==================== rat_multi_ckpt_flat
**rat_multi_ckpt_flat: gate families picked out**

(2 px per um)
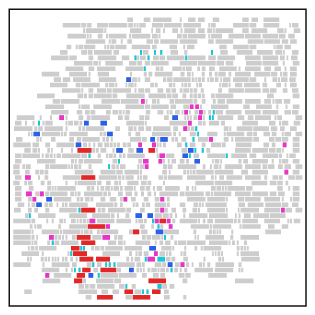

**config.mk**
```make
export PLATFORM = sky130hd
export DESIGN_NAME = rat_multi_ckpt_flat
export DESIGN_NICKNAME = d
export VERILOG_FILES = /design/src/rtl/rat_multi_ckpt_if.sv /design/src/rtl/rat_multi_ckpt.sv /design/src/flat_wrapper.sv
export SDC_FILE = /design/constraint.sdc
export NUM_CORES = 1
export LEC_CHECK = 0
export CORE_UTILIZATION = 50
export CTS_CLUSTER_DIAMETER = 60
export DETAILED_ROUTE_END_ITERATION = 10
export PLACE_DENSITY = 0.7
export SLEW_MARGIN = 25
export SYNTH_ARGS = -nofsm -noshare
export SYNTH_HDL_FRONTEND = slang
export SYNTH_SLANG_ARGS = --single-unit
```
**constraint.sdc**
```tcl
create_clock -name i_clk -period 6.4 [get_ports i_clk]
set_input_delay 1.28 -clock i_clk [delete_from_list [all_inputs] [get_ports i_clk]]
set_output_delay 1.28 -clock i_clk [all_outputs]
set_load 0.02 [all_outputs]
```
**src/rtl/rat_multi_ckpt_if.sv**
```systemverilog
// Rename / commit-free / checkpoint bundle between decode, the rename table and dispatch.
// The master side issues requests; the slave side (the rename table) answers.
interface rat_multi_ckpt_if #(
  parameter int unsigned NUM_ARCH_REGS = 8,
  parameter int unsigned NUM_PHYS_REGS = 16,
  parameter int unsigned RENAME_WIDTH  = 2,
  parameter int unsigned FREE_WIDTH    = 2
);
  localparam int unsigned AW = $clog2(NUM_ARCH_REGS);
  localparam int unsigned PW = $clog2(NUM_PHYS_REGS);
  localparam int unsigned CW = $clog2(NUM_PHYS_REGS + 1);

  logic [RENAME_WIDTH-1:0]    ren_valid;
  logic [RENAME_WIDTH*AW-1:0] ren_dest;
  logic [RENAME_WIDTH*AW-1:0] ren_src1;
  logic [RENAME_WIDTH*AW-1:0] ren_src2;
  logic                       ren_ready;
  logic [RENAME_WIDTH*PW-1:0] ren_pdest;
  logic [RENAME_WIDTH*PW-1:0] ren_old_pdest;
  logic [RENAME_WIDTH-1:0]    ren_old_valid;
  logic [RENAME_WIDTH*PW-1:0] ren_psrc1;
  logic [RENAME_WIDTH*PW-1:0] ren_psrc2;
  logic [RENAME_WIDTH-1:0]    ren_src1_found;
  logic [RENAME_WIDTH-1:0]    ren_src2_found;
  logic [FREE_WIDTH-1:0]      free_valid;
  logic [FREE_WIDTH*PW-1:0]   free_preg;
  logic                       ckpt_save;
  logic                       ckpt_restore;
  logic                       ckpt_valid;
  logic [CW-1:0]              free_count;

  modport master (
    output ren_valid, ren_dest, ren_src1, ren_src2, free_valid, free_preg,
           ckpt_save, ckpt_restore,
    input  ren_ready, ren_pdest, ren_old_pdest, ren_old_valid, ren_psrc1, ren_psrc2,
           ren_src1_found, ren_src2_found, ckpt_valid, free_count
  );

  modport slave (
    input  ren_valid, ren_dest, ren_src1, ren_src2, free_valid, free_preg,
           ckpt_save, ckpt_restore,
    output ren_ready, ren_pdest, ren_old_pdest, ren_old_valid, ren_psrc1, ren_psrc2,
           ren_src1_found, ren_src2_found, ckpt_valid, free_count
  );
endinterface

```
**src/rtl/rat_multi_ckpt.sv**
```systemverilog
// Superscalar register alias table with packed free-list allocation, commit reclaim
// and a single branch checkpoint that restores map and free list in one cycle.
module rat_multi_ckpt #(
  parameter int unsigned NUM_ARCH_REGS = 8,
  parameter int unsigned NUM_PHYS_REGS = 16,
  parameter int unsigned RENAME_WIDTH  = 2,
  parameter int unsigned FREE_WIDTH    = 2,
  parameter int unsigned INIT_MAP      = 1
) (
  input logic            i_clk,
  input logic            i_rst_n,
  rat_multi_ckpt_if.slave bus
);
  localparam int unsigned AW = $clog2(NUM_ARCH_REGS);
  localparam int unsigned PW = $clog2(NUM_PHYS_REGS);
  localparam int unsigned CW = $clog2(NUM_PHYS_REGS + 1);

  typedef logic [NUM_ARCH_REGS-1:0][PW-1:0] map_t;

  function automatic map_t f_rst_map();
    map_t m;
    for (int i = 0; i < NUM_ARCH_REGS; i++) m[i] = (INIT_MAP != 0) ? PW'(i) : '0;
    return m;
  endfunction

  localparam map_t                     RST_MAP   = f_rst_map();
  localparam logic [NUM_ARCH_REGS-1:0] RST_VLD   = (INIT_MAP != 0) ? '1 : '0;
  localparam logic [NUM_PHYS_REGS-1:0] RST_FREE  =
      (INIT_MAP != 0) ? ({NUM_PHYS_REGS{1'b1}} << NUM_ARCH_REGS) : '1;
  localparam logic [CW-1:0]            RST_COUNT =
      CW'((INIT_MAP != 0) ? (NUM_PHYS_REGS - NUM_ARCH_REGS) : NUM_PHYS_REGS);

  map_t                     r_map, w_map_d, r_snap_map;
  logic [NUM_ARCH_REGS-1:0] r_map_vld, w_map_vld_d, r_snap_vld;
  logic [NUM_PHYS_REGS-1:0] r_free, w_free_d, r_snap_free, r_freed_since, w_freed_since_d;
  logic [CW-1:0]            r_count, w_count_d;
  logic                     r_ckpt_valid, w_ckpt_valid_d, w_snap_en, w_do_restore;

  logic [NUM_PHYS_REGS-1:0]   w_avail, w_alloc_mask, w_newfree;
  logic [CW-1:0]              w_nreq;
  logic                       w_got, w_ready, w_accept, w_double_free;
  logic [RENAME_WIDTH*PW-1:0] w_pdest, w_old_pdest, w_psrc1, w_psrc2;
  logic [RENAME_WIDTH-1:0]    w_old_valid, w_found1, w_found2;

  // Lane k takes the k-th lowest free reg; lookups see older lanes' new mappings.
  always_comb begin
    w_avail      = r_free;
    w_alloc_mask = '0;
    w_nreq       = '0;
    w_got        = 1'b0;
    w_pdest      = '0;
    w_old_pdest  = '0;
    w_old_valid  = '0;
    w_psrc1      = '0;
    w_psrc2      = '0;
    w_found1     = '0;
    w_found2     = '0;
    for (int k = 0; k < RENAME_WIDTH; k++) begin
      w_got = 1'b0;
      if (bus.ren_valid[k]) begin
        w_nreq = w_nreq + CW'(1);
        for (int p = 0; p < NUM_PHYS_REGS; p++) begin
          if (!w_got && w_avail[p]) begin
            w_avail[p]            = 1'b0;
            w_alloc_mask[p]       = 1'b1;
            w_pdest[k*PW +: PW]   = PW'(p);
            w_got                 = 1'b1;
          end
        end
        w_old_pdest[k*PW +: PW] = r_map[bus.ren_dest[k*AW +: AW]];
        w_old_valid[k]          = r_map_vld[bus.ren_dest[k*AW +: AW]];
        w_psrc1[k*PW +: PW]     = r_map[bus.ren_src1[k*AW +: AW]];
        w_found1[k]             = r_map_vld[bus.ren_src1[k*AW +: AW]];
        w_psrc2[k*PW +: PW]     = r_map[bus.ren_src2[k*AW +: AW]];
        w_found2[k]             = r_map_vld[bus.ren_src2[k*AW +: AW]];
        for (int j = 0; j < RENAME_WIDTH; j++) begin
          if (j < k && bus.ren_valid[j]) begin
            if (bus.ren_dest[j*AW +: AW] == bus.ren_dest[k*AW +: AW]) begin
              w_old_pdest[k*PW +: PW] = w_pdest[j*PW +: PW];
              w_old_valid[k]          = 1'b1;
            end
            if (bus.ren_dest[j*AW +: AW] == bus.ren_src1[k*AW +: AW]) begin
              w_psrc1[k*PW +: PW] = w_pdest[j*PW +: PW];
              w_found1[k]         = 1'b1;
            end
            if (bus.ren_dest[j*AW +: AW] == bus.ren_src2[k*AW +: AW]) begin
              w_psrc2[k*PW +: PW] = w_pdest[j*PW +: PW];
              w_found2[k]         = 1'b1;
            end
          end
        end
      end
    end
  end

  assign w_ready      = !bus.ckpt_restore && (r_count >= w_nreq);
  assign w_accept     = w_ready && (|bus.ren_valid);
  assign w_do_restore = bus.ckpt_restore && r_ckpt_valid;

  always_comb begin
    w_newfree     = '0;
    w_double_free = 1'b0;
    for (int f = 0; f < FREE_WIDTH; f++) begin
      if (bus.free_valid[f]) begin
        w_newfree[bus.free_preg[f*PW +: PW]] = 1'b1;
        if (r_free[bus.free_preg[f*PW +: PW]]) w_double_free = 1'b1;
      end
    end
    w_map_d     = r_map;
    w_map_vld_d = r_map_vld;
    if (w_accept) begin
      // Ascending lane order lets the youngest lane win on a shared dest.
      for (int k = 0; k < RENAME_WIDTH; k++) begin
        if (bus.ren_valid[k]) begin
          w_map_d[bus.ren_dest[k*AW +: AW]]     = w_pdest[k*PW +: PW];
          w_map_vld_d[bus.ren_dest[k*AW +: AW]] = 1'b1;
        end
      end
    end
    w_free_d         = (r_free & ~(w_accept ? w_alloc_mask : '0)) | w_newfree;
    w_freed_since_d  = r_freed_since | w_newfree;
    w_ckpt_valid_d   = r_ckpt_valid;
    w_snap_en        = 1'b0;
    if (w_do_restore) begin
      w_map_d         = r_snap_map;
      w_map_vld_d     = r_snap_vld;
      w_free_d        = r_snap_free | r_freed_since | w_newfree;
      w_freed_since_d = '0;
      w_ckpt_valid_d  = 1'b0;
    end else if (bus.ckpt_save) begin
      w_freed_since_d = '0;
      w_ckpt_valid_d  = 1'b1;
      w_snap_en       = 1'b1;
    end
    w_count_d = '0;
    for (int p = 0; p < NUM_PHYS_REGS; p++) w_count_d = w_count_d + CW'(w_free_d[p]);
  end

  always_ff @(posedge i_clk or negedge i_rst_n) begin
    if (!i_rst_n) begin
      r_map         <= RST_MAP;
      r_map_vld     <= RST_VLD;
      r_free        <= RST_FREE;
      r_count       <= RST_COUNT;
      r_freed_since <= '0;
      r_ckpt_valid  <= 1'b0;
      r_snap_map    <= RST_MAP;
      r_snap_vld    <= RST_VLD;
      r_snap_free   <= RST_FREE;
    end else begin
      r_map         <= w_map_d;
      r_map_vld     <= w_map_vld_d;
      r_free        <= w_free_d;
      r_count       <= w_count_d;
      r_freed_since <= w_freed_since_d;
      r_ckpt_valid  <= w_ckpt_valid_d;
      if (w_snap_en) begin
        r_snap_map  <= w_map_d;
        r_snap_vld  <= w_map_vld_d;
        r_snap_free <= w_free_d;
      end
    end
  end

  a_no_double_free: assert property (@(posedge i_clk) disable iff (!i_rst_n) !w_double_free);

  assign bus.ren_ready      = w_ready;
  assign bus.ren_pdest      = w_pdest;
  assign bus.ren_old_pdest  = w_old_pdest;
  assign bus.ren_old_valid  = w_old_valid;
  assign bus.ren_psrc1      = w_psrc1;
  assign bus.ren_psrc2      = w_psrc2;
  assign bus.ren_src1_found = w_found1;
  assign bus.ren_src2_found = w_found2;
  assign bus.ckpt_valid     = r_ckpt_valid;
  assign bus.free_count     = r_count;
endmodule

```
**src/flat_wrapper.sv**
```systemverilog
// flat-port wrapper written by rule: the top's interface ports become plain ports
module rat_multi_ckpt_flat 
#(
  parameter int unsigned NUM_ARCH_REGS = 8,
  parameter int unsigned NUM_PHYS_REGS = 16,
  parameter int unsigned RENAME_WIDTH  = 2,
  parameter int unsigned FREE_WIDTH    = 2,
  parameter int unsigned INIT_MAP      = 1
)
  (i_clk, i_rst_n, bus_ren_valid, bus_ren_dest, bus_ren_src1, bus_ren_src2, bus_free_valid, bus_free_preg, bus_ckpt_save, bus_ckpt_restore, bus_ren_ready, bus_ren_pdest, bus_ren_old_pdest, bus_ren_old_valid, bus_ren_psrc1, bus_ren_psrc2, bus_ren_src1_found, bus_ren_src2_found, bus_ckpt_valid, bus_free_count);
  rat_multi_ckpt_if #(.NUM_ARCH_REGS(NUM_ARCH_REGS), .NUM_PHYS_REGS(NUM_PHYS_REGS), .RENAME_WIDTH(RENAME_WIDTH), .FREE_WIDTH(FREE_WIDTH)) bus_i ();
  input logic i_clk;
  input logic i_rst_n;
  input wire logic [$bits(bus_i.ren_valid)-1:0] bus_ren_valid;
  input wire logic [$bits(bus_i.ren_dest)-1:0] bus_ren_dest;
  input wire logic [$bits(bus_i.ren_src1)-1:0] bus_ren_src1;
  input wire logic [$bits(bus_i.ren_src2)-1:0] bus_ren_src2;
  input wire logic [$bits(bus_i.free_valid)-1:0] bus_free_valid;
  input wire logic [$bits(bus_i.free_preg)-1:0] bus_free_preg;
  input wire logic [$bits(bus_i.ckpt_save)-1:0] bus_ckpt_save;
  input wire logic [$bits(bus_i.ckpt_restore)-1:0] bus_ckpt_restore;
  output wire logic [$bits(bus_i.ren_ready)-1:0] bus_ren_ready;
  output wire logic [$bits(bus_i.ren_pdest)-1:0] bus_ren_pdest;
  output wire logic [$bits(bus_i.ren_old_pdest)-1:0] bus_ren_old_pdest;
  output wire logic [$bits(bus_i.ren_old_valid)-1:0] bus_ren_old_valid;
  output wire logic [$bits(bus_i.ren_psrc1)-1:0] bus_ren_psrc1;
  output wire logic [$bits(bus_i.ren_psrc2)-1:0] bus_ren_psrc2;
  output wire logic [$bits(bus_i.ren_src1_found)-1:0] bus_ren_src1_found;
  output wire logic [$bits(bus_i.ren_src2_found)-1:0] bus_ren_src2_found;
  output wire logic [$bits(bus_i.ckpt_valid)-1:0] bus_ckpt_valid;
  output wire logic [$bits(bus_i.free_count)-1:0] bus_free_count;
  assign bus_i.ren_valid = bus_ren_valid;
  assign bus_i.ren_dest = bus_ren_dest;
  assign bus_i.ren_src1 = bus_ren_src1;
  assign bus_i.ren_src2 = bus_ren_src2;
  assign bus_i.free_valid = bus_free_valid;
  assign bus_i.free_preg = bus_free_preg;
  assign bus_i.ckpt_save = bus_ckpt_save;
  assign bus_i.ckpt_restore = bus_ckpt_restore;
  assign bus_ren_ready = bus_i.ren_ready;
  assign bus_ren_pdest = bus_i.ren_pdest;
  assign bus_ren_old_pdest = bus_i.ren_old_pdest;
  assign bus_ren_old_valid = bus_i.ren_old_valid;
  assign bus_ren_psrc1 = bus_i.ren_psrc1;
  assign bus_ren_psrc2 = bus_i.ren_psrc2;
  assign bus_ren_src1_found = bus_i.ren_src1_found;
  assign bus_ren_src2_found = bus_i.ren_src2_found;
  assign bus_ckpt_valid = bus_i.ckpt_valid;
  assign bus_free_count = bus_i.free_count;
  rat_multi_ckpt #(.NUM_ARCH_REGS(NUM_ARCH_REGS), .NUM_PHYS_REGS(NUM_PHYS_REGS), .RENAME_WIDTH(RENAME_WIDTH), .FREE_WIDTH(FREE_WIDTH), .INIT_MAP(INIT_MAP)) u_core (.i_clk(i_clk), .i_rst_n(i_rst_n), .bus(bus_i));
endmodule
```
==================== vga_timing_gen
==> src/rtl/vga_timing_gen.sv <==
// 640x480@60 pixel-timing generator. Every output is registered from the
// next-state counter values, so DrawX/DrawY and all strobes describe the same
// pixel in the same cycle. Reset parks the counters on the last pixel of a
// frame, which makes the first edge after release land cleanly on (0,0).
module vga_timing_gen #(
    parameter int H_ACTIVE = 640,
    parameter int H_FP     = 16,
    parameter int H_SYNC   = 96,
    parameter int H_BP     = 48,
    parameter int V_ACTIVE = 480,
    parameter int V_FP     = 10,
    parameter int V_SYNC   = 2,
    parameter int V_BP     = 33,
    parameter int SYNC_POL = 0
) (
    input  logic       vga_clk,
    input  logic       reset,
    output logic [9:0] DrawX,
    output logic [9:0] DrawY,
    output logic       blank,
    output logic       hs,
    output logic       vs,
    output logic       line_start,
    output logic       frame_start,
    output logic [7:0] frame_count
);

    localparam int H_TOTAL = H_ACTIVE + H_FP + H_SYNC + H_BP;
    localparam int V_TOTAL = V_ACTIVE + V_FP + V_SYNC + V_BP;

    // 10-bit compare constants; counters never exceed 1023.
    localparam logic [9:0] H_MAX    = 10'(H_TOTAL - 1);
    localparam logic [9:0] V_MAX    = 10'(V_TOTAL - 1);
    localparam logic [9:0] H_ACT    = 10'(H_ACTIVE);
    localparam logic [9:0] V_ACT    = 10'(V_ACTIVE);
    localparam logic [9:0] HS_START = 10'(H_ACTIVE + H_FP);
    localparam logic [9:0] HS_END   = 10'(H_ACTIVE + H_FP + H_SYNC);
    localparam logic [9:0] VS_START = 10'(V_ACTIVE + V_FP);
    localparam logic [9:0] VS_END   = 10'(V_ACTIVE + V_FP + V_SYNC);

    localparam logic SYNC_ON  = (SYNC_POL != 0);
    localparam logic SYNC_OFF = ~SYNC_ON;

    // Refuse to elaborate geometries that do not fit the 10-bit counters.
    if (H_TOTAL > 1024 || V_TOTAL > 1024) begin : g_bad_geometry
        $error("vga_timing_gen: H_TOTAL/V_TOTAL must not exceed 1024");
    end

    logic [9:0] x_q, x_d;
    logic [9:0] y_q, y_d;
    logic       blank_q, blank_d;
    logic       hs_q, hs_d;
    logic       vs_q, vs_d;
    logic       ls_q, ls_d;
    logic       fs_q, fs_d;
    logic [7:0] fc_q, fc_d;

    // Next pixel position and the strobes that belong to that pixel.
    always_comb begin
        x_d = (x_q == H_MAX) ? 10'd0 : x_q + 10'd1;
        y_d = y_q;
        if (x_q == H_MAX) begin
            y_d = (y_q == V_MAX) ? 10'd0 : y_q + 10'd1;
        end
        blank_d = (x_d < H_ACT) && (y_d < V_ACT);
        hs_d    = ((x_d >= HS_START) && (x_d < HS_END)) ? SYNC_ON : SYNC_OFF;
        vs_d    = ((y_d >= VS_START) && (y_d < VS_END)) ? SYNC_ON : SYNC_OFF;
        ls_d    = (x_d == 10'd0);
        fs_d    = (x_d == 10'd0) && (y_d == 10'd0);
        fc_d    = fs_d ? fc_q + 8'd1 : fc_q;
    end

    // State registers; reset lands on the last pixel of a frame.
    always_ff @(posedge vga_clk or posedge reset) begin
        if (reset) begin
            x_q     <= H_MAX;
            y_q     <= V_MAX;
            blank_q <= 1'b0;
            hs_q    <= SYNC_OFF;
            vs_q    <= SYNC_OFF;
            ls_q    <= 1'b0;
            fs_q    <= 1'b0;
            fc_q    <= 8'd0;
        end else begin
            x_q     <= x_d;
            y_q     <= y_d;
            blank_q <= blank_d;
            hs_q    <= hs_d;
            vs_q    <= vs_d;
            ls_q    <= ls_d;
            fs_q    <= fs_d;
            fc_q    <= fc_d;
        end
    end

    assign DrawX       = x_q;
    assign DrawY       = y_q;
    assign blank       = blank_q;
    assign hs          = hs_q;
    assign vs          = vs_q;
    assign line_start  = ls_q;
    assign frame_start = fs_q;
    assign frame_count = fc_q;

endmodule

==> config.mk <==
export PLATFORM = sky130hd
export DESIGN_NAME = vga_timing_gen
export DESIGN_NICKNAME = d
export VERILOG_FILES = /design/src/rtl/vga_timing_gen.sv
export SDC_FILE = /design/constraint.sdc
export NUM_CORES = 1
export LEC_CHECK = 0
export CORE_MARGIN = 4
export CORE_UTILIZATION = 37
export CTS_CLUSTER_DIAMETER = 80
export DETAILED_ROUTE_END_ITERATION = 7
export PLACE_DENSITY = 0.57
export SYNTH_ARGS = -nofsm -noshare
export SYNTH_HDL_FRONTEND = slang
export SYNTH_SLANG_ARGS = --single-unit
==> constraint.sdc <==
create_clock -name vga_clk -period 4 [get_ports vga_clk]
set_input_delay 0.6 -clock vga_clk [delete_from_list [all_inputs] [get_ports vga_clk]]
set_output_delay 0.6 -clock vga_clk [all_outputs]
set_load 0.02 [all_outputs]
**rat_multi_ckpt_flat: wiring by layer**

(2 px per um) Two of the layers only.
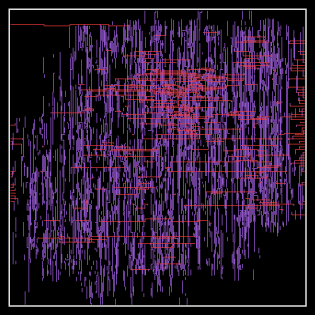
- red: M3 (wire length 2,540 um)
- purple: M2 (wire length 15,100 um)

**rat_multi_ckpt_flat: wiring heat map**

(2 px per um) 30 x 30 tiles, from dark purple (low) to yellow (high), scaled to the fullest tile. Values are wire area over tile area, all layers added.
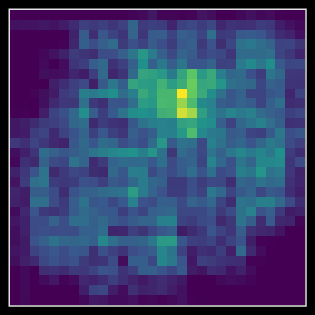
- mean over tiles: 0.24
- fullest tile: 1.1
- nearly empty tiles: 15%
- tiles over half the peak: 5.3%

## Picture notes: 'gate families picked out' of rat_multi_ckpt_flat
- red: fa/ha/maj cells (cells 22)
- cyan: inv cells (cells 46)
- magenta: and/or cells (cells 37)
- blue: non-inverting ao/oa cells (cells 23)

==> CHANGELOG.md, rat_multi_ckpt_flat <==
### Changed

- Max-cap check violation count: 0
- Signal inverters: about 46
- RSZ-0062 raised after global routing: false
- List of most frequent post-synthesis cells: nor2_1 (158), dfrtp_1 (77), nand2_1 (71)
- Worst Setup End Kind: flip-flop
- Final nets: 1,217
- Dpl cells: 1,414
- Final setup fails: 0
- Max clock buf depth: 2
- Critical R2R Launch: u_core.r_free[3]$_DFF_PN0_
- Floorplan core density: 51.8%
- Yosys stat area: 10,600 um^2
- Result of the run: finished clean
- Clock sink count: 134
- Sw Share: 40.9%
- Met3 Usage GRT: about 5.2%
- Syn_area_per_cell: between 9 and 10 um^2
- DRT Pass-1 Iters: 6
- DR vias: 9,581
- Syn_nets: 1,167
- Fmax: approximately 160 MHz
- Final Max Tran Viols: 0
- Area of the core: 20,500 um^2
- Mapped Area: 10,600 um^2
- CTS root buffer: clkbuf_16
- Internal power: ~2.8 mW
- Flop pwr share: 32.3%
[rat_multi_ckpt_flat: power by group through the flow]
stage / Clock, mW / Combinational (mW) / Sequential [mW]
6_report: 0.941 / 2.23 / 1.51
5_1_grt: 0.989 / 2.45 / 1.54
4_1_cts: 0.953 / 2.23 / 1.49
3_5_place_dp: 0 / 2.21 / 1.50
3_3_place_gp: 0 / 2.12 / 1.49
2_1_floorplan: 0 / 1.66 / 1.34
[rat_multi_ckpt_flat: layout by cell type, fill, tap and decap left out, drive strengths merged, types with 10 or more instances in the layout]
cell type	count
fa	10
nand3	19
clkbuf	22
mux4	57
o22ai	23
nand4	16
nand2b	17
xnor2	11
nor2b	11
or2	14
mux2	22
buf	43
inv	46
dfrtp	77
nor2	159
a211oi	45
o41ai	17
o31ai	14
a21oi	67
o32ai	17
a22oi	20
nand2	71
o21ai	43
mux2i	35
nor3	28
clkdlybuf4s50	75
nor4	13
dfstp	57
[rat_multi_ckpt_flat: logic make-up after synthesis]
logic type	after synthesis	share of synthesized area, %
buf+inv	135	5.35
fa+ha+maj	22	3.23
compound gates	315	22.2
simple gates	381	18.1
flops	134	32.3
xor+xnor	13	1.07
mux	114	17.7
**vga_timing_gen: cell placement**

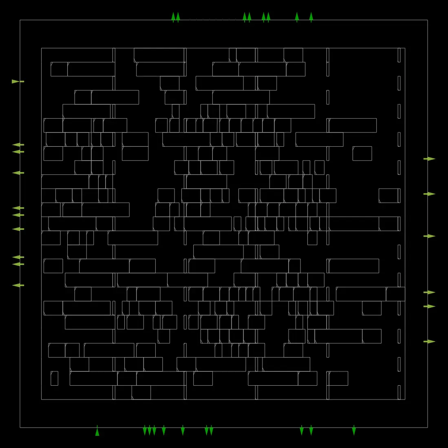
area of the core: 4790 um^2
seq_cells: 33
Core Util, Final: 49.4%
FP Rows: 25
fin cells: 291

==> CHANGELOG.md, vga_timing_gen <==
### Changed

- Result of the run: finished clean
- Tool Warnings: 27
- GR Util met1: about a fifth
- Worst EP arrival: 3.31 ns
- Warnings, synthesis: 0
- Worst Setup End Kind: flip-flop
- Hold path depth: 1
- M1 wire length: 2130 um
- Tot GR Track Use: 15.8%
- Via count of the first global-routing pass: 1,505
- # DRC: 0
- Number of buffers created by CTS: 5
- Final setup fails: 0
- Synth unique cells: approximately 50
- Synth top area cells: dfrtp_1 (28%), dfstp_2 (17%), xnor2_1 (5.7%), nand2_1 (3.6%), nand3_1 (3.2%)
- Initial antenna violation count: 0
- Gpl congestion: between 0.8 and 0.9
- Dominant logic cell type in the layout: clkdlybuf4s50_1
- Area leader share: 28.3%
- Synth Flop Type: dfrtp_1
- Placed Area: 2250 um^2
## vga_timing_gen: path summary, 6_finish.rpt
kind / start / endpoint / slack, ns
worst max-delay path: DrawX[0]$_DFF_PP1_ / frame_count[1]$_DFFE_PP0P_ / 0.86
min in group asynchronous: reset / DrawX[6]$_DFF_PP0_ / 0.72
worst max register to register: DrawX[0]$_DFF_PP1_ / frame_count[1]$_DFFE_PP0P_ / 0.86
max in group asynchronous: reset / DrawY[3]$_DFF_PP1_ / 2.94
worst min register to register: frame_count[7]$_DFFE_PP0P_ / frame_count[7]$_DFFE_PP0P_ / 0.49
worst min-delay path: frame_count[7]$_DFFE_PP0P_ / frame_count[7]$_DFFE_PP0P_ / 0.49
## vga_timing_gen: per-stage QoR
step | utilization (%) | std cells
finish | 49.4 | 291
global route | 49.4 | 291
CTS | 49.4 | 291
detailed placement | 46.9 | 283
global placement | 46.9 | 283
floorplan | - | 189
## vga_timing_gen: final cells by class
class	instances	area (um^2)
Clock buffer	7	86.3
Clock inverter	1	30.0
Fill cell	439	2420
Inverter	12	45.0
Multi-Input combinational cell	136	928
Sequential cell	33	841
Tap cell	67	83.8
Timing Repair Buffer	35	348

==================== usb_rx_decoder
### config.mk
export PLATFORM = sky130hd
export DESIGN_NAME = usb_rx_decoder
export DESIGN_NICKNAME = d
export VERILOG_FILES = /design/src/rtl/usb_rx_decoder_pkg.sv /design/src/rtl/usb_rx_decoder_crc_chk.sv /design/src/rtl/usb_rx_decoder.sv
export SDC_FILE = /design/constraint.sdc
export NUM_CORES = 1
export LEC_CHECK = 0
export ABC_AREA = 1
export CAP_MARGIN = 25
export CORE_ASPECT_RATIO = 1.5
export CORE_MARGIN = 2
export CORE_UTILIZATION = 57
export CTS_CLUSTER_SIZE = 25
export DETAILED_ROUTE_END_ITERATION = 10
export PLACE_DENSITY_LB_ADDON = 0.1
export SLEW_MARGIN = 0
export SYNTH_ARGS = -nofsm -noshare
export SYNTH_HDL_FRONTEND = slang
export SYNTH_SLANG_ARGS = --single-unit
### constraint.sdc
create_clock -name clock -period 12.4 [get_ports clock]
set_input_delay 3.72 -clock clock [delete_from_list [all_inputs] [get_ports clock]]
set_output_delay 3.72 -clock clock [all_outputs]
set_load 0.005 [all_outputs]
### src/rtl/usb_rx_decoder_pkg.sv
// USBPkg: shared encodings for the USB receive path.
// Holds bus-state codes, the SYNC pattern, PID constants, CRC polynomials
// and residuals, and the receive FSM state enum.
package USBPkg;

  // Line states as {DP, DM}
  localparam logic [1:0] BUS_SE0 = 2'b00;
  localparam logic [1:0] BUS_K   = 2'b01;
  localparam logic [1:0] BUS_J   = 2'b10;
  localparam logic [1:0] BUS_SE1 = 2'b11;

  // Eight line states of SYNC, oldest in the top bits: K J K J K J K K
  localparam logic [15:0] SYNC_PATTERN = {BUS_K, BUS_J, BUS_K, BUS_J,
                                          BUS_K, BUS_J, BUS_K, BUS_K};

  // PID type lives in the two LSBs of the PID nibble
  localparam logic [1:0] PID_TYPE_SPECIAL   = 2'b00;
  localparam logic [1:0] PID_TYPE_TOKEN     = 2'b01;
  localparam logic [1:0] PID_TYPE_HANDSHAKE = 2'b10;
  localparam logic [1:0] PID_TYPE_DATA      = 2'b11;

  localparam logic [3:0] PID_OUT   = 4'h1;
  localparam logic [3:0] PID_IN    = 4'h9;
  localparam logic [3:0] PID_SETUP = 4'hD;
  localparam logic [3:0] PID_DATA0 = 4'h3;
  localparam logic [3:0] PID_DATA1 = 4'hB;
  localparam logic [3:0] PID_ACK   = 4'h2;
  localparam logic [3:0] PID_NAK   = 4'hA;
  localparam logic [3:0] PID_STALL = 4'hE;

  // Serial CRCs: shift left, feedback from MSB, all-ones init
  localparam logic [4:0]  CRC5_POLY      = 5'b00101;
  localparam logic [4:0]  CRC5_RESIDUAL  = 5'b01100;
  localparam logic [15:0] CRC16_POLY     = 16'h8005;
  localparam logic [15:0] CRC16_RESIDUAL = 16'h800D;

  typedef enum logic [2:0] {
    ST_IDLE,
    ST_SYNC,
    ST_RECV,
    ST_EOP1,
    ST_EOP2,
    ST_DONE,
    ST_ERR
  } rx_state_e;

endpackage

### src/rtl/usb_rx_decoder_crc_chk.sv
// usb_rx_crc_chk: serial CRC5/CRC16 residual checker over the kept bits
// that follow the PID. The result is selected by the PID type.
module usb_rx_crc_chk
  import USBPkg::*;
(
  input  logic       clock,
  input  logic       reset,
  input  logic       clear,
  input  logic       enable,
  input  logic       in_bit,
  input  logic [1:0] kind,
  output logic       ok
);

  logic [4:0]  crc5_q, crc5_d;
  logic [15:0] crc16_q, crc16_d;

  // Next CRC values for one incoming bit
  always_comb begin
    crc5_d  = {crc5_q[3:0], 1'b0} ^ ((in_bit ^ crc5_q[4]) ? CRC5_POLY : 5'd0);
    crc16_d = {crc16_q[14:0], 1'b0} ^ ((in_bit ^ crc16_q[15]) ? CRC16_POLY : 16'd0);
  end

  // Both CRCs run in parallel; clear holds them at the all-ones seed
  always_ff @(posedge clock or posedge reset) begin
    if (reset) begin
      crc5_q  <= '1;
      crc16_q <= '1;
    end else if (clear) begin
      crc5_q  <= '1;
      crc16_q <= '1;
    end else if (enable) begin
      crc5_q  <= crc5_d;
      crc16_q <= crc16_d;
    end
  end

  // Residual comparison chosen by PID type
  always_comb begin
    case (kind)
      PID_TYPE_TOKEN:     ok = (crc5_q == CRC5_RESIDUAL);
      PID_TYPE_DATA:      ok = (crc16_q == CRC16_RESIDUAL);
      PID_TYPE_HANDSHAKE: ok = 1'b1;
      default:            ok = 1'b0;
    endcase
  end

endmodule

### src/rtl/usb_rx_decoder.sv
// usb_rx_decoder: USB full-speed style receiver, one bit time per clock.
// Detects SYNC, NRZI-decodes, removes stuffed bits, checks EOP and
// assembles the packet body LSB-first into pkt_out.
// Optional CRC residual check is built when USB_RX_CRC_CHK_EN is defined;
// otherwise crc_ok reads 1 alongside pkt_valid.
module usb_rx_decoder
  import USBPkg::*;
#(
  parameter int MAX_BITS = 100
) (
  input  logic                clock,
  input  logic                reset,
  input  logic                DP,
  input  logic                DM,
  output logic [MAX_BITS-1:0] pkt_out,
  output logic [31:0]         pkt_len,
  output logic                pkt_valid,
  output logic                pkt_error,
  output logic                crc_ok,
  output logic                rx_busy
);

  localparam int CW = $clog2(MAX_BITS + 1);

  rx_state_e           state_q;
  logic [1:0]          bus_q, prev_q;
  logic [13:0]         hist_q;
  logic [15:0]         hist_d;
  logic [MAX_BITS-1:0] buf_q, pkt_out_q;
  logic [CW-1:0]       count_q;
  logic [2:0]          ones_q;
  logic [31:0]         pkt_len_q;
  logic                pkt_valid_q, pkt_error_q, crc_ok_q, rx_busy_q;
  logic                is_jk, dec_bit, stuff_slot, at_cap, crc_ok_d;

  // Line decode helpers from the registered bus pair
  always_comb begin
    hist_d     = {hist_q, bus_q};
    is_jk      = (bus_q == BUS_J) || (bus_q == BUS_K);
    dec_bit    = (bus_q == prev_q);
    stuff_slot = (ones_q == 3'd6);
    at_cap     = (count_q == CW'(MAX_BITS));
  end

`ifdef USB_RX_CRC_CHK_EN
  logic crc_clear, crc_en, crc_res_ok;
  assign crc_clear = (state_q == ST_IDLE) || (state_q == ST_SYNC);
  // The PID (first 8 kept bits) is outside CRC coverage
  assign crc_en    = (state_q == ST_RECV) && is_jk && !stuff_slot && !at_cap &&
                     (count_q >= CW'(8));

  usb_rx_crc_chk u_crc_chk (
    .clock  (clock),
    .reset  (reset),
    .clear  (crc_clear),
    .enable (crc_en),
    .in_bit (dec_bit),
    .kind   (buf_q[1:0]),
    .ok     (crc_res_ok)
  );

  assign crc_ok_d = crc_res_ok && (buf_q[7:4] == ~buf_q[3:0]) && (count_q >= CW'(8));
`else
  assign crc_ok_d = 1'b1;
`endif

  // Receive FSM with registered outputs; pulses default low every cycle
  always_ff @(posedge clock or posedge reset) begin
    if (reset) begin
      state_q     <= ST_IDLE;
      bus_q       <= BUS_J;
      prev_q      <= BUS_J;
      hist_q      <= '0;
      buf_q       <= '0;
      count_q     <= '0;
      ones_q      <= '0;
      pkt_out_q   <= '0;
      pkt_len_q   <= '0;
      pkt_valid_q <= 1'b0;
      pkt_error_q <= 1'b0;
      crc_ok_q    <= 1'b0;
      rx_busy_q   <= 1'b0;
    end else begin
      bus_q       <= {DP, DM};
      pkt_valid_q <= 1'b0;
      pkt_error_q <= 1'b0;
      crc_ok_q    <= 1'b0;
      case (state_q)
        ST_IDLE, ST_SYNC: begin
          hist_q <= hist_d[13:0];
          if (hist_d == SYNC_PATTERN) begin
            state_q   <= ST_RECV;
            rx_busy_q <= 1'b1;
            buf_q     <= '0;
            count_q   <= '0;
            ones_q    <= '0;
            prev_q    <= BUS_K;
            hist_q    <= '0;
          end else if (state_q == ST_SYNC) begin
            if (!is_jk) begin
              state_q   <= ST_IDLE;
              rx_busy_q <= 1'b0;
            end
          end else if (bus_q == BUS_K && hist_q[1:0] == BUS_J) begin
            state_q   <= ST_SYNC;
            rx_busy_q <= 1'b1;
          end
        end
        ST_RECV: begin
          if (is_jk) begin
            prev_q <= bus_q;
            if (stuff_slot) begin
              // Bit after six 1s must be a stuffed 0 and is dropped
              ones_q <= '0;
              if (dec_bit) begin
                state_q     <= ST_ERR;
                pkt_error_q <= 1'b1;
              end
            end else if (at_cap) begin
              state_q     <= ST_ERR;
              pkt_error_q <= 1'b1;
            end else begin
              buf_q[count_q] <= dec_bit;
              count_q        <= count_q + CW'(1);
              ones_q         <= dec_bit ? ones_q + 3'd1 : 3'd0;
            end
          end else if (bus_q == BUS_SE0) begin
            state_q <= ST_EOP1;
          end else begin
            state_q     <= ST_ERR;
            pkt_error_q <= 1'b1;
          end
        end
        ST_EOP1: begin
          if (bus_q == BUS_SE0) begin
            state_q <= ST_EOP2;
          end else begin
            state_q     <= ST_ERR;
            pkt_error_q <= 1'b1;
          end
        end
        ST_EOP2: begin
          if (bus_q == BUS_J) begin
            state_q     <= ST_DONE;
            pkt_valid_q <= 1'b1;
            pkt_len_q   <= {{(32 - CW){1'b0}}, count_q};
            pkt_out_q   <= buf_q;
            crc_ok_q    <= crc_ok_d;
          end else begin
            state_q     <= ST_ERR;
            pkt_error_q <= 1'b1;
          end
        end
        ST_DONE: begin
          state_q   <= ST_IDLE;
          rx_busy_q <= 1'b0;
        end
        ST_ERR: begin
          state_q   <= ST_IDLE;
          rx_busy_q <= 1'b0;
          hist_q    <= '0;
        end
        default: begin
          state_q   <= ST_IDLE;
          rx_busy_q <= 1'b0;
        end
      endcase
    end
  end

  assign pkt_out   = pkt_out_q;
  assign pkt_len   = pkt_len_q;
  assign pkt_valid = pkt_valid_q;
  assign pkt_error = pkt_error_q;
  assign crc_ok    = crc_ok_q;
  assign rx_busy   = rx_busy_q;

endmodule

==================== decode_buffer
--- src/rtl/decode_buffer.sv ---
`default_nettype none
// ============================================================================
// Module      : decode_buffer
// Description : Circular FIFO of fully decoded instruction bundles that sits
//               between the decode stage and the scheduler. It absorbs
//               scheduler/back-end stalls and is emptied by a pipeline flush.
// Revision    : 1.0 - initial release
// ============================================================================
module decode_buffer #(
    parameter int DEPTH           = 4,  // entries, power of two, >= 2
    parameter int EXU_VALID_WIDTH = 4,  // width of the functional-unit one-hot
    parameter int EXU_UOP_WIDTH   = 7   // width of the functional-unit micro-op
) (
    input  logic                       clk_i,
    input  logic                       rst_n_i,
    input  logic                       flush_i,
    input  logic                       stall_i,
    input  logic                       write_i,
    output logic                       full_o,
    output logic                       empty_o,
    output logic                       valid_o,

    input  logic [31:0]                instr_address_i,
    input  logic                       compressed_i,
    input  logic                       exception_generated_i,
    input  logic [4:0]                 exception_vector_i,
    input  logic                       save_next_pc_i,
    input  logic                       fence_i,
    input  logic [63:0]                immediate_i,        // {imm[1], imm[0]}
    input  logic [1:0]                 immediate_valid_i,
    input  logic [9:0]                 src_reg_i,          // {src[1], src[0]}
    input  logic [4:0]                 dest_reg_i,
    input  logic [EXU_VALID_WIDTH-1:0] exu_valid_i,
    input  logic [EXU_UOP_WIDTH-1:0]   exu_uop_i,

    output logic [31:0]                instr_address_o,
    output logic                       compressed_o,
    output logic                       exception_generated_o,
    output logic [4:0]                 exception_vector_o,
    output logic                       save_next_pc_o,
    output logic                       fence_o,
    output logic [63:0]                immediate_o,
    output logic [1:0]                 immediate_valid_o,
    output logic [9:0]                 src_reg_o,
    output logic [4:0]                 dest_reg_o,
    output logic [EXU_VALID_WIDTH-1:0] exu_valid_o,
    output logic [EXU_UOP_WIDTH-1:0]   exu_uop_o
);

    localparam int PTR_W = $clog2(DEPTH);
    localparam int CNT_W = PTR_W + 1;
    localparam logic [CNT_W-1:0] C_DEPTH = CNT_W'(DEPTH);

    // ------------------------------------------------------------------------
    // Pointers, occupancy and handshake decodes
    // ------------------------------------------------------------------------
    logic [PTR_W-1:0] write_ptr;
    logic [PTR_W-1:0] read_ptr;
    logic [CNT_W-1:0] count;
    logic             push;
    logic             pop;

    // Flags decode registered occupancy only, so write_i/stall_i never reach
    // full_o/empty_o combinationally.
    assign full_o  = (count == C_DEPTH);
    assign empty_o = (count == '0);
    assign valid_o = !empty_o;

    // A pop while full does not free the slot for this cycle's write: push
    // looks only at full_o, never at pop.
    assign push = write_i & !full_o & !flush_i;
    assign pop  = valid_o & !stall_i & !flush_i;

    // ------------------------------------------------------------------------
    // Bundle storage (not reset; contents are meaningless while count == 0)
    // ------------------------------------------------------------------------
    logic [31:0]                addr_mem      [DEPTH];
    logic                       compressed_mem[DEPTH];
    logic                       exc_gen_mem   [DEPTH];
    logic [4:0]                 exc_vec_mem   [DEPTH];
    logic                       save_pc_mem   [DEPTH];
    logic                       fence_mem     [DEPTH];
    logic [63:0]                imm_mem       [DEPTH];
    logic [1:0]                 imm_valid_mem [DEPTH];
    logic [9:0]                 src_reg_mem   [DEPTH];
    logic [4:0]                 dest_reg_mem  [DEPTH];
    logic [EXU_VALID_WIDTH-1:0] exu_valid_mem [DEPTH];
    logic [EXU_UOP_WIDTH-1:0]   exu_uop_mem   [DEPTH];

    // Pointer and occupancy update; flush wins over push and pop.
    always_ff @(posedge clk_i or negedge rst_n_i) begin
        if (!rst_n_i) begin
            write_ptr <= '0;
            read_ptr  <= '0;
            count     <= '0;
        end else if (flush_i) begin
            write_ptr <= '0;
            read_ptr  <= '0;
            count     <= '0;
        end else begin
            if (push) begin
                write_ptr <= write_ptr + PTR_W'(1);
            end
            if (pop) begin
                read_ptr <= read_ptr + PTR_W'(1);
            end
            case ({push, pop})
                2'b10:   count <= count + CNT_W'(1);
                2'b01:   count <= count - CNT_W'(1);
                default: count <= count;
            endcase
        end
    end

    // Capture the presented bundle into the slot at write_ptr on a push.
    always_ff @(posedge clk_i) begin
        if (push) begin
            addr_mem[write_ptr]       <= instr_address_i;
            compressed_mem[write_ptr] <= compressed_i;
            exc_gen_mem[write_ptr]    <= exception_generated_i;
            exc_vec_mem[write_ptr]    <= exception_vector_i;
            save_pc_mem[write_ptr]    <= save_next_pc_i;
            fence_mem[write_ptr]      <= fence_i;
            imm_mem[write_ptr]        <= immediate_i;
            imm_valid_mem[write_ptr]  <= immediate_valid_i;
            src_reg_mem[write_ptr]    <= src_reg_i;
            dest_reg_mem[write_ptr]   <= dest_reg_i;
            exu_valid_mem[write_ptr]  <= exu_valid_i;
            exu_uop_mem[write_ptr]    <= exu_uop_i;
        end
    end

    // ------------------------------------------------------------------------
    // Head presentation. Fields that cause downstream action are masked on a
    // bubble so stale storage never issues an op or raises an exception.
    // ------------------------------------------------------------------------
    assign instr_address_o       = addr_mem[read_ptr];
    assign compressed_o          = compressed_mem[read_ptr];
    assign exception_generated_o = empty_o ? 1'b0 : exc_gen_mem[read_ptr];
    assign exception_vector_o    = exc_vec_mem[read_ptr];
    assign save_next_pc_o        = save_pc_mem[read_ptr];
    assign fence_o               = fence_mem[read_ptr];
    assign immediate_o           = imm_mem[read_ptr];
    assign immediate_valid_o     = imm_valid_mem[read_ptr];
    assign src_reg_o             = src_reg_mem[read_ptr];
    assign dest_reg_o            = dest_reg_mem[read_ptr];
    assign exu_valid_o           = empty_o ? '0 : exu_valid_mem[read_ptr];
    assign exu_uop_o             = exu_uop_mem[read_ptr];

endmodule
`default_nettype wire
--- config.mk ---
export PLATFORM = sky130hd
export DESIGN_NAME = decode_buffer
export DESIGN_NICKNAME = d
export VERILOG_FILES = /design/src/rtl/decode_buffer.sv
export SDC_FILE = /design/constraint.sdc
export NUM_CORES = 1
export LEC_CHECK = 0
export ABC_AREA = 1
export CORE_MARGIN = 2
export CORE_UTILIZATION = 54
export DETAILED_ROUTE_END_ITERATION = 10
export PLACE_DENSITY = 0.79
export SLEW_MARGIN = 20
export SYNTH_ARGS = -nofsm -noshare
export SYNTH_HDL_FRONTEND = slang
export SYNTH_SLANG_ARGS = --single-unit
--- constraint.sdc ---
create_clock -name clk_i -period 17.15 [get_ports clk_i]
set_clock_uncertainty 0.1 [all_clocks]
set_input_delay 1.715 -clock clk_i [delete_from_list [all_inputs] [get_ports clk_i]]
set_output_delay 1.715 -clock clk_i [all_outputs]
set_load 0.02 [all_outputs]
==================== seg7_scan_decoder_flat
--- config.mk ---
export PLATFORM = sky130hd
export DESIGN_NAME = seg7_scan_decoder_flat
export DESIGN_NICKNAME = d
export VERILOG_FILES = /design/src/rtl/seg7_scan_decoder_if.sv /design/src/rtl/seg7_scan_decoder.sv /design/src/flat_wrapper.sv
export SDC_FILE = /design/constraint.sdc
export NUM_CORES = 1
export LEC_CHECK = 0
export CORE_MARGIN = 5
export CORE_UTILIZATION = 30
export CTS_CLUSTER_SIZE = 30
export DETAILED_ROUTE_END_ITERATION = 6
export PLACE_DENSITY_LB_ADDON = 0.12
export SKIP_CTS_REPAIR_TIMING = 1
export SLEW_MARGIN = 20
export SYNTH_ARGS = -nofsm -noshare
export SYNTH_HDL_FRONTEND = slang
export SYNTH_SLANG_ARGS = --single-unit
--- constraint.sdc ---
create_clock -name clk_i -period 9.2 [get_ports clk_i]
set_clock_uncertainty 0.2 [all_clocks]
set_input_delay 2.76 -clock clk_i [delete_from_list [all_inputs] [get_ports clk_i]]
set_output_delay 2.76 -clock clk_i [all_outputs]
set_load 0.05 [all_outputs]
--- src/rtl/seg7_scan_decoder_if.sv ---
// Observed 7-segment scan bus and the decoded readback it produces.
// master drives the display bus and watches results; slave is the decoder.
interface seg7_scan_decoder_if #(
    parameter int NUM_DIGITS = 4
);
    logic [0:6]              seg_n;
    logic [NUM_DIGITS-1:0]   digit_sel_n;
    logic [4*NUM_DIGITS-1:0] hex_out;
    logic [NUM_DIGITS-1:0]   valid;
    logic [NUM_DIGITS-1:0]   err;
    logic                    update;
    logic [2:0]              upd_digit;
    logic                    frame_done;

    modport master (
        output seg_n, digit_sel_n,
        input  hex_out, valid, err, update, upd_digit, frame_done
    );

    modport slave (
        input  seg_n, digit_sel_n,
        output hex_out, valid, err, update, upd_digit, frame_done
    );
endinterface

--- src/rtl/seg7_scan_decoder.sv ---
// Recovers per-digit hex nibbles from a multiplexed active-low 7-segment bus.
// Commit lands STABLE_CYCLES-1 edges after the first sampling edge; no backpressure.
module seg7_scan_decoder #(
    parameter int NUM_DIGITS    = 4,
    parameter int STABLE_CYCLES = 4
) (
    input  logic              clk_i,
    input  logic              rst_i,
    seg7_scan_decoder_if.slave bus_if
);

    localparam int RUN_W = $clog2(STABLE_CYCLES + 1);
    localparam logic [RUN_W-1:0] RUN_MAX = RUN_W'(STABLE_CYCLES);

    typedef enum logic [1:0] {
        SEEK,
        TRACK,
        LOCKED
    } state_e;

    state_e                  state_q, state_d;
    logic [RUN_W-1:0]        run_q, run_d;
    logic [RUN_W:0]          run_inc;
    logic [NUM_DIGITS-1:0]   prev_sel_q;
    logic [0:6]              prev_seg_q;

    logic [4*NUM_DIGITS-1:0] hex_q;
    logic [NUM_DIGITS-1:0]   valid_q;
    logic [NUM_DIGITS-1:0]   err_q;
    logic [NUM_DIGITS-1:0]   seen_q;
    logic                    update_q;
    logic [2:0]              upd_digit_q;
    logic                    frame_done_q;

    logic [NUM_DIGITS-1:0]   sel_hot;
    logic                    legal;
    logic                    same;
    logic                    commit;
    logic [2:0]              idx;
    logic [5:0]              dec;
    logic                    dec_hex;
    logic                    dec_blank;
    logic [3:0]              dec_nib;

    // Result layout: {is_hex, is_blank, nibble}.
    function automatic logic [5:0] decode_seg(input logic [0:6] seg);
        logic [5:0] r;
        case (seg)
            7'b0000001: r = {2'b10, 4'h0};
            7'b1001111: r = {2'b10, 4'h1};
            7'b0010010: r = {2'b10, 4'h2};
            7'b0000110: r = {2'b10, 4'h3};
            7'b1001100: r = {2'b10, 4'h4};
            7'b0100100: r = {2'b10, 4'h5};
            7'b0100000: r = {2'b10, 4'h6};
            7'b0001111: r = {2'b10, 4'h7};
            7'b0000000: r = {2'b10, 4'h8};
            7'b0000100: r = {2'b10, 4'h9};
            7'b0001000: r = {2'b10, 4'hA};
            7'b1100000: r = {2'b10, 4'hB};
            7'b0110001: r = {2'b10, 4'hC};
            7'b1000010: r = {2'b10, 4'hD};
            7'b0110000: r = {2'b10, 4'hE};
            7'b0111000: r = {2'b10, 4'hF};
            7'b1111111: r = {2'b01, 4'h0};
            default:    r = {2'b00, 4'h0};
        endcase
        return r;
    endfunction

    always_comb begin
        sel_hot   = ~bus_if.digit_sel_n;
        legal     = ($countones(sel_hot) == 1);
        same      = (bus_if.digit_sel_n == prev_sel_q) && (bus_if.seg_n == prev_seg_q);
        idx       = 3'd0;
        for (int i = 0; i < NUM_DIGITS; i++) begin
            if (sel_hot[i]) begin
                idx = 3'(i);
            end
        end
        dec       = decode_seg(bus_if.seg_n);
        dec_hex   = dec[5];
        dec_blank = dec[4];
        dec_nib   = dec[3:0];
        run_inc   = {1'b0, run_q} + (RUN_W + 1)'(1);
    end

    // Run tracking: one commit per maximal stretch of identical legal samples.
    always_comb begin
        state_d = state_q;
        run_d   = run_q;
        commit  = 1'b0;
        case (state_q)
            SEEK: begin
                if (legal) begin
                    run_d = RUN_W'(1);
                    if (STABLE_CYCLES == 1) begin
                        commit  = 1'b1;
                        state_d = LOCKED;
                    end else begin
                        state_d = TRACK;
                    end
                end
            end
            TRACK: begin
                if (!legal) begin
                    run_d   = '0;
                    state_d = SEEK;
                end else if (same) begin
                    if (run_inc >= {1'b0, RUN_MAX}) begin
                        run_d   = RUN_MAX;
                        commit  = 1'b1;
                        state_d = LOCKED;
                    end else begin
                        run_d = run_inc[RUN_W-1:0];
                    end
                end else begin
                    run_d = RUN_W'(1);
                    if (STABLE_CYCLES == 1) begin
                        commit  = 1'b1;
                        state_d = LOCKED;
                    end
                end
            end
            LOCKED: begin
                if (!legal) begin
                    run_d   = '0;
                    state_d = SEEK;
                end else if (!same) begin
                    run_d = RUN_W'(1);
                    if (STABLE_CYCLES == 1) begin
                        commit = 1'b1;
                    end else begin
                        state_d = TRACK;
                    end
                end
            end
            default: begin
                run_d   = '0;
                state_d = SEEK;
            end
        endcase
    end

    always_ff @(posedge clk_i) begin
        if (rst_i) begin
            state_q    <= SEEK;
            run_q      <= '0;
            prev_sel_q <= '1;
            prev_seg_q <= '1;
        end else begin
            state_q    <= state_d;
            run_q      <= run_d;
            prev_sel_q <= bus_if.digit_sel_n;
            prev_seg_q <= bus_if.seg_n;
        end
    end

    always_ff @(posedge clk_i) begin
        if (rst_i) begin
            hex_q        <= '0;
            valid_q      <= '0;
            err_q        <= '0;
            seen_q       <= '0;
            update_q     <= 1'b0;
            upd_digit_q  <= 3'd0;
            frame_done_q <= 1'b0;
        end else begin
            update_q     <= commit;
            frame_done_q <= 1'b0;
            if (commit) begin
                upd_digit_q <= idx;
                for (int d = 0; d < NUM_DIGITS; d++) begin
                    if (sel_hot[d]) begin
                        if (dec_hex) begin
                            hex_q[4*d +: 4] <= dec_nib;
                            valid_q[d]      <= 1'b1;
                            err_q[d]        <= 1'b0;
                        end else if (dec_blank) begin
                            valid_q[d] <= 1'b0;
                            err_q[d]   <= 1'b0;
                        end else begin
                            valid_q[d] <= 1'b0;
                            err_q[d]   <= 1'b1;
                        end
                    end
                end
                // The completing commit opens a fresh, empty frame.
                if ((seen_q | sel_hot) == '1) begin
                    seen_q       <= '0;
                    frame_done_q <= 1'b1;
                end else begin
                    seen_q <= seen_q | sel_hot;
                end
            end
        end
    end

    assign bus_if.hex_out    = hex_q;
    assign bus_if.valid      = valid_q;
    assign bus_if.err        = err_q;
    assign bus_if.update     = update_q;
    assign bus_if.upd_digit  = upd_digit_q;
    assign bus_if.frame_done = frame_done_q;

endmodule

--- src/flat_wrapper.sv ---
// flat-port wrapper written by rule: the top's interface ports become plain ports
module seg7_scan_decoder_flat 
#(
    parameter int NUM_DIGITS    = 4,
    parameter int STABLE_CYCLES = 4
)
  (clk_i, rst_i, bus_if_seg_n, bus_if_digit_sel_n, bus_if_hex_out, bus_if_valid, bus_if_err, bus_if_update, bus_if_upd_digit, bus_if_frame_done);
  seg7_scan_decoder_if #(.NUM_DIGITS(NUM_DIGITS)) bus_if_i ();
  input  logic clk_i;
  input  logic rst_i;
  input wire logic [$bits(bus_if_i.seg_n)-1:0] bus_if_seg_n;
  input wire logic [$bits(bus_if_i.digit_sel_n)-1:0] bus_if_digit_sel_n;
  output wire logic [$bits(bus_if_i.hex_out)-1:0] bus_if_hex_out;
  output wire logic [$bits(bus_if_i.valid)-1:0] bus_if_valid;
  output wire logic [$bits(bus_if_i.err)-1:0] bus_if_err;
  output wire logic [$bits(bus_if_i.update)-1:0] bus_if_update;
  output wire logic [$bits(bus_if_i.upd_digit)-1:0] bus_if_upd_digit;
  output wire logic [$bits(bus_if_i.frame_done)-1:0] bus_if_frame_done;
  assign bus_if_i.seg_n = bus_if_seg_n;
  assign bus_if_i.digit_sel_n = bus_if_digit_sel_n;
  assign bus_if_hex_out = bus_if_i.hex_out;
  assign bus_if_valid = bus_if_i.valid;
  assign bus_if_err = bus_if_i.err;
  assign bus_if_update = bus_if_i.update;
  assign bus_if_upd_digit = bus_if_i.upd_digit;
  assign bus_if_frame_done = bus_if_i.frame_done;
  seg7_scan_decoder #(.NUM_DIGITS(NUM_DIGITS), .STABLE_CYCLES(STABLE_CYCLES)) u_core (.clk_i(clk_i), .rst_i(rst_i), .bus_if(bus_if_i));
endmodule
==================== gcd_controller
[src/rtl/gcd_controller.sv]
// gcd_controller: sequencing FSM for a 16-bit subtractive GCD datapath.
// Loads A then B from data_in, then subtracts the smaller from the larger until A==B.
//
// Ports:
//   clk, rst          clock and synchronous active-high reset
//   start, abort      begin a run (when idle) / cancel a run (when busy)
//   gt, lt, eq        comparator flags for aout vs bout
//   lda, ldb          load enables for datapath registers A and B
//   sel1, sel2        subtractor minuend / subtrahend select (0 = aout, 1 = bout)
//   sel_in            bus select (0 = subtractor, 1 = data_in)
//   busy, done, err   run in progress / last run converged / last run hit the limit
//   iter              subtractions performed in the current or last run
module gcd_controller #(
    parameter int unsigned MAX_ITER = 65535,
    parameter int unsigned ITER_W   = 16
) (
    input  logic              clk,
    input  logic              rst,
    input  logic              start,
    input  logic              abort,
    input  logic              gt,
    input  logic              lt,
    input  logic              eq,
    output logic              lda,
    output logic              ldb,
    output logic              sel1,
    output logic              sel2,
    output logic              sel_in,
    output logic              busy,
    output logic              done,
    output logic              err,
    output logic [ITER_W-1:0] iter
);

    typedef enum logic [1:0] {
        IDLE,
        LOAD_B,
        RUN
    } state_t;

    localparam logic [ITER_W-1:0] MAX_CNT = ITER_W'(MAX_ITER);

    state_t state;

    logic same;
    logic go_a;
    logic limit;

    // Contradictory or missing ordering flags are treated as equality,
    // so the run always terminates instead of subtracting blindly.
    assign same  = eq | (gt == lt);
    assign go_a  = ~same & gt;
    assign limit = (iter == MAX_CNT);

    // Mealy datapath controls; forced to defaults while reset is held.
    always_comb begin
        lda    = 1'b0;
        ldb    = 1'b0;
        sel1   = 1'b0;
        sel2   = 1'b1;
        sel_in = 1'b0;
        if (!rst) begin
            unique case (state)
                IDLE: begin
                    sel_in = 1'b1;
                    lda    = start;
                end
                LOAD_B: begin
                    sel_in = 1'b1;
                    ldb    = ~abort;
                end
                RUN: begin
                    if (!abort && !same && !limit) begin
                        if (go_a) begin
                            lda = 1'b1;
                        end else begin
                            sel1 = 1'b1;
                            sel2 = 1'b0;
                            ldb  = 1'b1;
                        end
                    end
                end
                default: ;
            endcase
        end
    end

    always_ff @(posedge clk) begin
        if (rst) begin
            state <= IDLE;
            busy  <= 1'b0;
            done  <= 1'b0;
            err   <= 1'b0;
            iter  <= '0;
        end else begin
            unique case (state)
                IDLE: begin
                    if (start) begin
                        state <= LOAD_B;
                        busy  <= 1'b1;
                        done  <= 1'b0;
                        err   <= 1'b0;
                        iter  <= '0;
                    end
                end
                LOAD_B: begin
                    if (abort) begin
                        state <= IDLE;
                        busy  <= 1'b0;
                    end else begin
                        state <= RUN;
                    end
                end
                RUN: begin
                    if (abort) begin
                        state <= IDLE;
                        busy  <= 1'b0;
                        done  <= 1'b0;
                        err   <= 1'b0;
                    end else if (same) begin
                        state <= IDLE;
                        busy  <= 1'b0;
                        done  <= 1'b1;
                    end else if (limit) begin
                        state <= IDLE;
                        busy  <= 1'b0;
                        err   <= 1'b1;
                    end else begin
                        iter <= iter + 1'b1;
                    end
                end
                default: begin
                    state <= IDLE;
                    busy  <= 1'b0;
                end
            endcase
        end
    end

endmodule

[config.mk]
export PLATFORM = sky130hd
export DESIGN_NAME = gcd_controller
export DESIGN_NICKNAME = d
export VERILOG_FILES = /design/src/rtl/gcd_controller.sv
export SDC_FILE = /design/constraint.sdc
export NUM_CORES = 1
export LEC_CHECK = 0
export CAP_MARGIN = 20
export CORE_ASPECT_RATIO = 1.1
export CORE_MARGIN = 1
export CORE_UTILIZATION = 45
export DETAILED_ROUTE_END_ITERATION = 10
export PLACE_DENSITY = 0.73
export SETUP_SLACK_MARGIN = 0.3
export SYNTH_ARGS = -nofsm -noshare
export SYNTH_HDL_FRONTEND = slang
export SYNTH_SLANG_ARGS = --single-unit
[constraint.sdc]
create_clock -name clk -period 6.4 [get_ports clk]
set_clock_uncertainty 0.2 [all_clocks]
set_input_delay 1.28 -clock clk [delete_from_list [all_inputs] [get_ports clk]]
set_output_delay 1.28 -clock clk [all_outputs]
set_load 0.005 [all_outputs]

==> layout pictures side by side <==
Wiring by layer.
picture 1
(2 px per um) Two of the layers only.
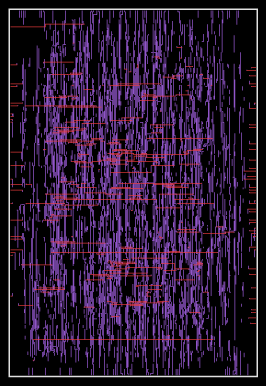
picture 2
(4 px per um) Two of the layers only.
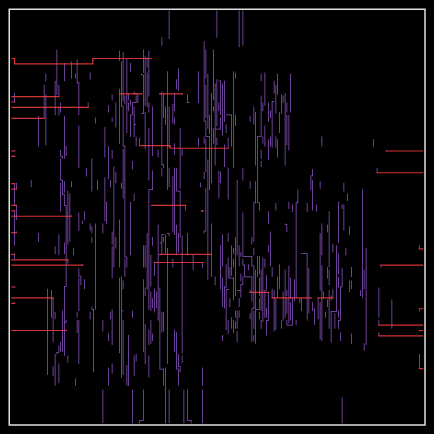
picture 3
(6 px per um) Two of the layers only.
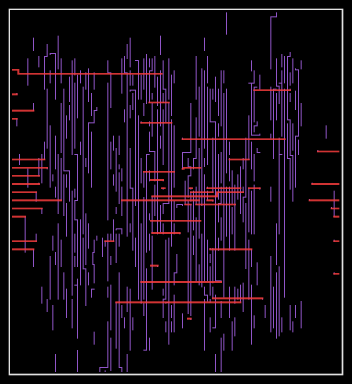
picture 4
(2 px per um) Two of the layers only.
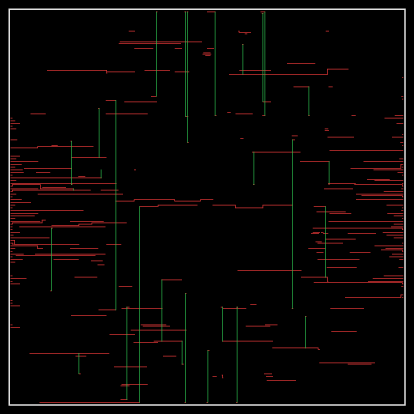
- largest die: picture 4
- least wire: picture 3
seg7_scan_decoder_flat -> picture 2
decode_buffer -> picture 4
usb_rx_decoder -> picture 1
gcd_controller -> picture 3

**gcd_controller: gate families picked out**

(6 px per um)
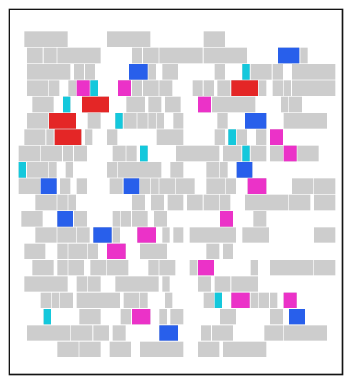
- red: fa/ha/maj cells (cells 4)
- blue: non-inverting ao/oa cells (cells 10; where all over the die)
- magenta: and/or cells (cells 13)
- cyan: inv cells (cells 10)

**gcd_controller: wiring heat map**

(4 px per um) 11 x 12 tiles, from dark purple (low) to yellow (high), scaled to the fullest tile. Values are wire area over tile area, all layers added.
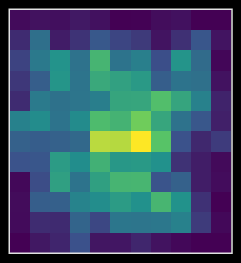
- densest ninth of the die: center
- mean over tiles: 0.20
- nearly empty tiles: 6.8%

==> CHANGELOG.md, gcd_controller <==
### Changed

- R2r endpoint: iter[9]$_SDFFE_PP0P_
- Cells after Synth: 182
- Final setup fails: 0
- Port Buf Inserts: 30
- Largest net degree at the start of global routing: 24
- Final setup TNS: 0 ns
- R2r setup slk: 3.48 ns
- Synth area leader: dfxtp_1
- MUX share of area: 0%
- Synth Flop Type: dfxtp_1
- Comb/total area: 52.5%
- Worst EP arrival: about 3.5 ns
- Result of the run: finished clean
- #FFs+latches synth: 21
- Vias per cell: ~6.4
- Max clock buf depth: 2
- Yosys xor share: 1.25%
- Startpoint Class: input port
- Horiz. Die Dim: 55.3 um
- Warnings, synthesis: 0
- Syn_area_per_cell: slightly below 8 um^2
- Initial antenna violation count: 0
- Htree depth: 1
- R2R cell count: 7
- Worst path buffer plus inverter count: 2
- Power Combinational: 0.0450 mW
- CP max stage delay: 0.49 ns
- Taps Inserted: 33
## gcd_controller: metrics by stage
step                hold WS (ns)  power (mW)  cell area [um^2]  util (%)
global placement           0.234       0.181              1730      60.0
global route               0.294       0.258              1760      61.0
detailed placement         0.243       0.181              1730      60.0
floorplan                  0.239       0.163              1410         -
finish                     0.254       0.249              1760      61.0
CTS                        0.262       0.247              1760      61.0
## gcd_controller: layer usage
| layer | part of all wire (%) | track usage (%) | routed length (um) | up-vias |
|---|---|---|---|---|
| li1 | - | - | - | 752 |
| met1 | 45 | 33.5 | 1860 | 724 |
| met2 | 47 | 46.5 | 1940 | 68 |
| met3 | 6.1 | 2.13 | 250 | 9 |
| met4 | 1.5 | 8.57 | 63 | 0 |
| met5 | 0 | 0 | 0 | - |
## gcd_controller: registers in the layout, summed over array words and instances, names as in the netlist
register  flops
done          1
err           1
iter         16
state         2
busy          1
## gcd_controller: worst reg2reg max path: stages, from the launching register on
cell and delay, ns:
dfxtp_1 0.35, inv_1 0.08, ha_1 0.45, nor3b_1 0.33, nand2_1 0.26, nor4_2 0.71, or3b_1 0.41, o21ai_1 0.07
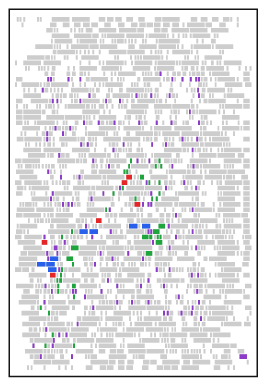
**Above:** usb_rx_decoder (gate families picked out).
(2 px per um)
- purple: inv cells (cells 135)
- green: nor cells (cells 43)
- blue: fa/ha/maj cells (cells 8)
- red: xor and xnor cells (cells 6)

==> CHANGELOG.md, usb_rx_decoder <==
### Changed

- Result of the run: finished clean
- Final nets: approximately 1,700
- IO Pins: 140
- Max clock buf depth: 3
- Layout cell share with drive strength beyond 1: 5.49%
- WL met2: between 15,000 and 20,000 um
- Yosys xor share: less than 1%
- Via count of the first global-routing pass: just over 10,000
- Floorplan core density: 57.9%
- Clkbuf count: 26
- Dominant logic cell type in the layout: nand2_1
- Largest net degree at the start of global routing: 111
- Horiz. Die Dim: between 100 and 150 um
- GR Util met1: 38.1%
- Worst-path clk slew: 0.07 ns
- Setup WS pre-CTS: 6.55 ns
- Filler cells: 1,799
- Total grt overflow: 0
- ANT nets after route: 0
- Worst path cell trace: clkdlybuf4s50_1 -> inv_8 -> buf_4
- Final Max Tran Viols: 0
- Fin cells: ~1,900
- Syn_area_per_cell: approximately 7.5 um^2
- Crit path depth: 3
- Tool Warnings: 35
- Placed Area: 13,200 um^2
- Worst hold slack: 0.470 ns
- Core Util, Final: about two thirds
- Final Hold Viols: 0
- First-pass GRT wire length: 51,100 um
- Worst min-delay path class: reg2reg
- Initial antenna violation count: 0
- Chip Height: between 150 and 200 um
- Warnings, synthesis: 0
- Flop share of the area: 42.8%
- Die area: 22,500 um^2
- Setup CP Type: in2async
- Port Buf Inserts: 114
- Max-area cell class: flip-flops and latches
- CTS tree: done
- Max-cap check violation count: 0
- Crit path time final: between 5 and 6 ns
- R2r setup slk: 9.21 ns
- Signal inverters: approximately 140
- R2R cell count: 9
- CP Data Required Time: 12.91 ns
- Post-DP HPWL: 17,900 um
- Area of the core: 21,000 um^2
==> usb_rx_decoder: cell usage after synthesis <==
cell	number	area, um^2
nand3_1	18	90.1
dfrtp_1	239	5980
conb_1	1	3.75
nand3_4	1	17.5
o21ai_0	16	80.1
ha_1	8	100
buf_2	59	295
a22oi_1	1	7.51
nand3_2	1	10.0
nor2_1	33	124
a21oi_1	1	5.00
xnor2_1	2	17.5
o31ai_1	1	7.51
buf_4	37	278
nand2_2	2	12.5
o22ai_1	12	75.1
or2_2	1	6.26
inv_1	128	480
buf_1	14	52.6
nor3_2	3	30.0
dfstp_2	2	52.6
nand3b_1	2	15.0
nand2_1	774	2910
nand4_1	202	1260
o21ai_1	8	40.0
inv_2	6	22.5
clkbuf_1	28	105
nor2_2	2	12.5
nor3_1	5	25.0
xor2_1	4	35.0
inv_4	1	6.26
==> usb_rx_decoder: cells by family after synthesis <==
kind of cell | count (synthesis)
compound gates | 39
xor+xnor | 6
fa+ha+maj | 8
buf+inv | 273
flops | 241
other cells | 1
simple gates | 1044
==> usb_rx_decoder: power by group <==
group          internal (mW)  switching, mW
logic                 0.0607          0.211
registers              0.814         0.0186
clock network          0.440          0.312
total                   1.32          0.542
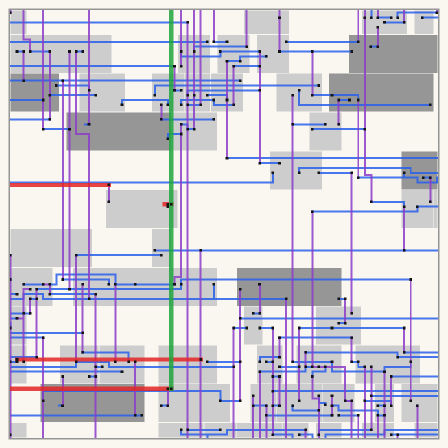
**Above:** seg7_scan_decoder_flat (close-up of the layout).
Region (37, 37) to (67, 67) um. Cells in gray, sequential cells in the stronger gray; small squares are vias.
- green: M4
- blue: M1
- purple: M2
- red: M3
- most frequent: xnor2_1 (5), dfxtp_1 (5), or2_2 (3)
- sequential cells in the window: 5
- cells with their middle in the window: 41
- netlist names of flops here include: u_core.prev_seg_q (2)

==> CHANGELOG.md, seg7_scan_decoder_flat <==
### Changed

- Period utilization: 67.3%
- Comb/total area: 47.4%
- Syn_area_per_cell: 9.49 um^2
- Worst-path clk slew: 0.10 ns
- Top non-seq family: simple AND/OR/NAND/NOR gates
- Worst min-delay path class: reg2reg
- CTS root buffer: clkbuf_8
- Worst path buffer plus inverter count: 2
- FP Rows: 34
- Result of the run: finished clean
- MUX share of area: 6.10%
- Warnings, synthesis: 0
- HP Start: u_core.bus_if.hex_out[9]$_SDFFE_PP0P_
- Post-synth seq share: 36.6%
- Area grow syn2layout: 20.8%
- Setup WS pre-CTS: 2.67 ns
- Initial DRC count: 75
- Tool Warnings: 27
- Internal power: 0.317 mW
- Total Wirelength: ~6600 um
==> seg7_scan_decoder_flat: power by group through the flow <==
stage | sequential, mW | clock, mW | combinational [mW]
final | 0.214 | 0.168 | 0.0550
after global routing | 0.215 | 0.180 | 0.0621
after CTS | 0.214 | 0.173 | 0.0554
after detailed placement | 0.219 | 0 | 0.0549
after global placement | 0.219 | 0 | 0.0556
after floorplan | 0.218 | 0 | 0.0400
==> seg7_scan_decoder_flat: registers in the layout, indices dropped and copies added, names as in the netlist <==
signal and cells:
u_core.bus_if.err 4, u_core.bus_if.frame_done 1, u_core.bus_if.hex_out 16, u_core.bus_if.upd_digit 2, u_core.bus_if.update 1, u_core.bus_if.valid 4
u_core.prev_seg_q 7, u_core.prev_sel_q 4, u_core.run_q 3, u_core.seen_q 4, u_core.state_q 2
==> seg7_scan_decoder_flat: metal layers <==
metal  wire length [um]  vias to the layer above  track usage, %
met2               2790                       47            18.7
met3                297                        5            3.17
met1               3480                     1001            17.5
met4                 65                        0            3.09
li1                   -                     1060               -
met5                  0                        -               0
==> seg7_scan_decoder_flat: tightest hold or removal path: cells and delay by family (launching register included) <==
family	cells	cell delay, ns
flops	1	0.32
simple gates	1	0.05
mux	1	0.05
**decode_buffer: gate families picked out**

(2 px per um)
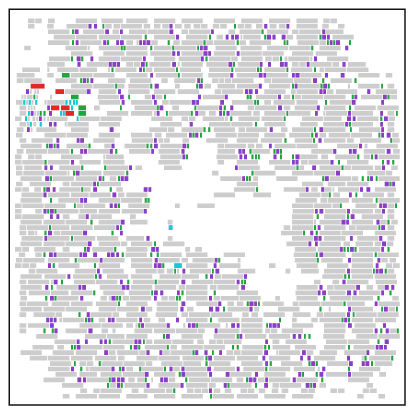
- cyan: inv cells (cells 17; where north-west)
- green: nor cells (cells 283; where all over the die)
- purple: aoi and oai cells (cells 407; where all over the die)
- red: fa/ha/maj cells (cells 5; where north-west)

==> CHANGELOG.md, decode_buffer <==
### Changed

- Clkbuf count: 65
- ANT nets after route: 0
- Critical R2R Launch: count[0]$_DFFE_PN0P_
- R2r endpoint: addr_mem[2][0]$_DFFE_PP_
- Yosys xor share: 0.0435%
- Combinational Area: 3460 um^2
- Ys cells: about 1,400
- Final Max Tran Viols: 0
- Filler cells: 2,467
- M1 wire length: 17,400 um
- Worst-path clk slew: 0.06 ns
- Signal inverters: 17
- Cells after Synth: around 1,400
- Seq pwr: ~1.6 mW
- Worst path buffer plus inverter count: 3
- Post-CTS Resized: 0
- Result of the run: finished clean
- Placed Area: 23,100 um^2
- Clock sink count: 539
- Via count of the first global-routing pass: between 10,000 and 15,000
decode_buffer: worst max path at each step:
| stage | slack, ns | depth (start not counted) | from | to |
|---|---|---|---|---|
| floorplan | 8.87 | 4 | write_i | addr_mem[0][0]$_DFFE_PP_ |
| global placement | 11.63 | 7 | write_i | exc_vec_mem[0][4]$_DFFE_PP_ |
| detailed placement | 11.56 | 7 | write_i | exc_vec_mem[0][4]$_DFFE_PP_ |
| CTS | 11.01 | 5 | read_ptr[0]$_DFFE_PN0P_ | immediate_o[45] |
| global route | 10.83 | 5 | read_ptr[0]$_DFFE_PN0P_ | immediate_o[45] |
| finish | 11.04 | 5 | read_ptr[0]$_DFFE_PN0P_ | immediate_o[45] |
decode_buffer: synth_stat cells, types with 6 or more instances:
cell type and count:
buf_6 16, buf_2 31, nand2_1 21, nor2_1 283, o22ai_1 128, o21ai_0 167, clkbuf_1 30, inv_1 15
clkbuf_2 6, o21ai_1 103, a21oi_1 9, edfxtp_1 532, dfrtp_1 7
decode_buffer: worst min-delay path: stages, from the launching register on:
cell and delay, ns:
dfrtp_1 0.38, nand2_1 0.07, nand2_1 0.06

==================== ix_scoreboard
**ix_scoreboard: close-up of the layout**

Region (76, 76) to (106, 106) um. Cells in gray, sequential cells in the stronger gray; small squares are vias.
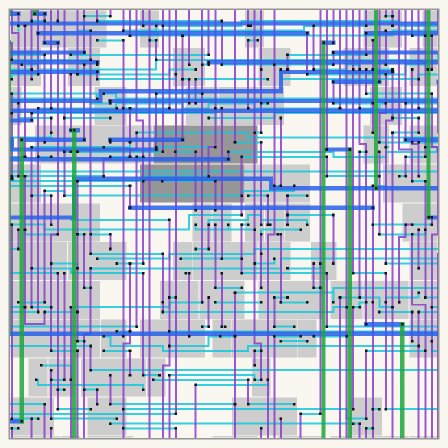

--- config.mk ---
export PLATFORM = sky130hd
export DESIGN_NAME = ix_scoreboard
export DESIGN_NICKNAME = d
export VERILOG_FILES = /design/src/rtl/ix_scoreboard.sv
export SDC_FILE = /design/constraint.sdc
export NUM_CORES = 1
export LEC_CHECK = 0
export CORE_UTILIZATION = 30
export CTS_CLUSTER_SIZE = 14
export DETAILED_ROUTE_END_ITERATION = 8
export SYNTH_ARGS = -nofsm -noshare
export SYNTH_HDL_FRONTEND = slang
export SYNTH_SLANG_ARGS = --single-unit
--- constraint.sdc ---
create_clock -name clk -period 7.2 [get_ports clk]
set_input_delay 1.44 -clock clk [delete_from_list [all_inputs] [get_ports clk]]
set_output_delay 1.44 -clock clk [all_outputs]
set_load 0.05 [all_outputs]
--- src/rtl/ix_scoreboard.sv ---
// Issue-stage register scoreboard: per-register pending-write counters plus the
// writeback port of the newest producer, queried combinationally by issue.
module ix_scoreboard #(
  parameter int NREG = 32,
  parameter int NSRC = 2,
  parameter int NWB  = 2,
  parameter int CNTW = 2,
  localparam int RW  = $clog2(NREG),
  localparam int PW  = (NWB > 1) ? $clog2(NWB) : 1
) (
  input  logic                clk,
  input  logic                rst,
  input  logic                clear,
  input  logic                iss_valid,
  input  logic                iss_wb_en,
  input  logic [RW-1:0]       iss_dst,
  input  logic [PW-1:0]       iss_pipe,
  output logic                iss_ready,
  input  logic [NWB-1:0]      wb_valid,
  input  logic [NWB*RW-1:0]   wb_dst,
  input  logic [NSRC*RW-1:0]  src,
  output logic [NSRC-1:0]     src_busy,
  output logic [NSRC*PW-1:0]  src_pipe,
  output logic                busy_any,
  output logic                err
);

  // Wide enough to hold cnt + 1 and the sum of all same-cycle writeback hits.
  localparam int SW = CNTW + $clog2(NWB + 1) + 1;

  logic [CNTW-1:0] cnt_q  [NREG];
  logic [CNTW-1:0] cnt_d  [NREG];
  logic [PW-1:0]   pipe_q [NREG];
  logic [PW-1:0]   pipe_d [NREG];
  logic            err_q, err_d;
  logic            acc;
  logic            uflow;
  logic [SW-1:0]   avail;
  logic [SW-1:0]   dec;

  function automatic logic [SW-1:0] hits_of(input logic [RW-1:0]     r,
                                            input logic [NWB-1:0]    v,
                                            input logic [NWB*RW-1:0] d);
    hits_of = '0;
    for (int p = 0; p < NWB; p++)
      if (v[p] && (d[p*RW +: RW] == r) && (r != '0))
        hits_of = hits_of + SW'(1);
  endfunction

  assign iss_ready = !(iss_wb_en && (iss_dst != '0) && (cnt_q[iss_dst] == {CNTW{1'b1}}));
  assign acc       = iss_valid && iss_ready && iss_wb_en && (iss_dst != '0);
  assign err       = err_q;

  always_comb begin
    cnt_d  = cnt_q;
    pipe_d = pipe_q;
    uflow  = 1'b0;
    avail  = '0;
    dec    = '0;
    for (int r = 1; r < NREG; r++) begin
      avail = SW'(cnt_q[r]) + SW'(acc && (iss_dst == RW'(r)));
      dec   = hits_of(RW'(r), wb_valid, wb_dst);
      if (dec > avail) begin
        cnt_d[r] = '0;
        uflow    = 1'b1;
      end else begin
        cnt_d[r] = CNTW'(avail - dec);
      end
    end
    if (acc)
      pipe_d[iss_dst] = iss_pipe;
    // Clear wins over everything in flight this cycle, including error reporting.
    if (clear) begin
      for (int r = 0; r < NREG; r++) begin
        cnt_d[r]  = '0;
        pipe_d[r] = '0;
      end
    end
    cnt_d[0]  = '0;
    pipe_d[0] = '0;
    err_d     = err_q | (uflow && !clear);
  end

  always_comb begin
    src_busy = '0;
    src_pipe = '0;
    for (int i = 0; i < NSRC; i++) begin
      src_busy[i] = (src[i*RW +: RW] != '0) &&
                    (SW'(cnt_q[src[i*RW +: RW]]) > hits_of(src[i*RW +: RW], wb_valid, wb_dst));
      src_pipe[i*PW +: PW] = pipe_q[src[i*RW +: RW]];
    end
  end

  always_comb begin
    busy_any = 1'b0;
    for (int r = 1; r < NREG; r++)
      busy_any = busy_any | (cnt_q[r] != '0);
  end

  always_ff @(posedge clk) begin
    if (rst) begin
      for (int r = 0; r < NREG; r++) begin
        cnt_q[r]  <= '0;
        pipe_q[r] <= '0;
      end
      err_q <= 1'b0;
    end else begin
      cnt_q  <= cnt_d;
      pipe_q <= pipe_d;
      err_q  <= err_d;
    end
  end

endmodule

==================== alu_issue_ctrl
==> config.mk <==
export PLATFORM = sky130hd
export DESIGN_NAME = alu_issue_ctrl
export DESIGN_NICKNAME = d
export VERILOG_FILES = /design/src/rtl/alu_pkg.sv /design/src/rtl/alu_shift_chunker.sv /design/src/rtl/alu_issue_ctrl.sv
export SDC_FILE = /design/constraint.sdc
export NUM_CORES = 1
export LEC_CHECK = 0
export CORE_UTILIZATION = 46
export CTS_BUF_LIST = sky130_fd_sc_hd__clkbuf_2
export CTS_CLUSTER_DIAMETER = 30
export DETAILED_ROUTE_END_ITERATION = 6
export GPL_TIMING_DRIVEN = 0
export HOLD_SLACK_MARGIN = 0.02
export PLACE_DENSITY_LB_ADDON = 0.15
export RECOVER_POWER = 100
export SLEW_MARGIN = 20
export SYNTH_ARGS = -nofsm -noshare
export SYNTH_HDL_FRONTEND = slang
export SYNTH_SLANG_ARGS = --single-unit
export TNS_END_PERCENT = 10
==> constraint.sdc <==
create_clock -name clk -period 2.74 [get_ports clk]
set_clock_uncertainty 0.15 [all_clocks]
set_input_delay 0.822 -clock clk [delete_from_list [all_inputs] [get_ports clk]]
set_output_delay 0.822 -clock clk [all_outputs]
set_load 0.005 [all_outputs]
==> src/rtl/alu_pkg.sv <==
// Shared opcodes, flag bit positions and issue-FSM states for the 16-bit ALU interface.
package alu_pkg;
  localparam logic [2:0] OP_ADD   = 3'b001;
  localparam logic [2:0] OP_SUB   = 3'b010;
  localparam logic [2:0] OP_AND   = 3'b011;
  localparam logic [2:0] OP_OR    = 3'b100;
  localparam logic [2:0] OP_XOR   = 3'b101;
  localparam logic [2:0] OP_SHIFT = 3'b110;

  localparam int FLAG_Z = 3;
  localparam int FLAG_N = 2;
  localparam int FLAG_V = 1;
  localparam int FLAG_C = 0;

  typedef enum logic [1:0] {IDLE, EXEC, SHIFT, RESP} state_e;

  function automatic logic op_legal(input logic [2:0] op);
    return (op != 3'b000) && (op != 3'b111);
  endfunction
endpackage

==> src/rtl/alu_shift_chunker.sv <==
// Splits a 0..2^SHAMT_W-1 shift into ALU passes of at most 3 places each.
module alu_shift_chunker #(
  parameter int SHAMT_W = 4
) (
  input  logic               clk,
  input  logic               rst_n,
  input  logic               load,
  input  logic [SHAMT_W-1:0] amt,
  input  logic               step,
  output logic [1:0]         sel,
  output logic               last_pass
);
  logic [SHAMT_W-1:0] rem;

  // A zero amount still yields one pass with sel 0.
  assign last_pass = (rem <= SHAMT_W'(3));
  assign sel       = last_pass ? rem[1:0] : 2'd3;

  always_ff @(posedge clk or negedge rst_n) begin
    if (!rst_n)    rem <= '0;
    else if (load) rem <= amt;
    else if (step) rem <= rem - SHAMT_W'(sel);
  end
endmodule

==> src/rtl/alu_issue_ctrl.sv <==
// Request/response front end for the 16-bit ALU: sequences ops and multi-pass shifts, keeps status flags.
module alu_issue_ctrl
  import alu_pkg::*;
#(
  parameter int W       = 16,
  parameter int SHAMT_W = 4
) (
  input  logic         clk,
  input  logic         rst_n,
  input  logic         req_valid,
  output logic         req_ready,
  input  logic [2:0]   req_op,
  input  logic [W-1:0] req_a,
  input  logic [W-1:0] req_b,
  input  logic         req_setflags,
  output logic         rsp_valid,
  input  logic         rsp_ready,
  output logic [W-1:0] rsp_result,
  output logic [3:0]   rsp_flags,
  output logic         rsp_err,
  output logic [W-1:0] alu_a,
  output logic [W-1:0] alu_b,
  output logic [2:0]   alu_ctl,
  input  logic [W-1:0] alu_out,
  input  logic [3:0]   alu_flags,
  output logic [3:0]   status_flags
);
  state_e       state;
  logic [2:0]   op_q;
  logic [W-1:0] a_q, b_q;
  logic         setf_q;
  logic         accept, addsub;
  logic [1:0]   sel;
  logic         last_pass;
  logic [3:0]   res_flags;

  assign req_ready = (state == IDLE) || (state == RESP && rsp_ready);
  assign rsp_valid = (state == RESP);
  assign accept    = req_valid && req_ready;
  assign addsub    = (op_q == OP_ADD) || (op_q == OP_SUB);

  // Logic ops and shifts leave the ALU's v/c stale, so the architectural v/c carry through.
  assign res_flags = {alu_flags[FLAG_Z], alu_flags[FLAG_N],
                      addsub ? alu_flags[FLAG_V] : status_flags[FLAG_V],
                      addsub ? alu_flags[FLAG_C] : status_flags[FLAG_C]};

  alu_shift_chunker #(.SHAMT_W(SHAMT_W)) u_chunker (
    .clk       (clk),
    .rst_n     (rst_n),
    .load      (accept && req_op == OP_SHIFT),
    .amt       (req_b[SHAMT_W-1:0]),
    .step      (state == SHIFT),
    .sel       (sel),
    .last_pass (last_pass)
  );

  // AND is the idle control code so the ALU never sees its hold-on-default encoding.
  always_comb begin
    alu_ctl = OP_AND;
    alu_a   = '0;
    alu_b   = '0;
    case (state)
      EXEC: begin
        alu_ctl = op_q;
        alu_a   = a_q;
        alu_b   = b_q;
      end
      SHIFT: begin
        alu_ctl = OP_SHIFT;
        alu_a   = a_q;
        alu_b   = {{(W-2){1'b0}}, sel};
      end
      default: ;
    endcase
  end

  always_ff @(posedge clk or negedge rst_n) begin
    if (!rst_n) begin
      state        <= IDLE;
      op_q         <= OP_AND;
      a_q          <= '0;
      b_q          <= '0;
      setf_q       <= 1'b0;
      rsp_result   <= '0;
      rsp_flags    <= '0;
      rsp_err      <= 1'b0;
      status_flags <= '0;
    end else begin
      case (state)
        IDLE, RESP: begin
          if (state == RESP && rsp_ready) state <= IDLE;
          if (accept) begin
            op_q   <= req_op;
            a_q    <= req_a;
            b_q    <= req_b;
            setf_q <= req_setflags;
            if (!op_legal(req_op)) begin
              state      <= RESP;
              rsp_err    <= 1'b1;
              rsp_result <= '0;
              rsp_flags  <= status_flags;
            end else if (req_op == OP_SHIFT) begin
              state <= SHIFT;
            end else begin
              state <= EXEC;
            end
          end
        end
        EXEC, SHIFT: begin
          // a_q doubles as the running value between shift passes.
          if (state == SHIFT) a_q <= alu_out;
          if (state == EXEC || last_pass) begin
            state      <= RESP;
            rsp_result <= alu_out;
            rsp_flags  <= res_flags;
            rsp_err    <= 1'b0;
            if (setf_q) status_flags <= res_flags;
          end
        end
        default: state <= IDLE;
      endcase
    end
  end
endmodule

==================== mipi_rx_pattern_ref
==> src/rtl/mipi_rx_frame_checker_pkg.sv <==
// Shared constants and types for the MIPI RX loopback frame checker.
// The pattern values, data type and default geometry match the loopback
// TX pattern generator so both ends of the link agree on the window rule.
package mipi_rx_frame_checker_pkg;

    localparam int          H_ACTIVE_DEF   = 640;
    localparam int          V_ACTIVE_DEF   = 480;
    localparam int          WIN_MARGIN_DEF = 100;
    localparam int          FLASH_W_DEF    = 25;

    localparam logic [47:0] PIX_IN   = 48'h204f4c4c4548;
    localparam logic [47:0] PIX_OUT  = 48'hFF00FFFF00FF;
    localparam logic [5:0]  EXP_TYPE = 6'h24;

    // x saturates at H_ACTIVE, y saturates at 2047
    localparam int          X_W = 10;
    localparam int          Y_W = 11;

    typedef enum logic {
        SYNC_WAIT = 1'b0,
        ACTIVE    = 1'b1
    } chk_state_e;

endpackage

==> src/rtl/mipi_rx_pattern_ref.sv <==
// Combinational reference of the TX window pattern.
//   x_i   : beat index within the line
//   y_i   : line index within the frame
//   pix_o : expected DATA[47:0] for that position
// Inside the window (strict bounds on both axes) the pattern is PIX_IN,
// everywhere else PIX_OUT.
module mipi_rx_pattern_ref
    import mipi_rx_frame_checker_pkg::*;
#(
    parameter int H_ACTIVE   = H_ACTIVE_DEF,
    parameter int V_ACTIVE   = V_ACTIVE_DEF,
    parameter int WIN_MARGIN = WIN_MARGIN_DEF
) (
    input  logic [X_W-1:0] x_i,
    input  logic [Y_W-1:0] y_i,
    output logic [47:0]    pix_o
);

    localparam logic [X_W-1:0] X_LO = X_W'(WIN_MARGIN);
    localparam logic [X_W-1:0] X_HI = X_W'(H_ACTIVE - WIN_MARGIN);
    localparam logic [Y_W-1:0] Y_LO = Y_W'(WIN_MARGIN);
    localparam logic [Y_W-1:0] Y_HI = Y_W'(V_ACTIVE - WIN_MARGIN);

    logic in_win;

    always_comb begin
        in_win = (x_i > X_LO) && (x_i < X_HI) && (y_i > Y_LO) && (y_i < Y_HI);
        pix_o  = in_win ? PIX_IN : PIX_OUT;
    end

endmodule

==> config.mk <==
export PLATFORM = sky130hd
export DESIGN_NAME = mipi_rx_pattern_ref
export DESIGN_NICKNAME = d
export VERILOG_FILES = /design/src/rtl/mipi_rx_frame_checker_pkg.sv /design/src/rtl/mipi_rx_pattern_ref.sv
export SDC_FILE = /design/constraint.sdc
export NUM_CORES = 1
export LEC_CHECK = 0
export CELL_PAD_IN_SITES_DETAIL_PLACEMENT = 1
export CELL_PAD_IN_SITES_GLOBAL_PLACEMENT = 1
export CORE_MARGIN = 10
export CORE_UTILIZATION = 15
export DETAILED_ROUTE_END_ITERATION = 6
export PLACE_DENSITY = 0.88
export RECOVER_POWER = 50
export SYNTH_ARGS = -nofsm -noshare
export SYNTH_HDL_FRONTEND = slang
export SYNTH_SLANG_ARGS = --single-unit
==> constraint.sdc <==
create_clock -name vclk -period 3.95
set_clock_uncertainty 0.05 [all_clocks]
set_input_delay 0.79 -clock vclk [all_inputs]
set_output_delay 0.79 -clock vclk [all_outputs]
set_load 0.05 [all_outputs]
==================== fetch_unit
### src/rtl/fetch_unit.sv
// fetch_unit: instruction fetch stage.
//   Keeps its own PC and issues one word request at a time to instruction
//   memory. Returned words are buffered with their PC in a small FIFO that
//   feeds Decode. A redirect (branch/jump) reloads the PC, flushes the FIFO
//   and arranges for an in-flight response to be dropped.
//
// Handshakes:
//   mem_req_*  : valid/ready. A transfer happens on a rising edge where
//                mem_req_valid && mem_req_ready. Once raised, mem_req_valid
//                and mem_req_addr stay stable until accepted; only a
//                redirect (or reset) withdraws a pending request.
//   mem_rsp_*  : valid only, no backpressure. At most one response is
//                outstanding, and space for it was reserved at issue time.
//   inst_*     : valid/ready. The head is consumed on a rising edge where
//                inst_valid && inst_ready; inst_data/inst_pc are meaningless
//                while inst_valid is low.
//
// Ports:
//   clk, rst               clock, synchronous active-high reset
//   redirect_valid/_pc     reload PC (low two bits ignored) and flush
//   mem_req_valid/_ready   request handshake, mem_req_addr = current PC
//   mem_rsp_valid/_data    response word for the outstanding request
//   inst_valid/_ready      queue head handshake towards Decode
//   inst_data, inst_pc     queue head contents
//   iq_count               queue occupancy
//   done_fetch             one-cycle pulse after a word enters the queue
//   state_dbg              current FSM state (S_REQ=0, S_WAIT=1, S_DISCARD=2)
module fetch_unit #(
  parameter int ADDR_W   = 32,
  parameter int INST_W   = 32,
  parameter int IQ_DEPTH = 4,
  parameter logic [ADDR_W-1:0] RESET_PC = '0
) (
  input  logic                          clk,
  input  logic                          rst,
  input  logic                          redirect_valid,
  input  logic [ADDR_W-1:0]             redirect_pc,
  output logic                          mem_req_valid,
  input  logic                          mem_req_ready,
  output logic [ADDR_W-1:0]             mem_req_addr,
  input  logic                          mem_rsp_valid,
  input  logic [INST_W-1:0]             mem_rsp_data,
  output logic                          inst_valid,
  input  logic                          inst_ready,
  output logic [INST_W-1:0]             inst_data,
  output logic [ADDR_W-1:0]             inst_pc,
  output logic [$clog2(IQ_DEPTH):0]     iq_count,
  output logic                          done_fetch,
  output logic [1:0]                    state_dbg
);

  localparam int PTR_W = $clog2(IQ_DEPTH);
  localparam int CNT_W = PTR_W + 1;
  localparam logic [CNT_W-1:0] FULL_CNT = CNT_W'(IQ_DEPTH);

  typedef enum logic [1:0] {
    S_REQ     = 2'd0,
    S_WAIT    = 2'd1,
    S_DISCARD = 2'd2
  } state_t;

  state_t state, state_next;

  logic [ADDR_W-1:0] pc, pc_next;
  logic [ADDR_W-1:0] req_pc;

  logic [ADDR_W-1:0] q_pc   [IQ_DEPTH];
  logic [INST_W-1:0] q_data [IQ_DEPTH];
  logic [PTR_W-1:0]  wr_ptr, rd_ptr;
  logic [CNT_W-1:0]  count;

  logic req_fire;
  logic push;
  logic pop;

  // Issue is blocked during reset, while the queue has no free slot, and in
  // the cycle a redirect arrives (that request would target the old path).
  assign mem_req_valid = (state == S_REQ) && (count < FULL_CNT) &&
                         !redirect_valid && !rst;
  assign mem_req_addr  = pc;
  assign req_fire      = mem_req_valid && mem_req_ready;

  // A response in the redirect cycle belongs to the abandoned path.
  assign push = (state == S_WAIT) && mem_rsp_valid && !redirect_valid && !rst;

  assign inst_valid = (count != '0);
  assign pop        = inst_valid && inst_ready;
  assign inst_data  = q_data[rd_ptr];
  assign inst_pc    = q_pc[rd_ptr];
  assign iq_count   = count;
  assign state_dbg  = state;

  // Next-state and next-PC.
  always_comb begin
    state_next = state;
    pc_next    = pc;
    if (redirect_valid) begin
      pc_next = {redirect_pc[ADDR_W-1:2], 2'b00};
      case (state)
        S_REQ:     state_next = S_REQ;
        // Accepted request still owes a response: drop it unless it is here.
        S_WAIT:    state_next = mem_rsp_valid ? S_REQ : S_DISCARD;
        S_DISCARD: state_next = mem_rsp_valid ? S_REQ : S_DISCARD;
        default:   state_next = S_REQ;
      endcase
    end else begin
      case (state)
        S_REQ: begin
          if (req_fire) begin
            state_next = S_WAIT;
            pc_next    = pc + ADDR_W'(4);
          end
        end
        S_WAIT:    if (mem_rsp_valid) state_next = S_REQ;
        S_DISCARD: if (mem_rsp_valid) state_next = S_REQ;
        default:   state_next = S_REQ;
      endcase
    end
  end

  always_ff @(posedge clk) begin
    if (rst) begin
      state      <= S_REQ;
      pc         <= RESET_PC;
      req_pc     <= RESET_PC;
      wr_ptr     <= '0;
      rd_ptr     <= '0;
      count      <= '0;
      done_fetch <= 1'b0;
    end else begin
      state      <= state_next;
      pc         <= pc_next;
      done_fetch <= push;
      if (req_fire) begin
        req_pc <= pc;
      end
      if (redirect_valid) begin
        // Flush: any same-cycle pop counts as consumed, pushes are blocked.
        wr_ptr <= '0;
        rd_ptr <= '0;
        count  <= '0;
      end else begin
        if (push) begin
          wr_ptr <= wr_ptr + PTR_W'(1);
        end
        if (pop) begin
          rd_ptr <= rd_ptr + PTR_W'(1);
        end
        case ({push, pop})
          2'b10:   count <= count + CNT_W'(1);
          2'b01:   count <= count - CNT_W'(1);
          default: count <= count;
        endcase
      end
    end
  end

  // Queue storage needs no reset; entries are only read once written.
  // A push into an empty queue is not bypassed to the head output.
  always_ff @(posedge clk) begin
    if (push) begin
      q_pc[wr_ptr]   <= req_pc;
      q_data[wr_ptr] <= mem_rsp_data;
    end
  end

endmodule

### config.mk
export PLATFORM = sky130hd
export DESIGN_NAME = fetch_unit
export DESIGN_NICKNAME = d
export VERILOG_FILES = /design/src/rtl/fetch_unit.sv
export SDC_FILE = /design/constraint.sdc
export NUM_CORES = 1
export LEC_CHECK = 0
export CAP_MARGIN = 0
export CORE_ASPECT_RATIO = 1.2
export CORE_MARGIN = 4
export CORE_UTILIZATION = 23
export CTS_CLUSTER_SIZE = 20
export DETAILED_ROUTE_END_ITERATION = 16
export REMOVE_ABC_BUFFERS = 1
export SYNTH_ARGS = -nofsm -noshare
export SYNTH_HDL_FRONTEND = slang
export SYNTH_SLANG_ARGS = --single-unit
### constraint.sdc
create_clock -name clk -period 3.7 [get_ports clk]
set_input_delay 0.74 -clock clk [delete_from_list [all_inputs] [get_ports clk]]
set_output_delay 0.74 -clock clk [all_outputs]
set_load 0.005 [all_outputs]
**ix_scoreboard: gate families picked out**

(2 px per um)
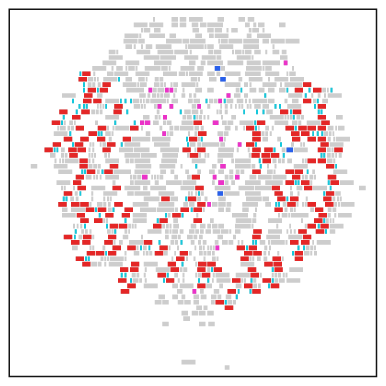
- blue: non-inverting ao/oa cells (cells 4)
- cyan: inv cells (cells 129)
- magenta: and/or cells (cells 24)
- red: fa/ha/maj cells (cells 192)

**ix_scoreboard: wiring heat map**

(1.5 px per um) 37 x 37 tiles, from dark purple (low) to yellow (high), scaled to the fullest tile. Values are wire area over tile area, all layers added.
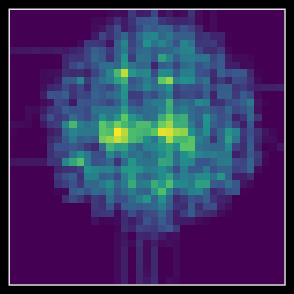
- densest ninth of the die: center
- tiles over half the peak: 6.9%
- nearly empty tiles: 41%
- emptiest ninth of the die: south-west

## Picture notes: 'close-up of the layout' of ix_scoreboard
- blue: M3
- purple: M2
- green: M4
- cyan: M1
- sequential cells in the window: 2
- most frequent: ha_1 (10), inv_1 (6), nor4_1 (5)
- cells with their middle in the window: 55
- netlist names of flops here include: cnt_q (2)

==> CHANGELOG.md, ix_scoreboard <==
### Changed

- Max-area cell class: multi-input combinational cells
- FP Rows: 65
- N_diodes: 0
- Worst path cell trace: clkdlybuf4s50_1 -> buf_4 -> mux4_2 -> mux4_2 -> mux2_2 -> ha_1 -> a211oi_1 -> buf_12
- Clk cell area share: 2.51%
- Yosys xor share: 4.55%
- Seq_cells: ~94
- #FFs+latches synth: 94
- Htree depth: 3
- Layer with the highest usage: met2
- Gpl congestion: 0.964
- Post-CTS Resized: 0
- Most frequent cells in the layout: ha_1 (192), nor2_1 (146), inv_1 (127), dfxtp_1 (94), nand2_1 (88)
- CP max stage delay: 0.99 ns
- Comb/total area: 65.9%
- Mapped Area: 9810 um^2
- Sw Share: 31.9%
- Async S/R FF share, synth: 0%
- CTS tree: done
- Top non-seq family: adder cells
- Final Max Tran Viols: 0
- Vias per cell: 5.28
- Syn_area_per_cell: 8.74 um^2
- DR vias: 8,332
- Worst-path clk slew: 0.07 ns
- Internal power: about 0.86 mW
- Tot GR Track Use: 18.8%
- Initial antenna violation count: 1
- Crit path from: src[1]
- Core Util, Final: 34.3%
- Warnings, synthesis: 0
- Maximum vdd drop: 0.000111 V
- Result of the run: finished clean
- Logic Gate Count: 845
- Chip Height: 183 um
- Total grt overflow: 0
- Dpl cells: ~1,600
- Setup CP Type: in2out
- Via count of the first global-routing pass: around 8,000
- Setup crit end: src_busy[0]
- Flop share of the area: between 15 and 20%
- R2r setup slk: 2.55 ns
- Area leader share: 24.5%
- List of most frequent post-synthesis cells: ha_1 (192), nor2_1 (147), inv_1 (127)
- Largest net degree at the start of global routing: approximately 56
- Synth Flop Type: dfxtp_1
ix_scoreboard: power groups by stage:
| stage | sequential [mW] | combinational [mW] | clock, mW |
|---|---|---|---|
| after floorplan | 0.543 | 0.160 | 0 |
| after global placement | 0.544 | 0.247 | 0 |
| after detailed placement | 0.544 | 0.249 | 0 |
| after CTS | 0.532 | 0.250 | 0.483 |
| after global routing | 0.532 | 0.272 | 0.501 |
| final | 0.532 | 0.253 | 0.473 |
ix_scoreboard: metal layers:
layer	share of wire, %	up-vias
met3	7.8	79
met2	48	339
met4	3.6	2
li1	-	3922
met1	41	3990
met5	0.039	-
ix_scoreboard: registers in the layout, summed over array words and instances (netlist names):
| signal | cells |
|---|---|
| err | 1 |
| pipe_q | 31 |
| cnt_q | 62 |
ix_scoreboard: per-stage QoR:
| step | setup slack [ns] | hold slack [ns] |
|---|---|---|
| finish | 0.763 | 0.478 |
| CTS | 0.766 | 0.477 |
| global route | 0.650 | 0.502 |
| global placement | 0.780 | 0.457 |
| detailed placement | 0.653 | 0.464 |
| floorplan | 0.983 | 0.442 |
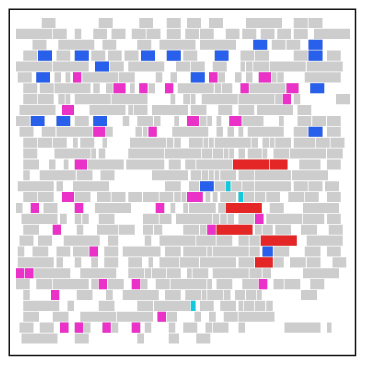
**Above:** alu_issue_ctrl (gate families picked out).
(4 px per um)
- blue: non-inverting ao/oa cells (cells 18)
- cyan: inv cells (cells 3)
- red: fa/ha/maj cells (cells 6; where east)
- magenta: and/or cells (cells 35)

==> CHANGELOG.md, alu_issue_ctrl <==
### Changed

- Port Buf Inserts: 121
- Cell area power density: approximately 1400 nW/um^2
- Crit path time final: 2.79 ns
- R2r setup slk: 0.28 ns
- CP Data Required Time: 1.77 ns
- AO/OA Area Share: 10.6%
- Yosys stat area: roughly 3300 um^2
- Floorplan core density: 47.7%
- Combinational Area: 1590 um^2
- IO Pins: 122
- Placed Area: ~4600 um^2
- RSZ-0062 raised after global routing: true
- CP top delay family: buffers and inverters
- Hold-fix buffers, CTS: 0
- Result of the run: finished with violations
- Worst hold slack: 0.368 ns
- R2R cell count: 10
- Setup CP Type: reg2out
- Final setup fails: 7
- Clkbuf count: 10
- Tot GR Track Use: 24.7%
- Total grt overflow: 0
- Final Max Tran Viols: 0
- Slowest cell on the critical path: dfrtp_1
- Setup WS pre-CTS: -0.675 ns
- Repair and plain buffers: 161
- Worst-Margin Slew: 1.27 ns
- Cells after Synth: ~280
- Failing checks: negative setup slack
- M1 wire length: 3760 um
- Grt met2 use: 39.6%
- Fin area: 4910 um^2
- Mapped Area: 3260 um^2
- Gpl congestion: 0.823
- Dpl cells: about 500
- Sw power: 2.71 mW
- Yosys xor share: 0.537%
- Seq pwr: roughly 1.8 mW
- Power Total: 7.08 mW
- Worst EP arrival: 1.82 ns
- Final worst slack: -0.0517 ns
- Taps Inserted: 96
- DRT Pass-1 Iters: 4
- Area of the core: 6830 um^2
- Dominant logic cell type in the layout: clkdlybuf4s50_1
- DR top layer: met4
[alu_issue_ctrl: state kept, by name, indices dropped and copies added (netlist names)]
signal and count:
state 2, status_flags 4, b_q 16, u_chunker.rem 4
rsp_result 16, setf_q 1, a_q 16, rsp_err 1
op_q 3, rsp_flags 4
[alu_issue_ctrl: what timing repair did]
| action | in CTS | in global routing |
|---|---|---|
| setup endpoints to repair | 36 | 36 |
| gates cloned | 2 | 1 |
| setup buffers | 12 | 9 |
| resized | 130 | 63 |
| pin swaps | 3 | 3 |
[alu_issue_ctrl: synth_stat cells (3+ instances only)]
| cell type | instances | area share [%] |
|---|---|---|
| nand2_1 | 9 | 1.0 |
| clkbuf_1 | 9 | 1.0 |
| mux2i_1 | 18 | 5.5 |
| dfrtp_1 | 65 | 50 |
| ha_1 | 6 | 2.3 |
| mux2_4 | 3 | 1.4 |
| mux2_2 | 34 | 12 |
| a32o_1 | 16 | 4.9 |
| a21oi_1 | 19 | 2.9 |
| and2_1 | 30 | 5.8 |
| or2_2 | 3 | 0.58 |
| nand3b_1 | 3 | 0.69 |
| inv_1 | 3 | 0.35 |
| buf_2 | 6 | 0.92 |
| nor2_1 | 23 | 2.6 |
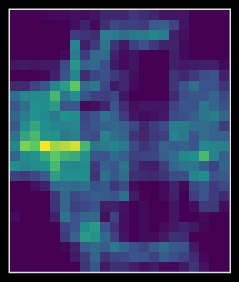
**Above:** fetch_unit (wiring heat map).
(1 px per um) 22 x 26 tiles, from dark purple (low) to yellow (high), scaled to the fullest tile. Values are wire area over tile area, all layers added.
- nearly empty tiles: 25%
- mean over tiles: 0.088
- densest ninth of the die: west
- fullest tile: 0.46

==> CHANGELOG.md, fetch_unit <==
### Changed

- Final Hold Viols: 0
- R2r endpoint: state_dbg[1]$_SDFFE_PP0P_
- DR vias: 7,110
- First-pass GRT wire length: between 40,000 and 50,000 um
- Cells after Synth: 744
- Total Wirelength: ~31,000 um
- Post-synth seq share: 72.0%
- Count leader, synth: edfxtp_1
- Top non-seq family: multiplexers
- Maximum vdd drop: 0.000247 V
- Final Max Tran Viols: 0
- Clk cell area share: 6.99%
- HP Start: req_pc[14]$_SDFFE_PP0P_
- Horiz. Die Dim: about 220 um
- Placed Area: 15,000 um^2
- Setup CP Type: reg2out
- Flop share of the area: 55.2%
- Fin cells: about 1,700
- GR Util met1: roughly 14%
- Initial DRC count: 439
- RSZ-0062 raised after global routing: false
- Filler cells: approximately 5,200
- Combinational Area: 3210 um^2
- Core Util, Final: between 30 and 40%
- Max reg flops: 128
- Synth top area cells: edfxtp_1 (60%), dfxtp_1 (12%), mux4_2 (11%), nand2_1 (2.6%), a21oi_1 (1.9%)
- CTS root buffer: clkbuf_16
- Via count of the first global-routing pass: roughly 7,300
- Routed WL per cell: 18.9 um
- Seq_cells: 320
- Worst EP arrival: approximately 2.5 ns
- Result of the run: finished clean
- Clk_skew: 0.0228 ns
- IO Pins: 174
- Worst-Margin Slew: 0.748 ns
- Fmax: 305 MHz
- Worst Setup End Kind: output port
- Synth area leader: edfxtp_1
- Max-area cell class: flip-flops and latches
- Post-CTS Resized: 0
-- fetch_unit: through the flow --
stage	total power [mW]	setup TNS [ns]	worst slack, ns
2_1_floorplan	4.07	-21.48	-0.346
3_3_place_gp	4.27	0	0.623
3_5_place_dp	4.28	0	0.625
4_1_cts	7.75	0	0.289
5_1_grt	7.90	0	0.243
6_report	7.60	0	0.421
-- fetch_unit: cells in the final DEF (no fill, tap or decap), types with 3 or more instances in the layout --
cell	count
edfxtp_1	248
clkdlybuf4s50_1	166
nand2_1	86
dfxtp_1	70
mux4_2	62
a21oi_1	46
clkbuf_16	37
nor2_1	23
buf_4	18
inv_1	17
xnor2_1	14
clkinv_2	11
nand4_1	10
nand3_1	9
a31oi_1	9
nor3_1	8
ha_1	8
and2_1	7
and3_1	6
o22ai_1	6
clkbuf_1	6
buf_12	6
and4_1	5
o21ai_0	5
a211oi_1	5
or3_1	4
and2_4	4
conb_1	4
clkinv_4	4
xor2_1	3
nor4_1	3
o211ai_1	3
inv_6	3
-- fetch_unit: power by group --
| group | switching (mW) | internal, mW |
|---|---|---|
| combinational | 0.126 | 0.146 |
| clock | 1.44 | 1.96 |
| sequential | 0.0499 | 3.88 |
| total | 1.62 | 5.98 |
**mipi_rx_pattern_ref: wiring by layer**

(4 px per um) Two of the layers only.
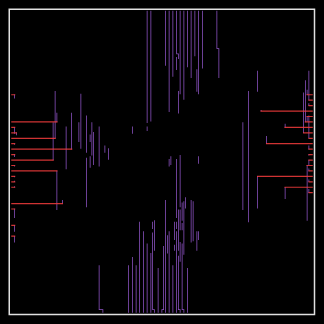
- red: M3 (wire length 146 um)
- purple: M2 (wire length 962 um)

==> CHANGELOG.md, mipi_rx_pattern_ref <==
### Changed

- Result of the run: finished clean
- Initial antenna violation count: 0
- RSZ-0062 raised after global routing: false
- Post-CTS Setup Bufs: 0
- Worst Setup End Kind: output port
- Synth unique cells: 15
- Area leader share: 75.2%
- Pwr top: combinational logic
- Max-cap check violation count: 0
- Leakage: 0.330 nW
- Fin area: 753 um^2
- Warnings, synthesis: 0
- Seq_cells: 0
- Total grt overflow: 0
- Die area: 5770 um^2
- Setup CP Type: in2out
- IO Pins: 69
- GR Util met1: 5.04%
- Adder Share, Synth: 0%
- Final Hold Viols: 0
-- mipi_rx_pattern_ref: critical path, stage by stage --
cell and delay (ns):
clkdlybuf4s50_1 0.43, or4_1 0.50, o21ai_0 0.26, and4_1 0.23, buf_4 0.25, buf_12 0.17
-- mipi_rx_pattern_ref: routing by layer --
metal  routed length (um)  vias up
met5                    0        -
met4                    0        0
met3                  145        0
met2                  961       37
met1                  651      180
li1                     -      201
-- mipi_rx_pattern_ref: metrics by stage --
stage | setup slack (ns) | utilization [%]
floorplan | 0.178 | -
global placement | 0.551 | 26.0
detailed placement | 0.516 | 26.0
CTS | 0.516 | 26.0
global route | 0.330 | 24.9
finish | 0.465 | 24.9
-- mipi_rx_pattern_ref: cell usage after synthesis --
cell       number
conb_1          2
o211ai_1        1
nor3_1          1
a211o_1         1
nor4_1          1
or4_1           1
and4_1          2
nand4_1         1
nand3_1         2
and3_1          1
buf_4          47
o21ai_0         1
o2111ai_1       1
a211oi_1        2
o21ai_1         1
-- mipi_rx_pattern_ref: final cells by class --
type                       instances  area, um^2
fill                             370        2270
multi-input combinational         33         173
tap                               44        55.1
timing repair buffer              54         526

==================== prog_mealy_fsm
### config.mk
export PLATFORM = sky130hd
export DESIGN_NAME = prog_mealy_fsm
export DESIGN_NICKNAME = d
export VERILOG_FILES = /design/src/rtl/prog_mealy_fsm.sv
export SDC_FILE = /design/constraint.sdc
export NUM_CORES = 2
export LEC_CHECK = 0
export ABC_AREA = 1
export CAP_MARGIN = 20
export CORE_ASPECT_RATIO = 0.75
export CORE_MARGIN = 10
export CORE_UTILIZATION = 28
export DETAILED_ROUTE_END_ITERATION = 7
export SLEW_MARGIN = 20
export SYNTH_ARGS = -nofsm -noshare
export SYNTH_HDL_FRONTEND = slang
export SYNTH_SLANG_ARGS = --single-unit
### constraint.sdc
create_clock -name clk -period 3.3 [get_ports clk]
set_clock_uncertainty 0.05 [all_clocks]
set_input_delay 0.495 -clock clk [delete_from_list [all_inputs] [get_ports clk]]
set_output_delay 0.495 -clock clk [all_outputs]
set_load 0.01 [all_outputs]
### src/rtl/prog_mealy_fsm.sv
// prog_mealy_fsm -- run-time programmable Mealy FSM engine.
//
// Each state owns N_RULES priority-ordered (mask, value) input matches. The
// lowest-indexed valid matching rule of the current state drives y/hit and
// selects the next state. The rule table is loaded through the cfg_* port.
//
// Ports:
//   clk, rst      rising-edge clock, synchronous active-high reset
//   en            step enable (gates y/hit and the state transition)
//   x             FSM inputs (x[0] = benchmark x1)
//   y, hit        combinational Mealy output word / rule-matched flag
//   state_o       registered current state index
//   cfg_we        table write strobe; cfg_addr = {state, rule}
//   cfg_data      {valid, mask, value, next, out}
//   key           lock key (only with FSM_KEY_LOCK_EN)
//
// Build option: define FSM_KEY_LOCK_EN to add the key port. A wrong key
// inverts y on a hit and advances the selected next state by one (mod N_STATES).

// One rule comparator; the top instantiates an array of these, one per rule.
module prog_mealy_fsm_rule #(
  parameter int N_IN = 7
) (
  input  logic            valid,
  input  logic [N_IN-1:0] mask,
  input  logic [N_IN-1:0] value,
  input  logic [N_IN-1:0] x,
  output logic            match
);
  assign match = valid && ((x & mask) == (value & mask));
endmodule

module prog_mealy_fsm #(
  parameter int                N_IN      = 7,
  parameter int                N_OUT     = 9,
  parameter int                N_STATES  = 9,
  parameter int                N_RULES   = 6,
  parameter int                KEY_W     = 16,
  parameter logic [KEY_W-1:0]  KEY_VALUE = 16'hA5C3,
  localparam int               SW        = $clog2(N_STATES),
  localparam int               RW        = $clog2(N_RULES),
  localparam int               CW        = 1 + 2*N_IN + SW + N_OUT
) (
  input  logic             clk,
  input  logic             rst,
  input  logic             en,
  input  logic [N_IN-1:0]  x,
  output logic [N_OUT-1:0] y,
  output logic [SW-1:0]    state_o,
  output logic             hit,
  input  logic             cfg_we,
  input  logic [SW+RW-1:0] cfg_addr,
  input  logic [CW-1:0]    cfg_data
`ifdef FSM_KEY_LOCK_EN
  ,
  input  logic [KEY_W-1:0] key
`endif
);

  typedef struct packed {
    logic             valid;
    logic [N_IN-1:0]  mask;
    logic [N_IN-1:0]  value;
    logic [SW-1:0]    nxt;
    logic [N_OUT-1:0] out;
  } rule_t;

  localparam logic [SW-1:0] LAST_ST = SW'(N_STATES - 1);
  localparam logic [RW-1:0] LAST_RL = RW'(N_RULES - 1);

  logic [SW-1:0] state_q, state_d;
  rule_t         tbl_q [N_STATES][N_RULES];
  rule_t         tbl_d [N_STATES][N_RULES];

  // ---- table write port ----
  logic [SW-1:0] cfg_st;
  logic [RW-1:0] cfg_rl;
  assign cfg_st = cfg_addr[SW+RW-1:RW];
  assign cfg_rl = cfg_addr[RW-1:0];

  always_comb begin
    tbl_d = tbl_q;
    // Out-of-range addresses are dropped rather than aliased onto real entries.
    if (cfg_we && (cfg_st <= LAST_ST) && (cfg_rl <= LAST_RL))
      tbl_d[cfg_st][cfg_rl] = rule_t'(cfg_data);
  end

  // ---- rule match, one comparator per rule of the current state ----
  logic [N_RULES-1:0] match;

  for (genvar gr = 0; gr < N_RULES; gr++) begin : g_rule
    prog_mealy_fsm_rule #(.N_IN(N_IN)) u_rule (
      .valid (tbl_q[state_q][gr].valid),
      .mask  (tbl_q[state_q][gr].mask),
      .value (tbl_q[state_q][gr].value),
      .x     (x),
      .match (match[gr])
    );
  end

  // Descending scan so the lowest-indexed match is the last one written.
  logic [SW-1:0]    win_nxt;
  logic [N_OUT-1:0] win_out;
  always_comb begin
    win_nxt = '0;
    win_out = '0;
    for (int r = N_RULES - 1; r >= 0; r--) begin
      if (match[r]) begin
        win_nxt = tbl_q[state_q][r].nxt;
        win_out = tbl_q[state_q][r].out;
      end
    end
  end

  // ---- key gate ----
  logic [KEY_W-1:0] key_int;
`ifdef FSM_KEY_LOCK_EN
  assign key_int = key;
`else
  // Tied to the correct key so the gate folds away to "unlocked".
  assign key_int = KEY_VALUE;
`endif
  logic key_ok;
  assign key_ok = (key_int == KEY_VALUE);

  // ---- next state / outputs ----
  logic [SW-1:0]    nxt_legal, nxt_step;
  logic [N_OUT-1:0] y_win;

  always_comb begin
    // Illegal-state recovery first; the lock increment applies on top of it.
    nxt_legal = (win_nxt > LAST_ST) ? '0 : win_nxt;
    nxt_step  = nxt_legal;
    y_win     = win_out;
    if (!key_ok) begin
      y_win    = ~win_out;
      nxt_step = (nxt_legal == LAST_ST) ? '0 : nxt_legal + SW'(1);
    end

    state_d = state_q;
    y       = '0;
    hit     = 1'b0;
    if (en && (|match)) begin
      hit     = 1'b1;
      y       = y_win;
      state_d = nxt_step;
    end
  end

  always_ff @(posedge clk) begin
    if (rst) begin
      state_q <= '0;
      for (int s = 0; s < N_STATES; s++)
        for (int r = 0; r < N_RULES; r++)
          tbl_q[s][r].valid <= 1'b0;
    end else begin
      state_q <= state_d;
      tbl_q   <= tbl_d;
    end
  end

  assign state_o = state_q;

endmodule
==================== io_port_responder
`src/rtl/io_pkg.sv`:
```
// Shared constants and types for the IO-space responder: register map,
// status bit layout and the per-button debouncer state encoding.
package io_pkg;

  localparam logic [1:0] IO_STATUS = 2'b00;
  localparam logic [1:0] IO_SWLO   = 2'b01;
  localparam logic [1:0] IO_SWHI   = 2'b10;
  localparam logic [1:0] IO_LED    = 2'b11;

  localparam int ST_LREADY  = 0;
  localparam int ST_SREADY  = 1;
  localparam int ST_OVERRUN = 2;

  localparam int DEBOUNCE_DEFAULT = 1_000_000;

  typedef enum logic {
    DB_LOW  = 1'b0,
    DB_HIGH = 1'b1
  } db_state_t;

  typedef struct packed {
    logic overrun;
    logic sready;
    logic lready;
  } status_t;

  function automatic logic [31:0] status_word(input status_t s);
    logic [31:0] w;
    w = '0;
    w[ST_LREADY]  = s.lready;
    w[ST_SREADY]  = s.sready;
    w[ST_OVERRUN] = s.overrun;
    return w;
  endfunction

endpackage

```
`src/rtl/btn_debounce.sv`:
```
// One push-button path: 2-flop synchronizer, stable-count debouncer and a
// single-cycle pulse on the debounced rising edge.
module btn_debounce
  import io_pkg::*;
#(
  parameter int DEBOUNCE_CYCLES = DEBOUNCE_DEFAULT
) (
  input  logic clk,
  input  logic reset,
  input  logic btn,
  output logic level,
  output logic rise
);

  localparam int CW = $clog2(DEBOUNCE_CYCLES);
  localparam logic [CW-1:0] CNT_LAST = CW'(DEBOUNCE_CYCLES - 1);

  logic [1:0]    sync_reg;
  db_state_t     state_reg, state_next;
  logic [CW-1:0] cnt_reg, cnt_next;
  logic          differ;

  always_ff @(posedge clk or negedge reset) begin
    if (!reset) begin
      sync_reg  <= 2'b00;
      state_reg <= DB_LOW;
      cnt_reg   <= '0;
    end else begin
      sync_reg  <= {sync_reg[0], btn};
      state_reg <= state_next;
      cnt_reg   <= cnt_next;
    end
  end

  // Any cycle of agreement restarts the count; the toggle resets it too.
  always_comb begin
    state_next = state_reg;
    cnt_next   = '0;
    differ     = sync_reg[1] != (state_reg == DB_HIGH);
    if (differ) begin
      if (cnt_reg == CNT_LAST) begin
        state_next = (state_reg == DB_HIGH) ? DB_LOW : DB_HIGH;
      end else begin
        cnt_next = cnt_reg + 1'b1;
      end
    end
  end

  // Rise fires on the toggling edge itself so the flag lands with the level.
  always_comb begin
    level = (state_reg == DB_HIGH);
    rise  = (state_reg == DB_LOW) && (state_next == DB_HIGH);
  end

endmodule

```
`src/rtl/io_port_responder.sv`:
```
// IO-space peripheral: LED register, captured switch snapshot and a status
// register whose ready flags are raised by debounced button presses.
module io_port_responder
  import io_pkg::*;
#(
  parameter int DEBOUNCE_CYCLES = DEBOUNCE_DEFAULT
) (
  input  logic        clk,
  input  logic        reset,
  input  logic        pRead,
  input  logic        pWrite,
  input  logic [1:0]  addr,
  input  logic [11:0] writeData,
  output logic [31:0] readData,
  input  logic        btnL,
  input  logic        btnR,
  input  logic [15:0] switch,
  output logic [11:0] led
);

  logic [1:0]  btn_raw;
  logic [1:0]  btn_level;
  logic [1:0]  btn_rise;
  logic        unused_levels;

  logic [15:0] sw_sync1_reg, sw_sync2_reg;
  logic [15:0] sw_latch_reg, sw_latch_next;
  logic [11:0] led_reg, led_next;
  status_t     status_reg, status_next;
  logic        wr_led, rd_swhi;

  assign btn_raw = {btnR, btnL};

  // Index 0 is the LED-ready button, index 1 the switch-capture button.
  generate
    for (genvar gi = 0; gi < 2; gi++) begin : g_btn
      btn_debounce #(
        .DEBOUNCE_CYCLES(DEBOUNCE_CYCLES)
      ) u_db (
        .clk  (clk),
        .reset(reset),
        .btn  (btn_raw[gi]),
        .level(btn_level[gi]),
        .rise (btn_rise[gi])
      );
    end
  endgenerate

  // Debounced levels are not mapped into the register file.
  assign unused_levels = ^btn_level;

  assign wr_led  = pWrite && (addr == IO_LED);
  assign rd_swhi = pRead && (addr == IO_SWHI);

  // Set beats clear, except a capture racing an SWHI read leaves no overrun.
  always_comb begin
    led_next            = wr_led ? writeData : led_reg;
    sw_latch_next       = btn_rise[1] ? sw_sync2_reg : sw_latch_reg;
    status_next.lready  = btn_rise[0] | (status_reg.lready & ~wr_led);
    status_next.sready  = btn_rise[1] | (status_reg.sready & ~rd_swhi);
    status_next.overrun = ~rd_swhi &
                          (status_reg.overrun | (btn_rise[1] & status_reg.sready));
  end

  always_ff @(posedge clk or negedge reset) begin
    if (!reset) begin
      sw_sync1_reg <= '0;
      sw_sync2_reg <= '0;
      sw_latch_reg <= '0;
      led_reg      <= '0;
      status_reg   <= '0;
    end else begin
      sw_sync1_reg <= switch;
      sw_sync2_reg <= sw_sync1_reg;
      sw_latch_reg <= sw_latch_next;
      led_reg      <= led_next;
      status_reg   <= status_next;
    end
  end

  always_comb begin
    readData = '0;
    if (pRead) begin
      case (addr)
        IO_STATUS: readData = status_word(status_reg);
        IO_SWLO:   readData = {24'b0, sw_latch_reg[7:0]};
        IO_SWHI:   readData = {24'b0, sw_latch_reg[15:8]};
        default:   readData = {20'b0, led_reg};
      endcase
    end
  end

  assign led = led_reg;

endmodule

```
`config.mk`:
```
export PLATFORM = sky130hd
export DESIGN_NAME = io_port_responder
export DESIGN_NICKNAME = d
export VERILOG_FILES = /design/src/rtl/io_pkg.sv /design/src/rtl/btn_debounce.sv /design/src/rtl/io_port_responder.sv
export SDC_FILE = /design/constraint.sdc
export NUM_CORES = 1
export LEC_CHECK = 0
export CAP_MARGIN = 10
export CORE_MARGIN = 4
export CORE_UTILIZATION = 53
export DETAILED_ROUTE_END_ITERATION = 7
export PLACE_DENSITY_LB_ADDON = 0.05
export SLEW_MARGIN = 0
export SYNTH_ARGS = -nofsm -noshare
export SYNTH_HDL_FRONTEND = slang
export SYNTH_SLANG_ARGS = --single-unit
export TNS_END_PERCENT = 10
```
`constraint.sdc`:
```
create_clock -name clk -period 2.7 [get_ports clk]
set_clock_uncertainty 0.2 [all_clocks]
set_input_delay 0.27 -clock clk [delete_from_list [all_inputs] [get_ports clk]]
set_output_delay 0.27 -clock clk [all_outputs]
set_load 0.02 [all_outputs]
```

## Gallery

Close-up of the layout.
shot_01.png
Region (36, 36) to (66, 66) um. Cells in gray, sequential cells in the stronger gray; small squares are vias.
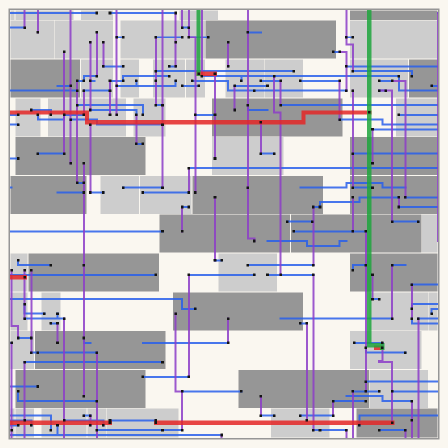
shot_02.png
Region (265, 198) to (295, 228) um. Cells in gray, sequential cells in the stronger gray; small squares are vias.
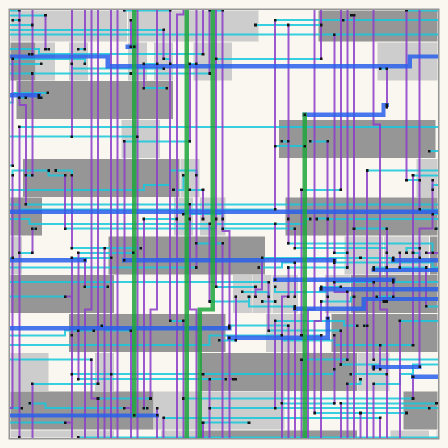
| from | picture |
|---|---|
| io_port_responder | shot_01.png |
| prog_mealy_fsm | shot_02.png |

Key to shot_02.png:
- purple: M2
- cyan: M1
- blue: M3
- green: M4
- sequential cells in the window: 12
- netlist names of flops here include: tbl_q (12)
- cells with their middle in the window: 34
- most frequent: edfxtp_1 (12), nand2_1 (6), buf_4 (4)

**prog_mealy_fsm: wiring by layer**

(1 px per um) Two of the layers only.
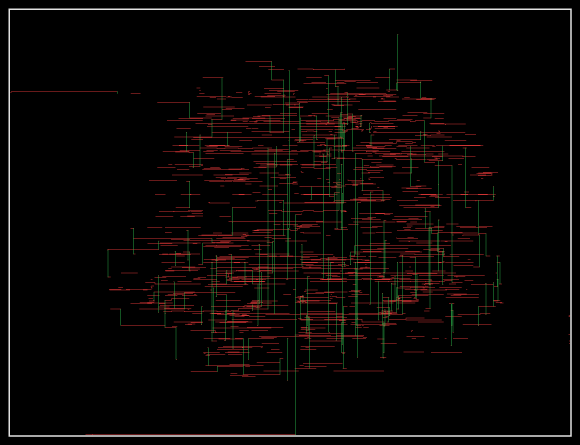
- green: M4 (wire length 5,860 um)
- red: M3 (wire length 17,800 um)

==> CHANGELOG.md, prog_mealy_fsm <==
### Changed

- Gate power share: about 1.8%
- Adder Share, Synth: 0%
- Yosys stat area: 61,300 um^2
- Most used cell, CP: buf_12
- Final setup fails: 12
- Internal power: around 30 mW
- Hold Path End: tbl_q[1080]$_DFFE_PP_
- DR top layer: met5
- Yosys xor share: 0%
- Leakage: ~26 nW
- Cell area power density: between 500 and 600 nW/um^2
- Final nets: between 5,000 and 6,000
- Tool Warnings: 29
- Worst min-delay path class: in2reg
- DR vias: 42,073
- Die area: 238,000 um^2
- M1 wire length: 81,200 um
- CP max stage delay: about 0.36 ns
- Late-Pin Clk Latency: 0.79 ns
- GR Util met1: 21.6%
- Pwr top: registers
- Initial DRC count: 5,597
- CTS root buffer: clkbuf_16
- Dominant logic cell type in the layout: edfxtp_1
- RSZ-0062 raised after global routing: true
- Taps Inserted: 2,925
- Result of the run: finished with violations
- Worst-Margin Slew: between 1 and 1.5 ns
- Failing checks: negative setup slack
- Post-CTS Resized: between 200 and 250
- Setup CP Type: reg2out
- Warnings, synthesis: 0
- Max-area cell class: flip-flops and latches
- Period utilization: 136%
- Most frequent cells in the layout: edfxtp_1 (1,458), nand2_1 (864), nor2_1 (466), nand3_1 (391), o21ai_0 (285)
- Final worst slack: -1.18 ns
- Syn_nets: 4,975
==> prog_mealy_fsm: synth_stat cells <==
cell / count / share of area [%]
nand3b_1: 2 / 0.024
a221oi_1: 4 / 0.057
buf_6: 19 / 0.35
inv_1: 275 / 1.7
a211oi_1: 4 / 0.049
o22ai_1: 42 / 0.43
clkbuf_1: 70 / 0.43
buf_4: 62 / 0.76
buf_1: 22 / 0.13
nand3_1: 443 / 3.6
a22o_1: 2 / 0.029
nor3_2: 9 / 0.15
nor2_1: 537 / 3.3
nor3_1: 6 / 0.049
nor3_4: 1 / 0.027
a22oi_1: 23 / 0.28
o21ai_1: 40 / 0.33
o211ai_1: 97 / 1.2
a21oi_1: 131 / 1.1
a221oi_2: 1 / 0.024
o21ai_0: 318 / 2.6
nand2_1: 924 / 5.7
and3_1: 4 / 0.041
or2_1: 4 / 0.041
a32oi_1: 25 / 0.36
o221ai_1: 177 / 2.5
nor2_2: 4 / 0.041
nand2_2: 4 / 0.041
a32o_1: 9 / 0.15
edfxtp_1: 1458 / 71
dfxtp_1: 58 / 1.9
buf_2: 134 / 1.1
inv_2: 7 / 0.043
or2_2: 13 / 0.13
**io_port_responder: wiring by layer**

(4 px per um) Two of the layers only.
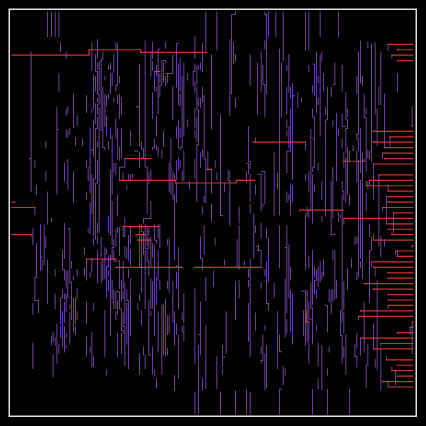
- red: M3 (wire length 556 um)
- purple: M2 (wire length 3,880 um)

==> CHANGELOG.md, io_port_responder <==
### Changed

- R2r setup slk: 0.39 ns
- Warnings, synthesis: 0
- CP top delay family: buffers and inverters
- Vias per cell: 5.28
- Final Hold Viols: 0
- Result of the run: finished clean
- Placed Area: 5300 um^2
- Met3 routed WL: 555 um
- Clkbuf count: 9
- Fin area: 5520 um^2
- Fin cells: roughly 560
- Flop pwr share: 56.2%
- Dpl cells: between 500 and 600
- Crit path depth: 5
- Worst hold slack: 0.133 ns
- Seq_cells: 109
- Leakage: between 2 and 2.5 nW
- Hold-fix buffers, CTS: 1
- Buffering overhead: 12.4%
- Most frequent cells in the layout: dfrtp_1 (109), clkdlybuf4s50_1 (58), nor2_1 (32), conb_1 (20), mux2_2 (19)
- RSZ-0062 raised after global routing: false
- IO Pins: around 80
- R2R cell count: 6
- Via count of the first global-routing pass: 2,841
- Htree depth: 3
- Max-area cell class: flip-flops and latches
- Simple share: between 15 and 20%
- First-pass GRT wire length: between 10,000 and 15,000 um
- Combinational Area: approximately 1700 um^2
io_port_responder: synth_stat cells (2+ instances only):
master / count / area (um^2)
nand4_1: 11 / 68.8
or4_1: 6 / 45.0
nand2_1: 16 / 60.1
a22oi_1: 5 / 37.5
and4_1: 3 / 26.3
mux4_2: 3 / 67.6
mux2_2: 19 / 214
or2_2: 2 / 12.5
xnor2_1: 18 / 158
nor2b_1: 7 / 43.8
buf_4: 20 / 150
nor4_1: 10 / 62.6
a21oi_1: 12 / 60.1
buf_2: 2 / 10.0
inv_1: 6 / 22.5
xor2_1: 8 / 70.1
nand3_2: 2 / 20.0
or3_1: 8 / 50.1
and2_1: 8 / 50.1
mux2_1: 16 / 180
o21ai_0: 7 / 35.0
dfrtp_1: 109 / 2730
nor4b_1: 2 / 17.5
clkbuf_1: 7 / 26.3
nor2_1: 32 / 120
and3_1: 3 / 18.8
ha_1: 2 / 25.0
o31ai_1: 3 / 22.5
nand2b_1: 2 / 12.5
nor3_1: 4 / 20.0
nand3_1: 14 / 70.1


## Gallery

Close-up of the layout.
(a)
Region (28, 28) to (58, 58) um. Cells in gray, sequential cells in the stronger gray; small squares are vias.
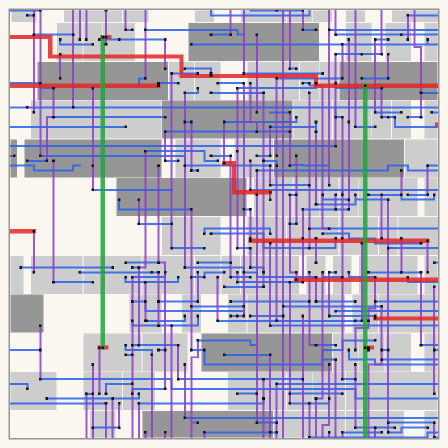
(b)
Region (59, 59) to (89, 89) um. Cells in gray, sequential cells in the stronger gray; small squares are vias.
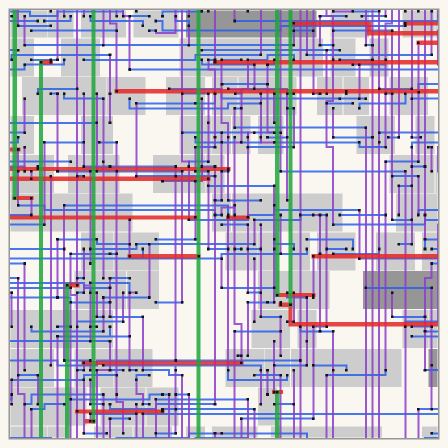
(c)
Region (47, 76) to (77, 106) um. Cells in gray, sequential cells in the stronger gray; small squares are vias.
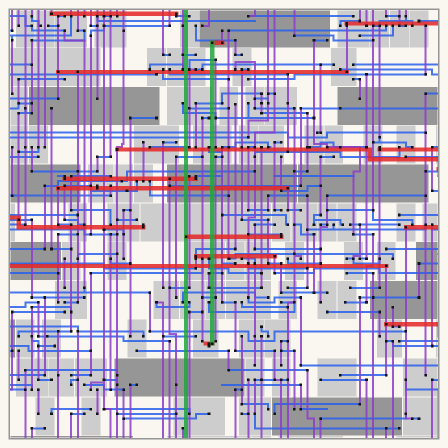
(d)
Region (23, 23) to (53, 53) um. Cells in gray, sequential cells in the stronger gray; small squares are vias.
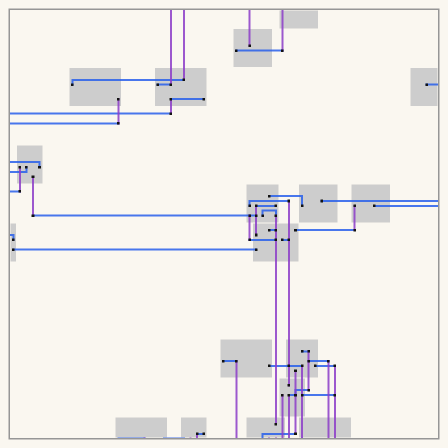
(e)
Region (95, 116) to (125, 146) um. Cells in gray, sequential cells in the stronger gray; small squares are vias.
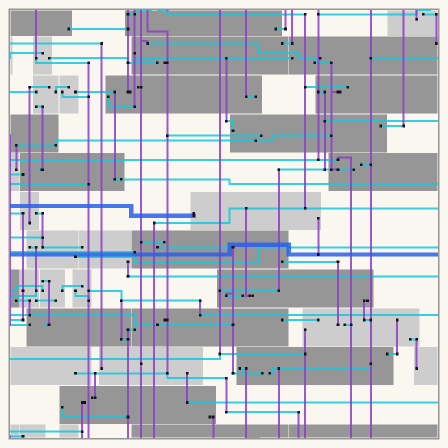
(f)
Region (24, 24) to (54, 54) um. Cells in gray, sequential cells in the stronger gray; small squares are vias.
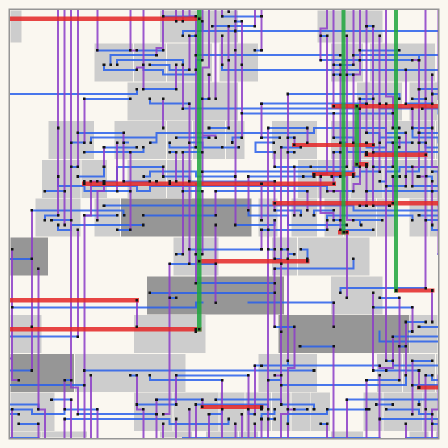
(b) comes from rat_multi_ckpt_flat.
(e) comes from fetch_unit.
(d) comes from mipi_rx_pattern_ref.
(f) comes from vga_timing_gen.
(c) comes from usb_rx_decoder.
(a) comes from alu_issue_ctrl.

Key to (d):
- blue: M1
- purple: M2
- most frequent: clkdlybuf4s50_1 (5), buf_4 (3), o21ai_0 (2)
- cells with their middle in the window: 15
- sequential cells in the window: 0


==> notes/layouts.md <==
Pictures saved along the way, in no particular order.

Wiring heat map.
image #1
(4 px per um) 16 x 16 tiles, from dark purple (low) to yellow (high), scaled to the fullest tile. Values are wire area over tile area, all layers added.
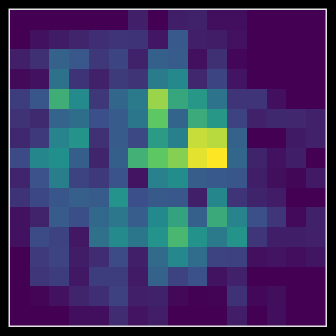
image #2
(1.5 px per um) 25 x 37 tiles, from dark purple (low) to yellow (high), scaled to the fullest tile. Values are wire area over tile area, all layers added.
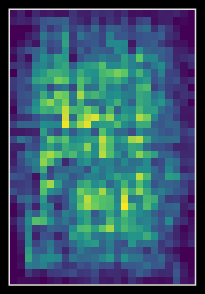
image #3
(3 px per um) 17 x 17 tiles, from dark purple (low) to yellow (high), scaled to the fullest tile. Values are wire area over tile area, all layers added.
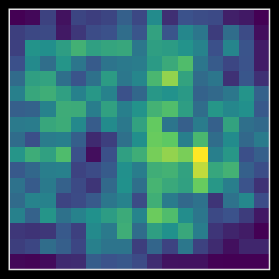
image #4
(0.5 px per um) 28 x 21 tiles, from dark purple (low) to yellow (high), scaled to the fullest tile. Values are wire area over tile area, all layers added.
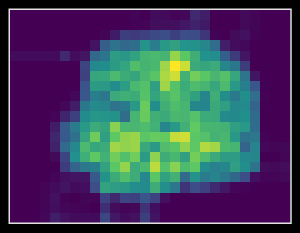
image #5
(1.5 px per um) 39 x 39 tiles, from dark purple (low) to yellow (high), scaled to the fullest tile. Values are wire area over tile area, all layers added.
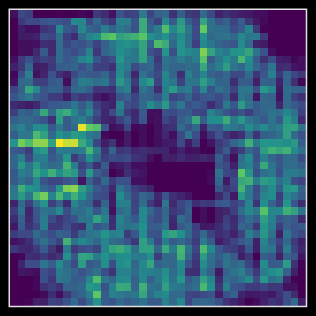
image #6
(3 px per um) 21 x 21 tiles, from dark purple (low) to yellow (high), scaled to the fullest tile. Values are wire area over tile area, all layers added.
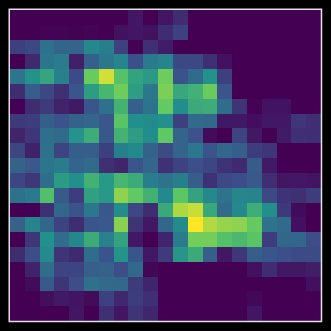
Image #5 is decode_buffer.
Image #3 is alu_issue_ctrl.
Image #6 is seg7_scan_decoder_flat.
Image #1 is vga_timing_gen.
Image #2 is usb_rx_decoder.
Image #4 is prog_mealy_fsm.

Power is estimated from default activity; no workload was simulated.
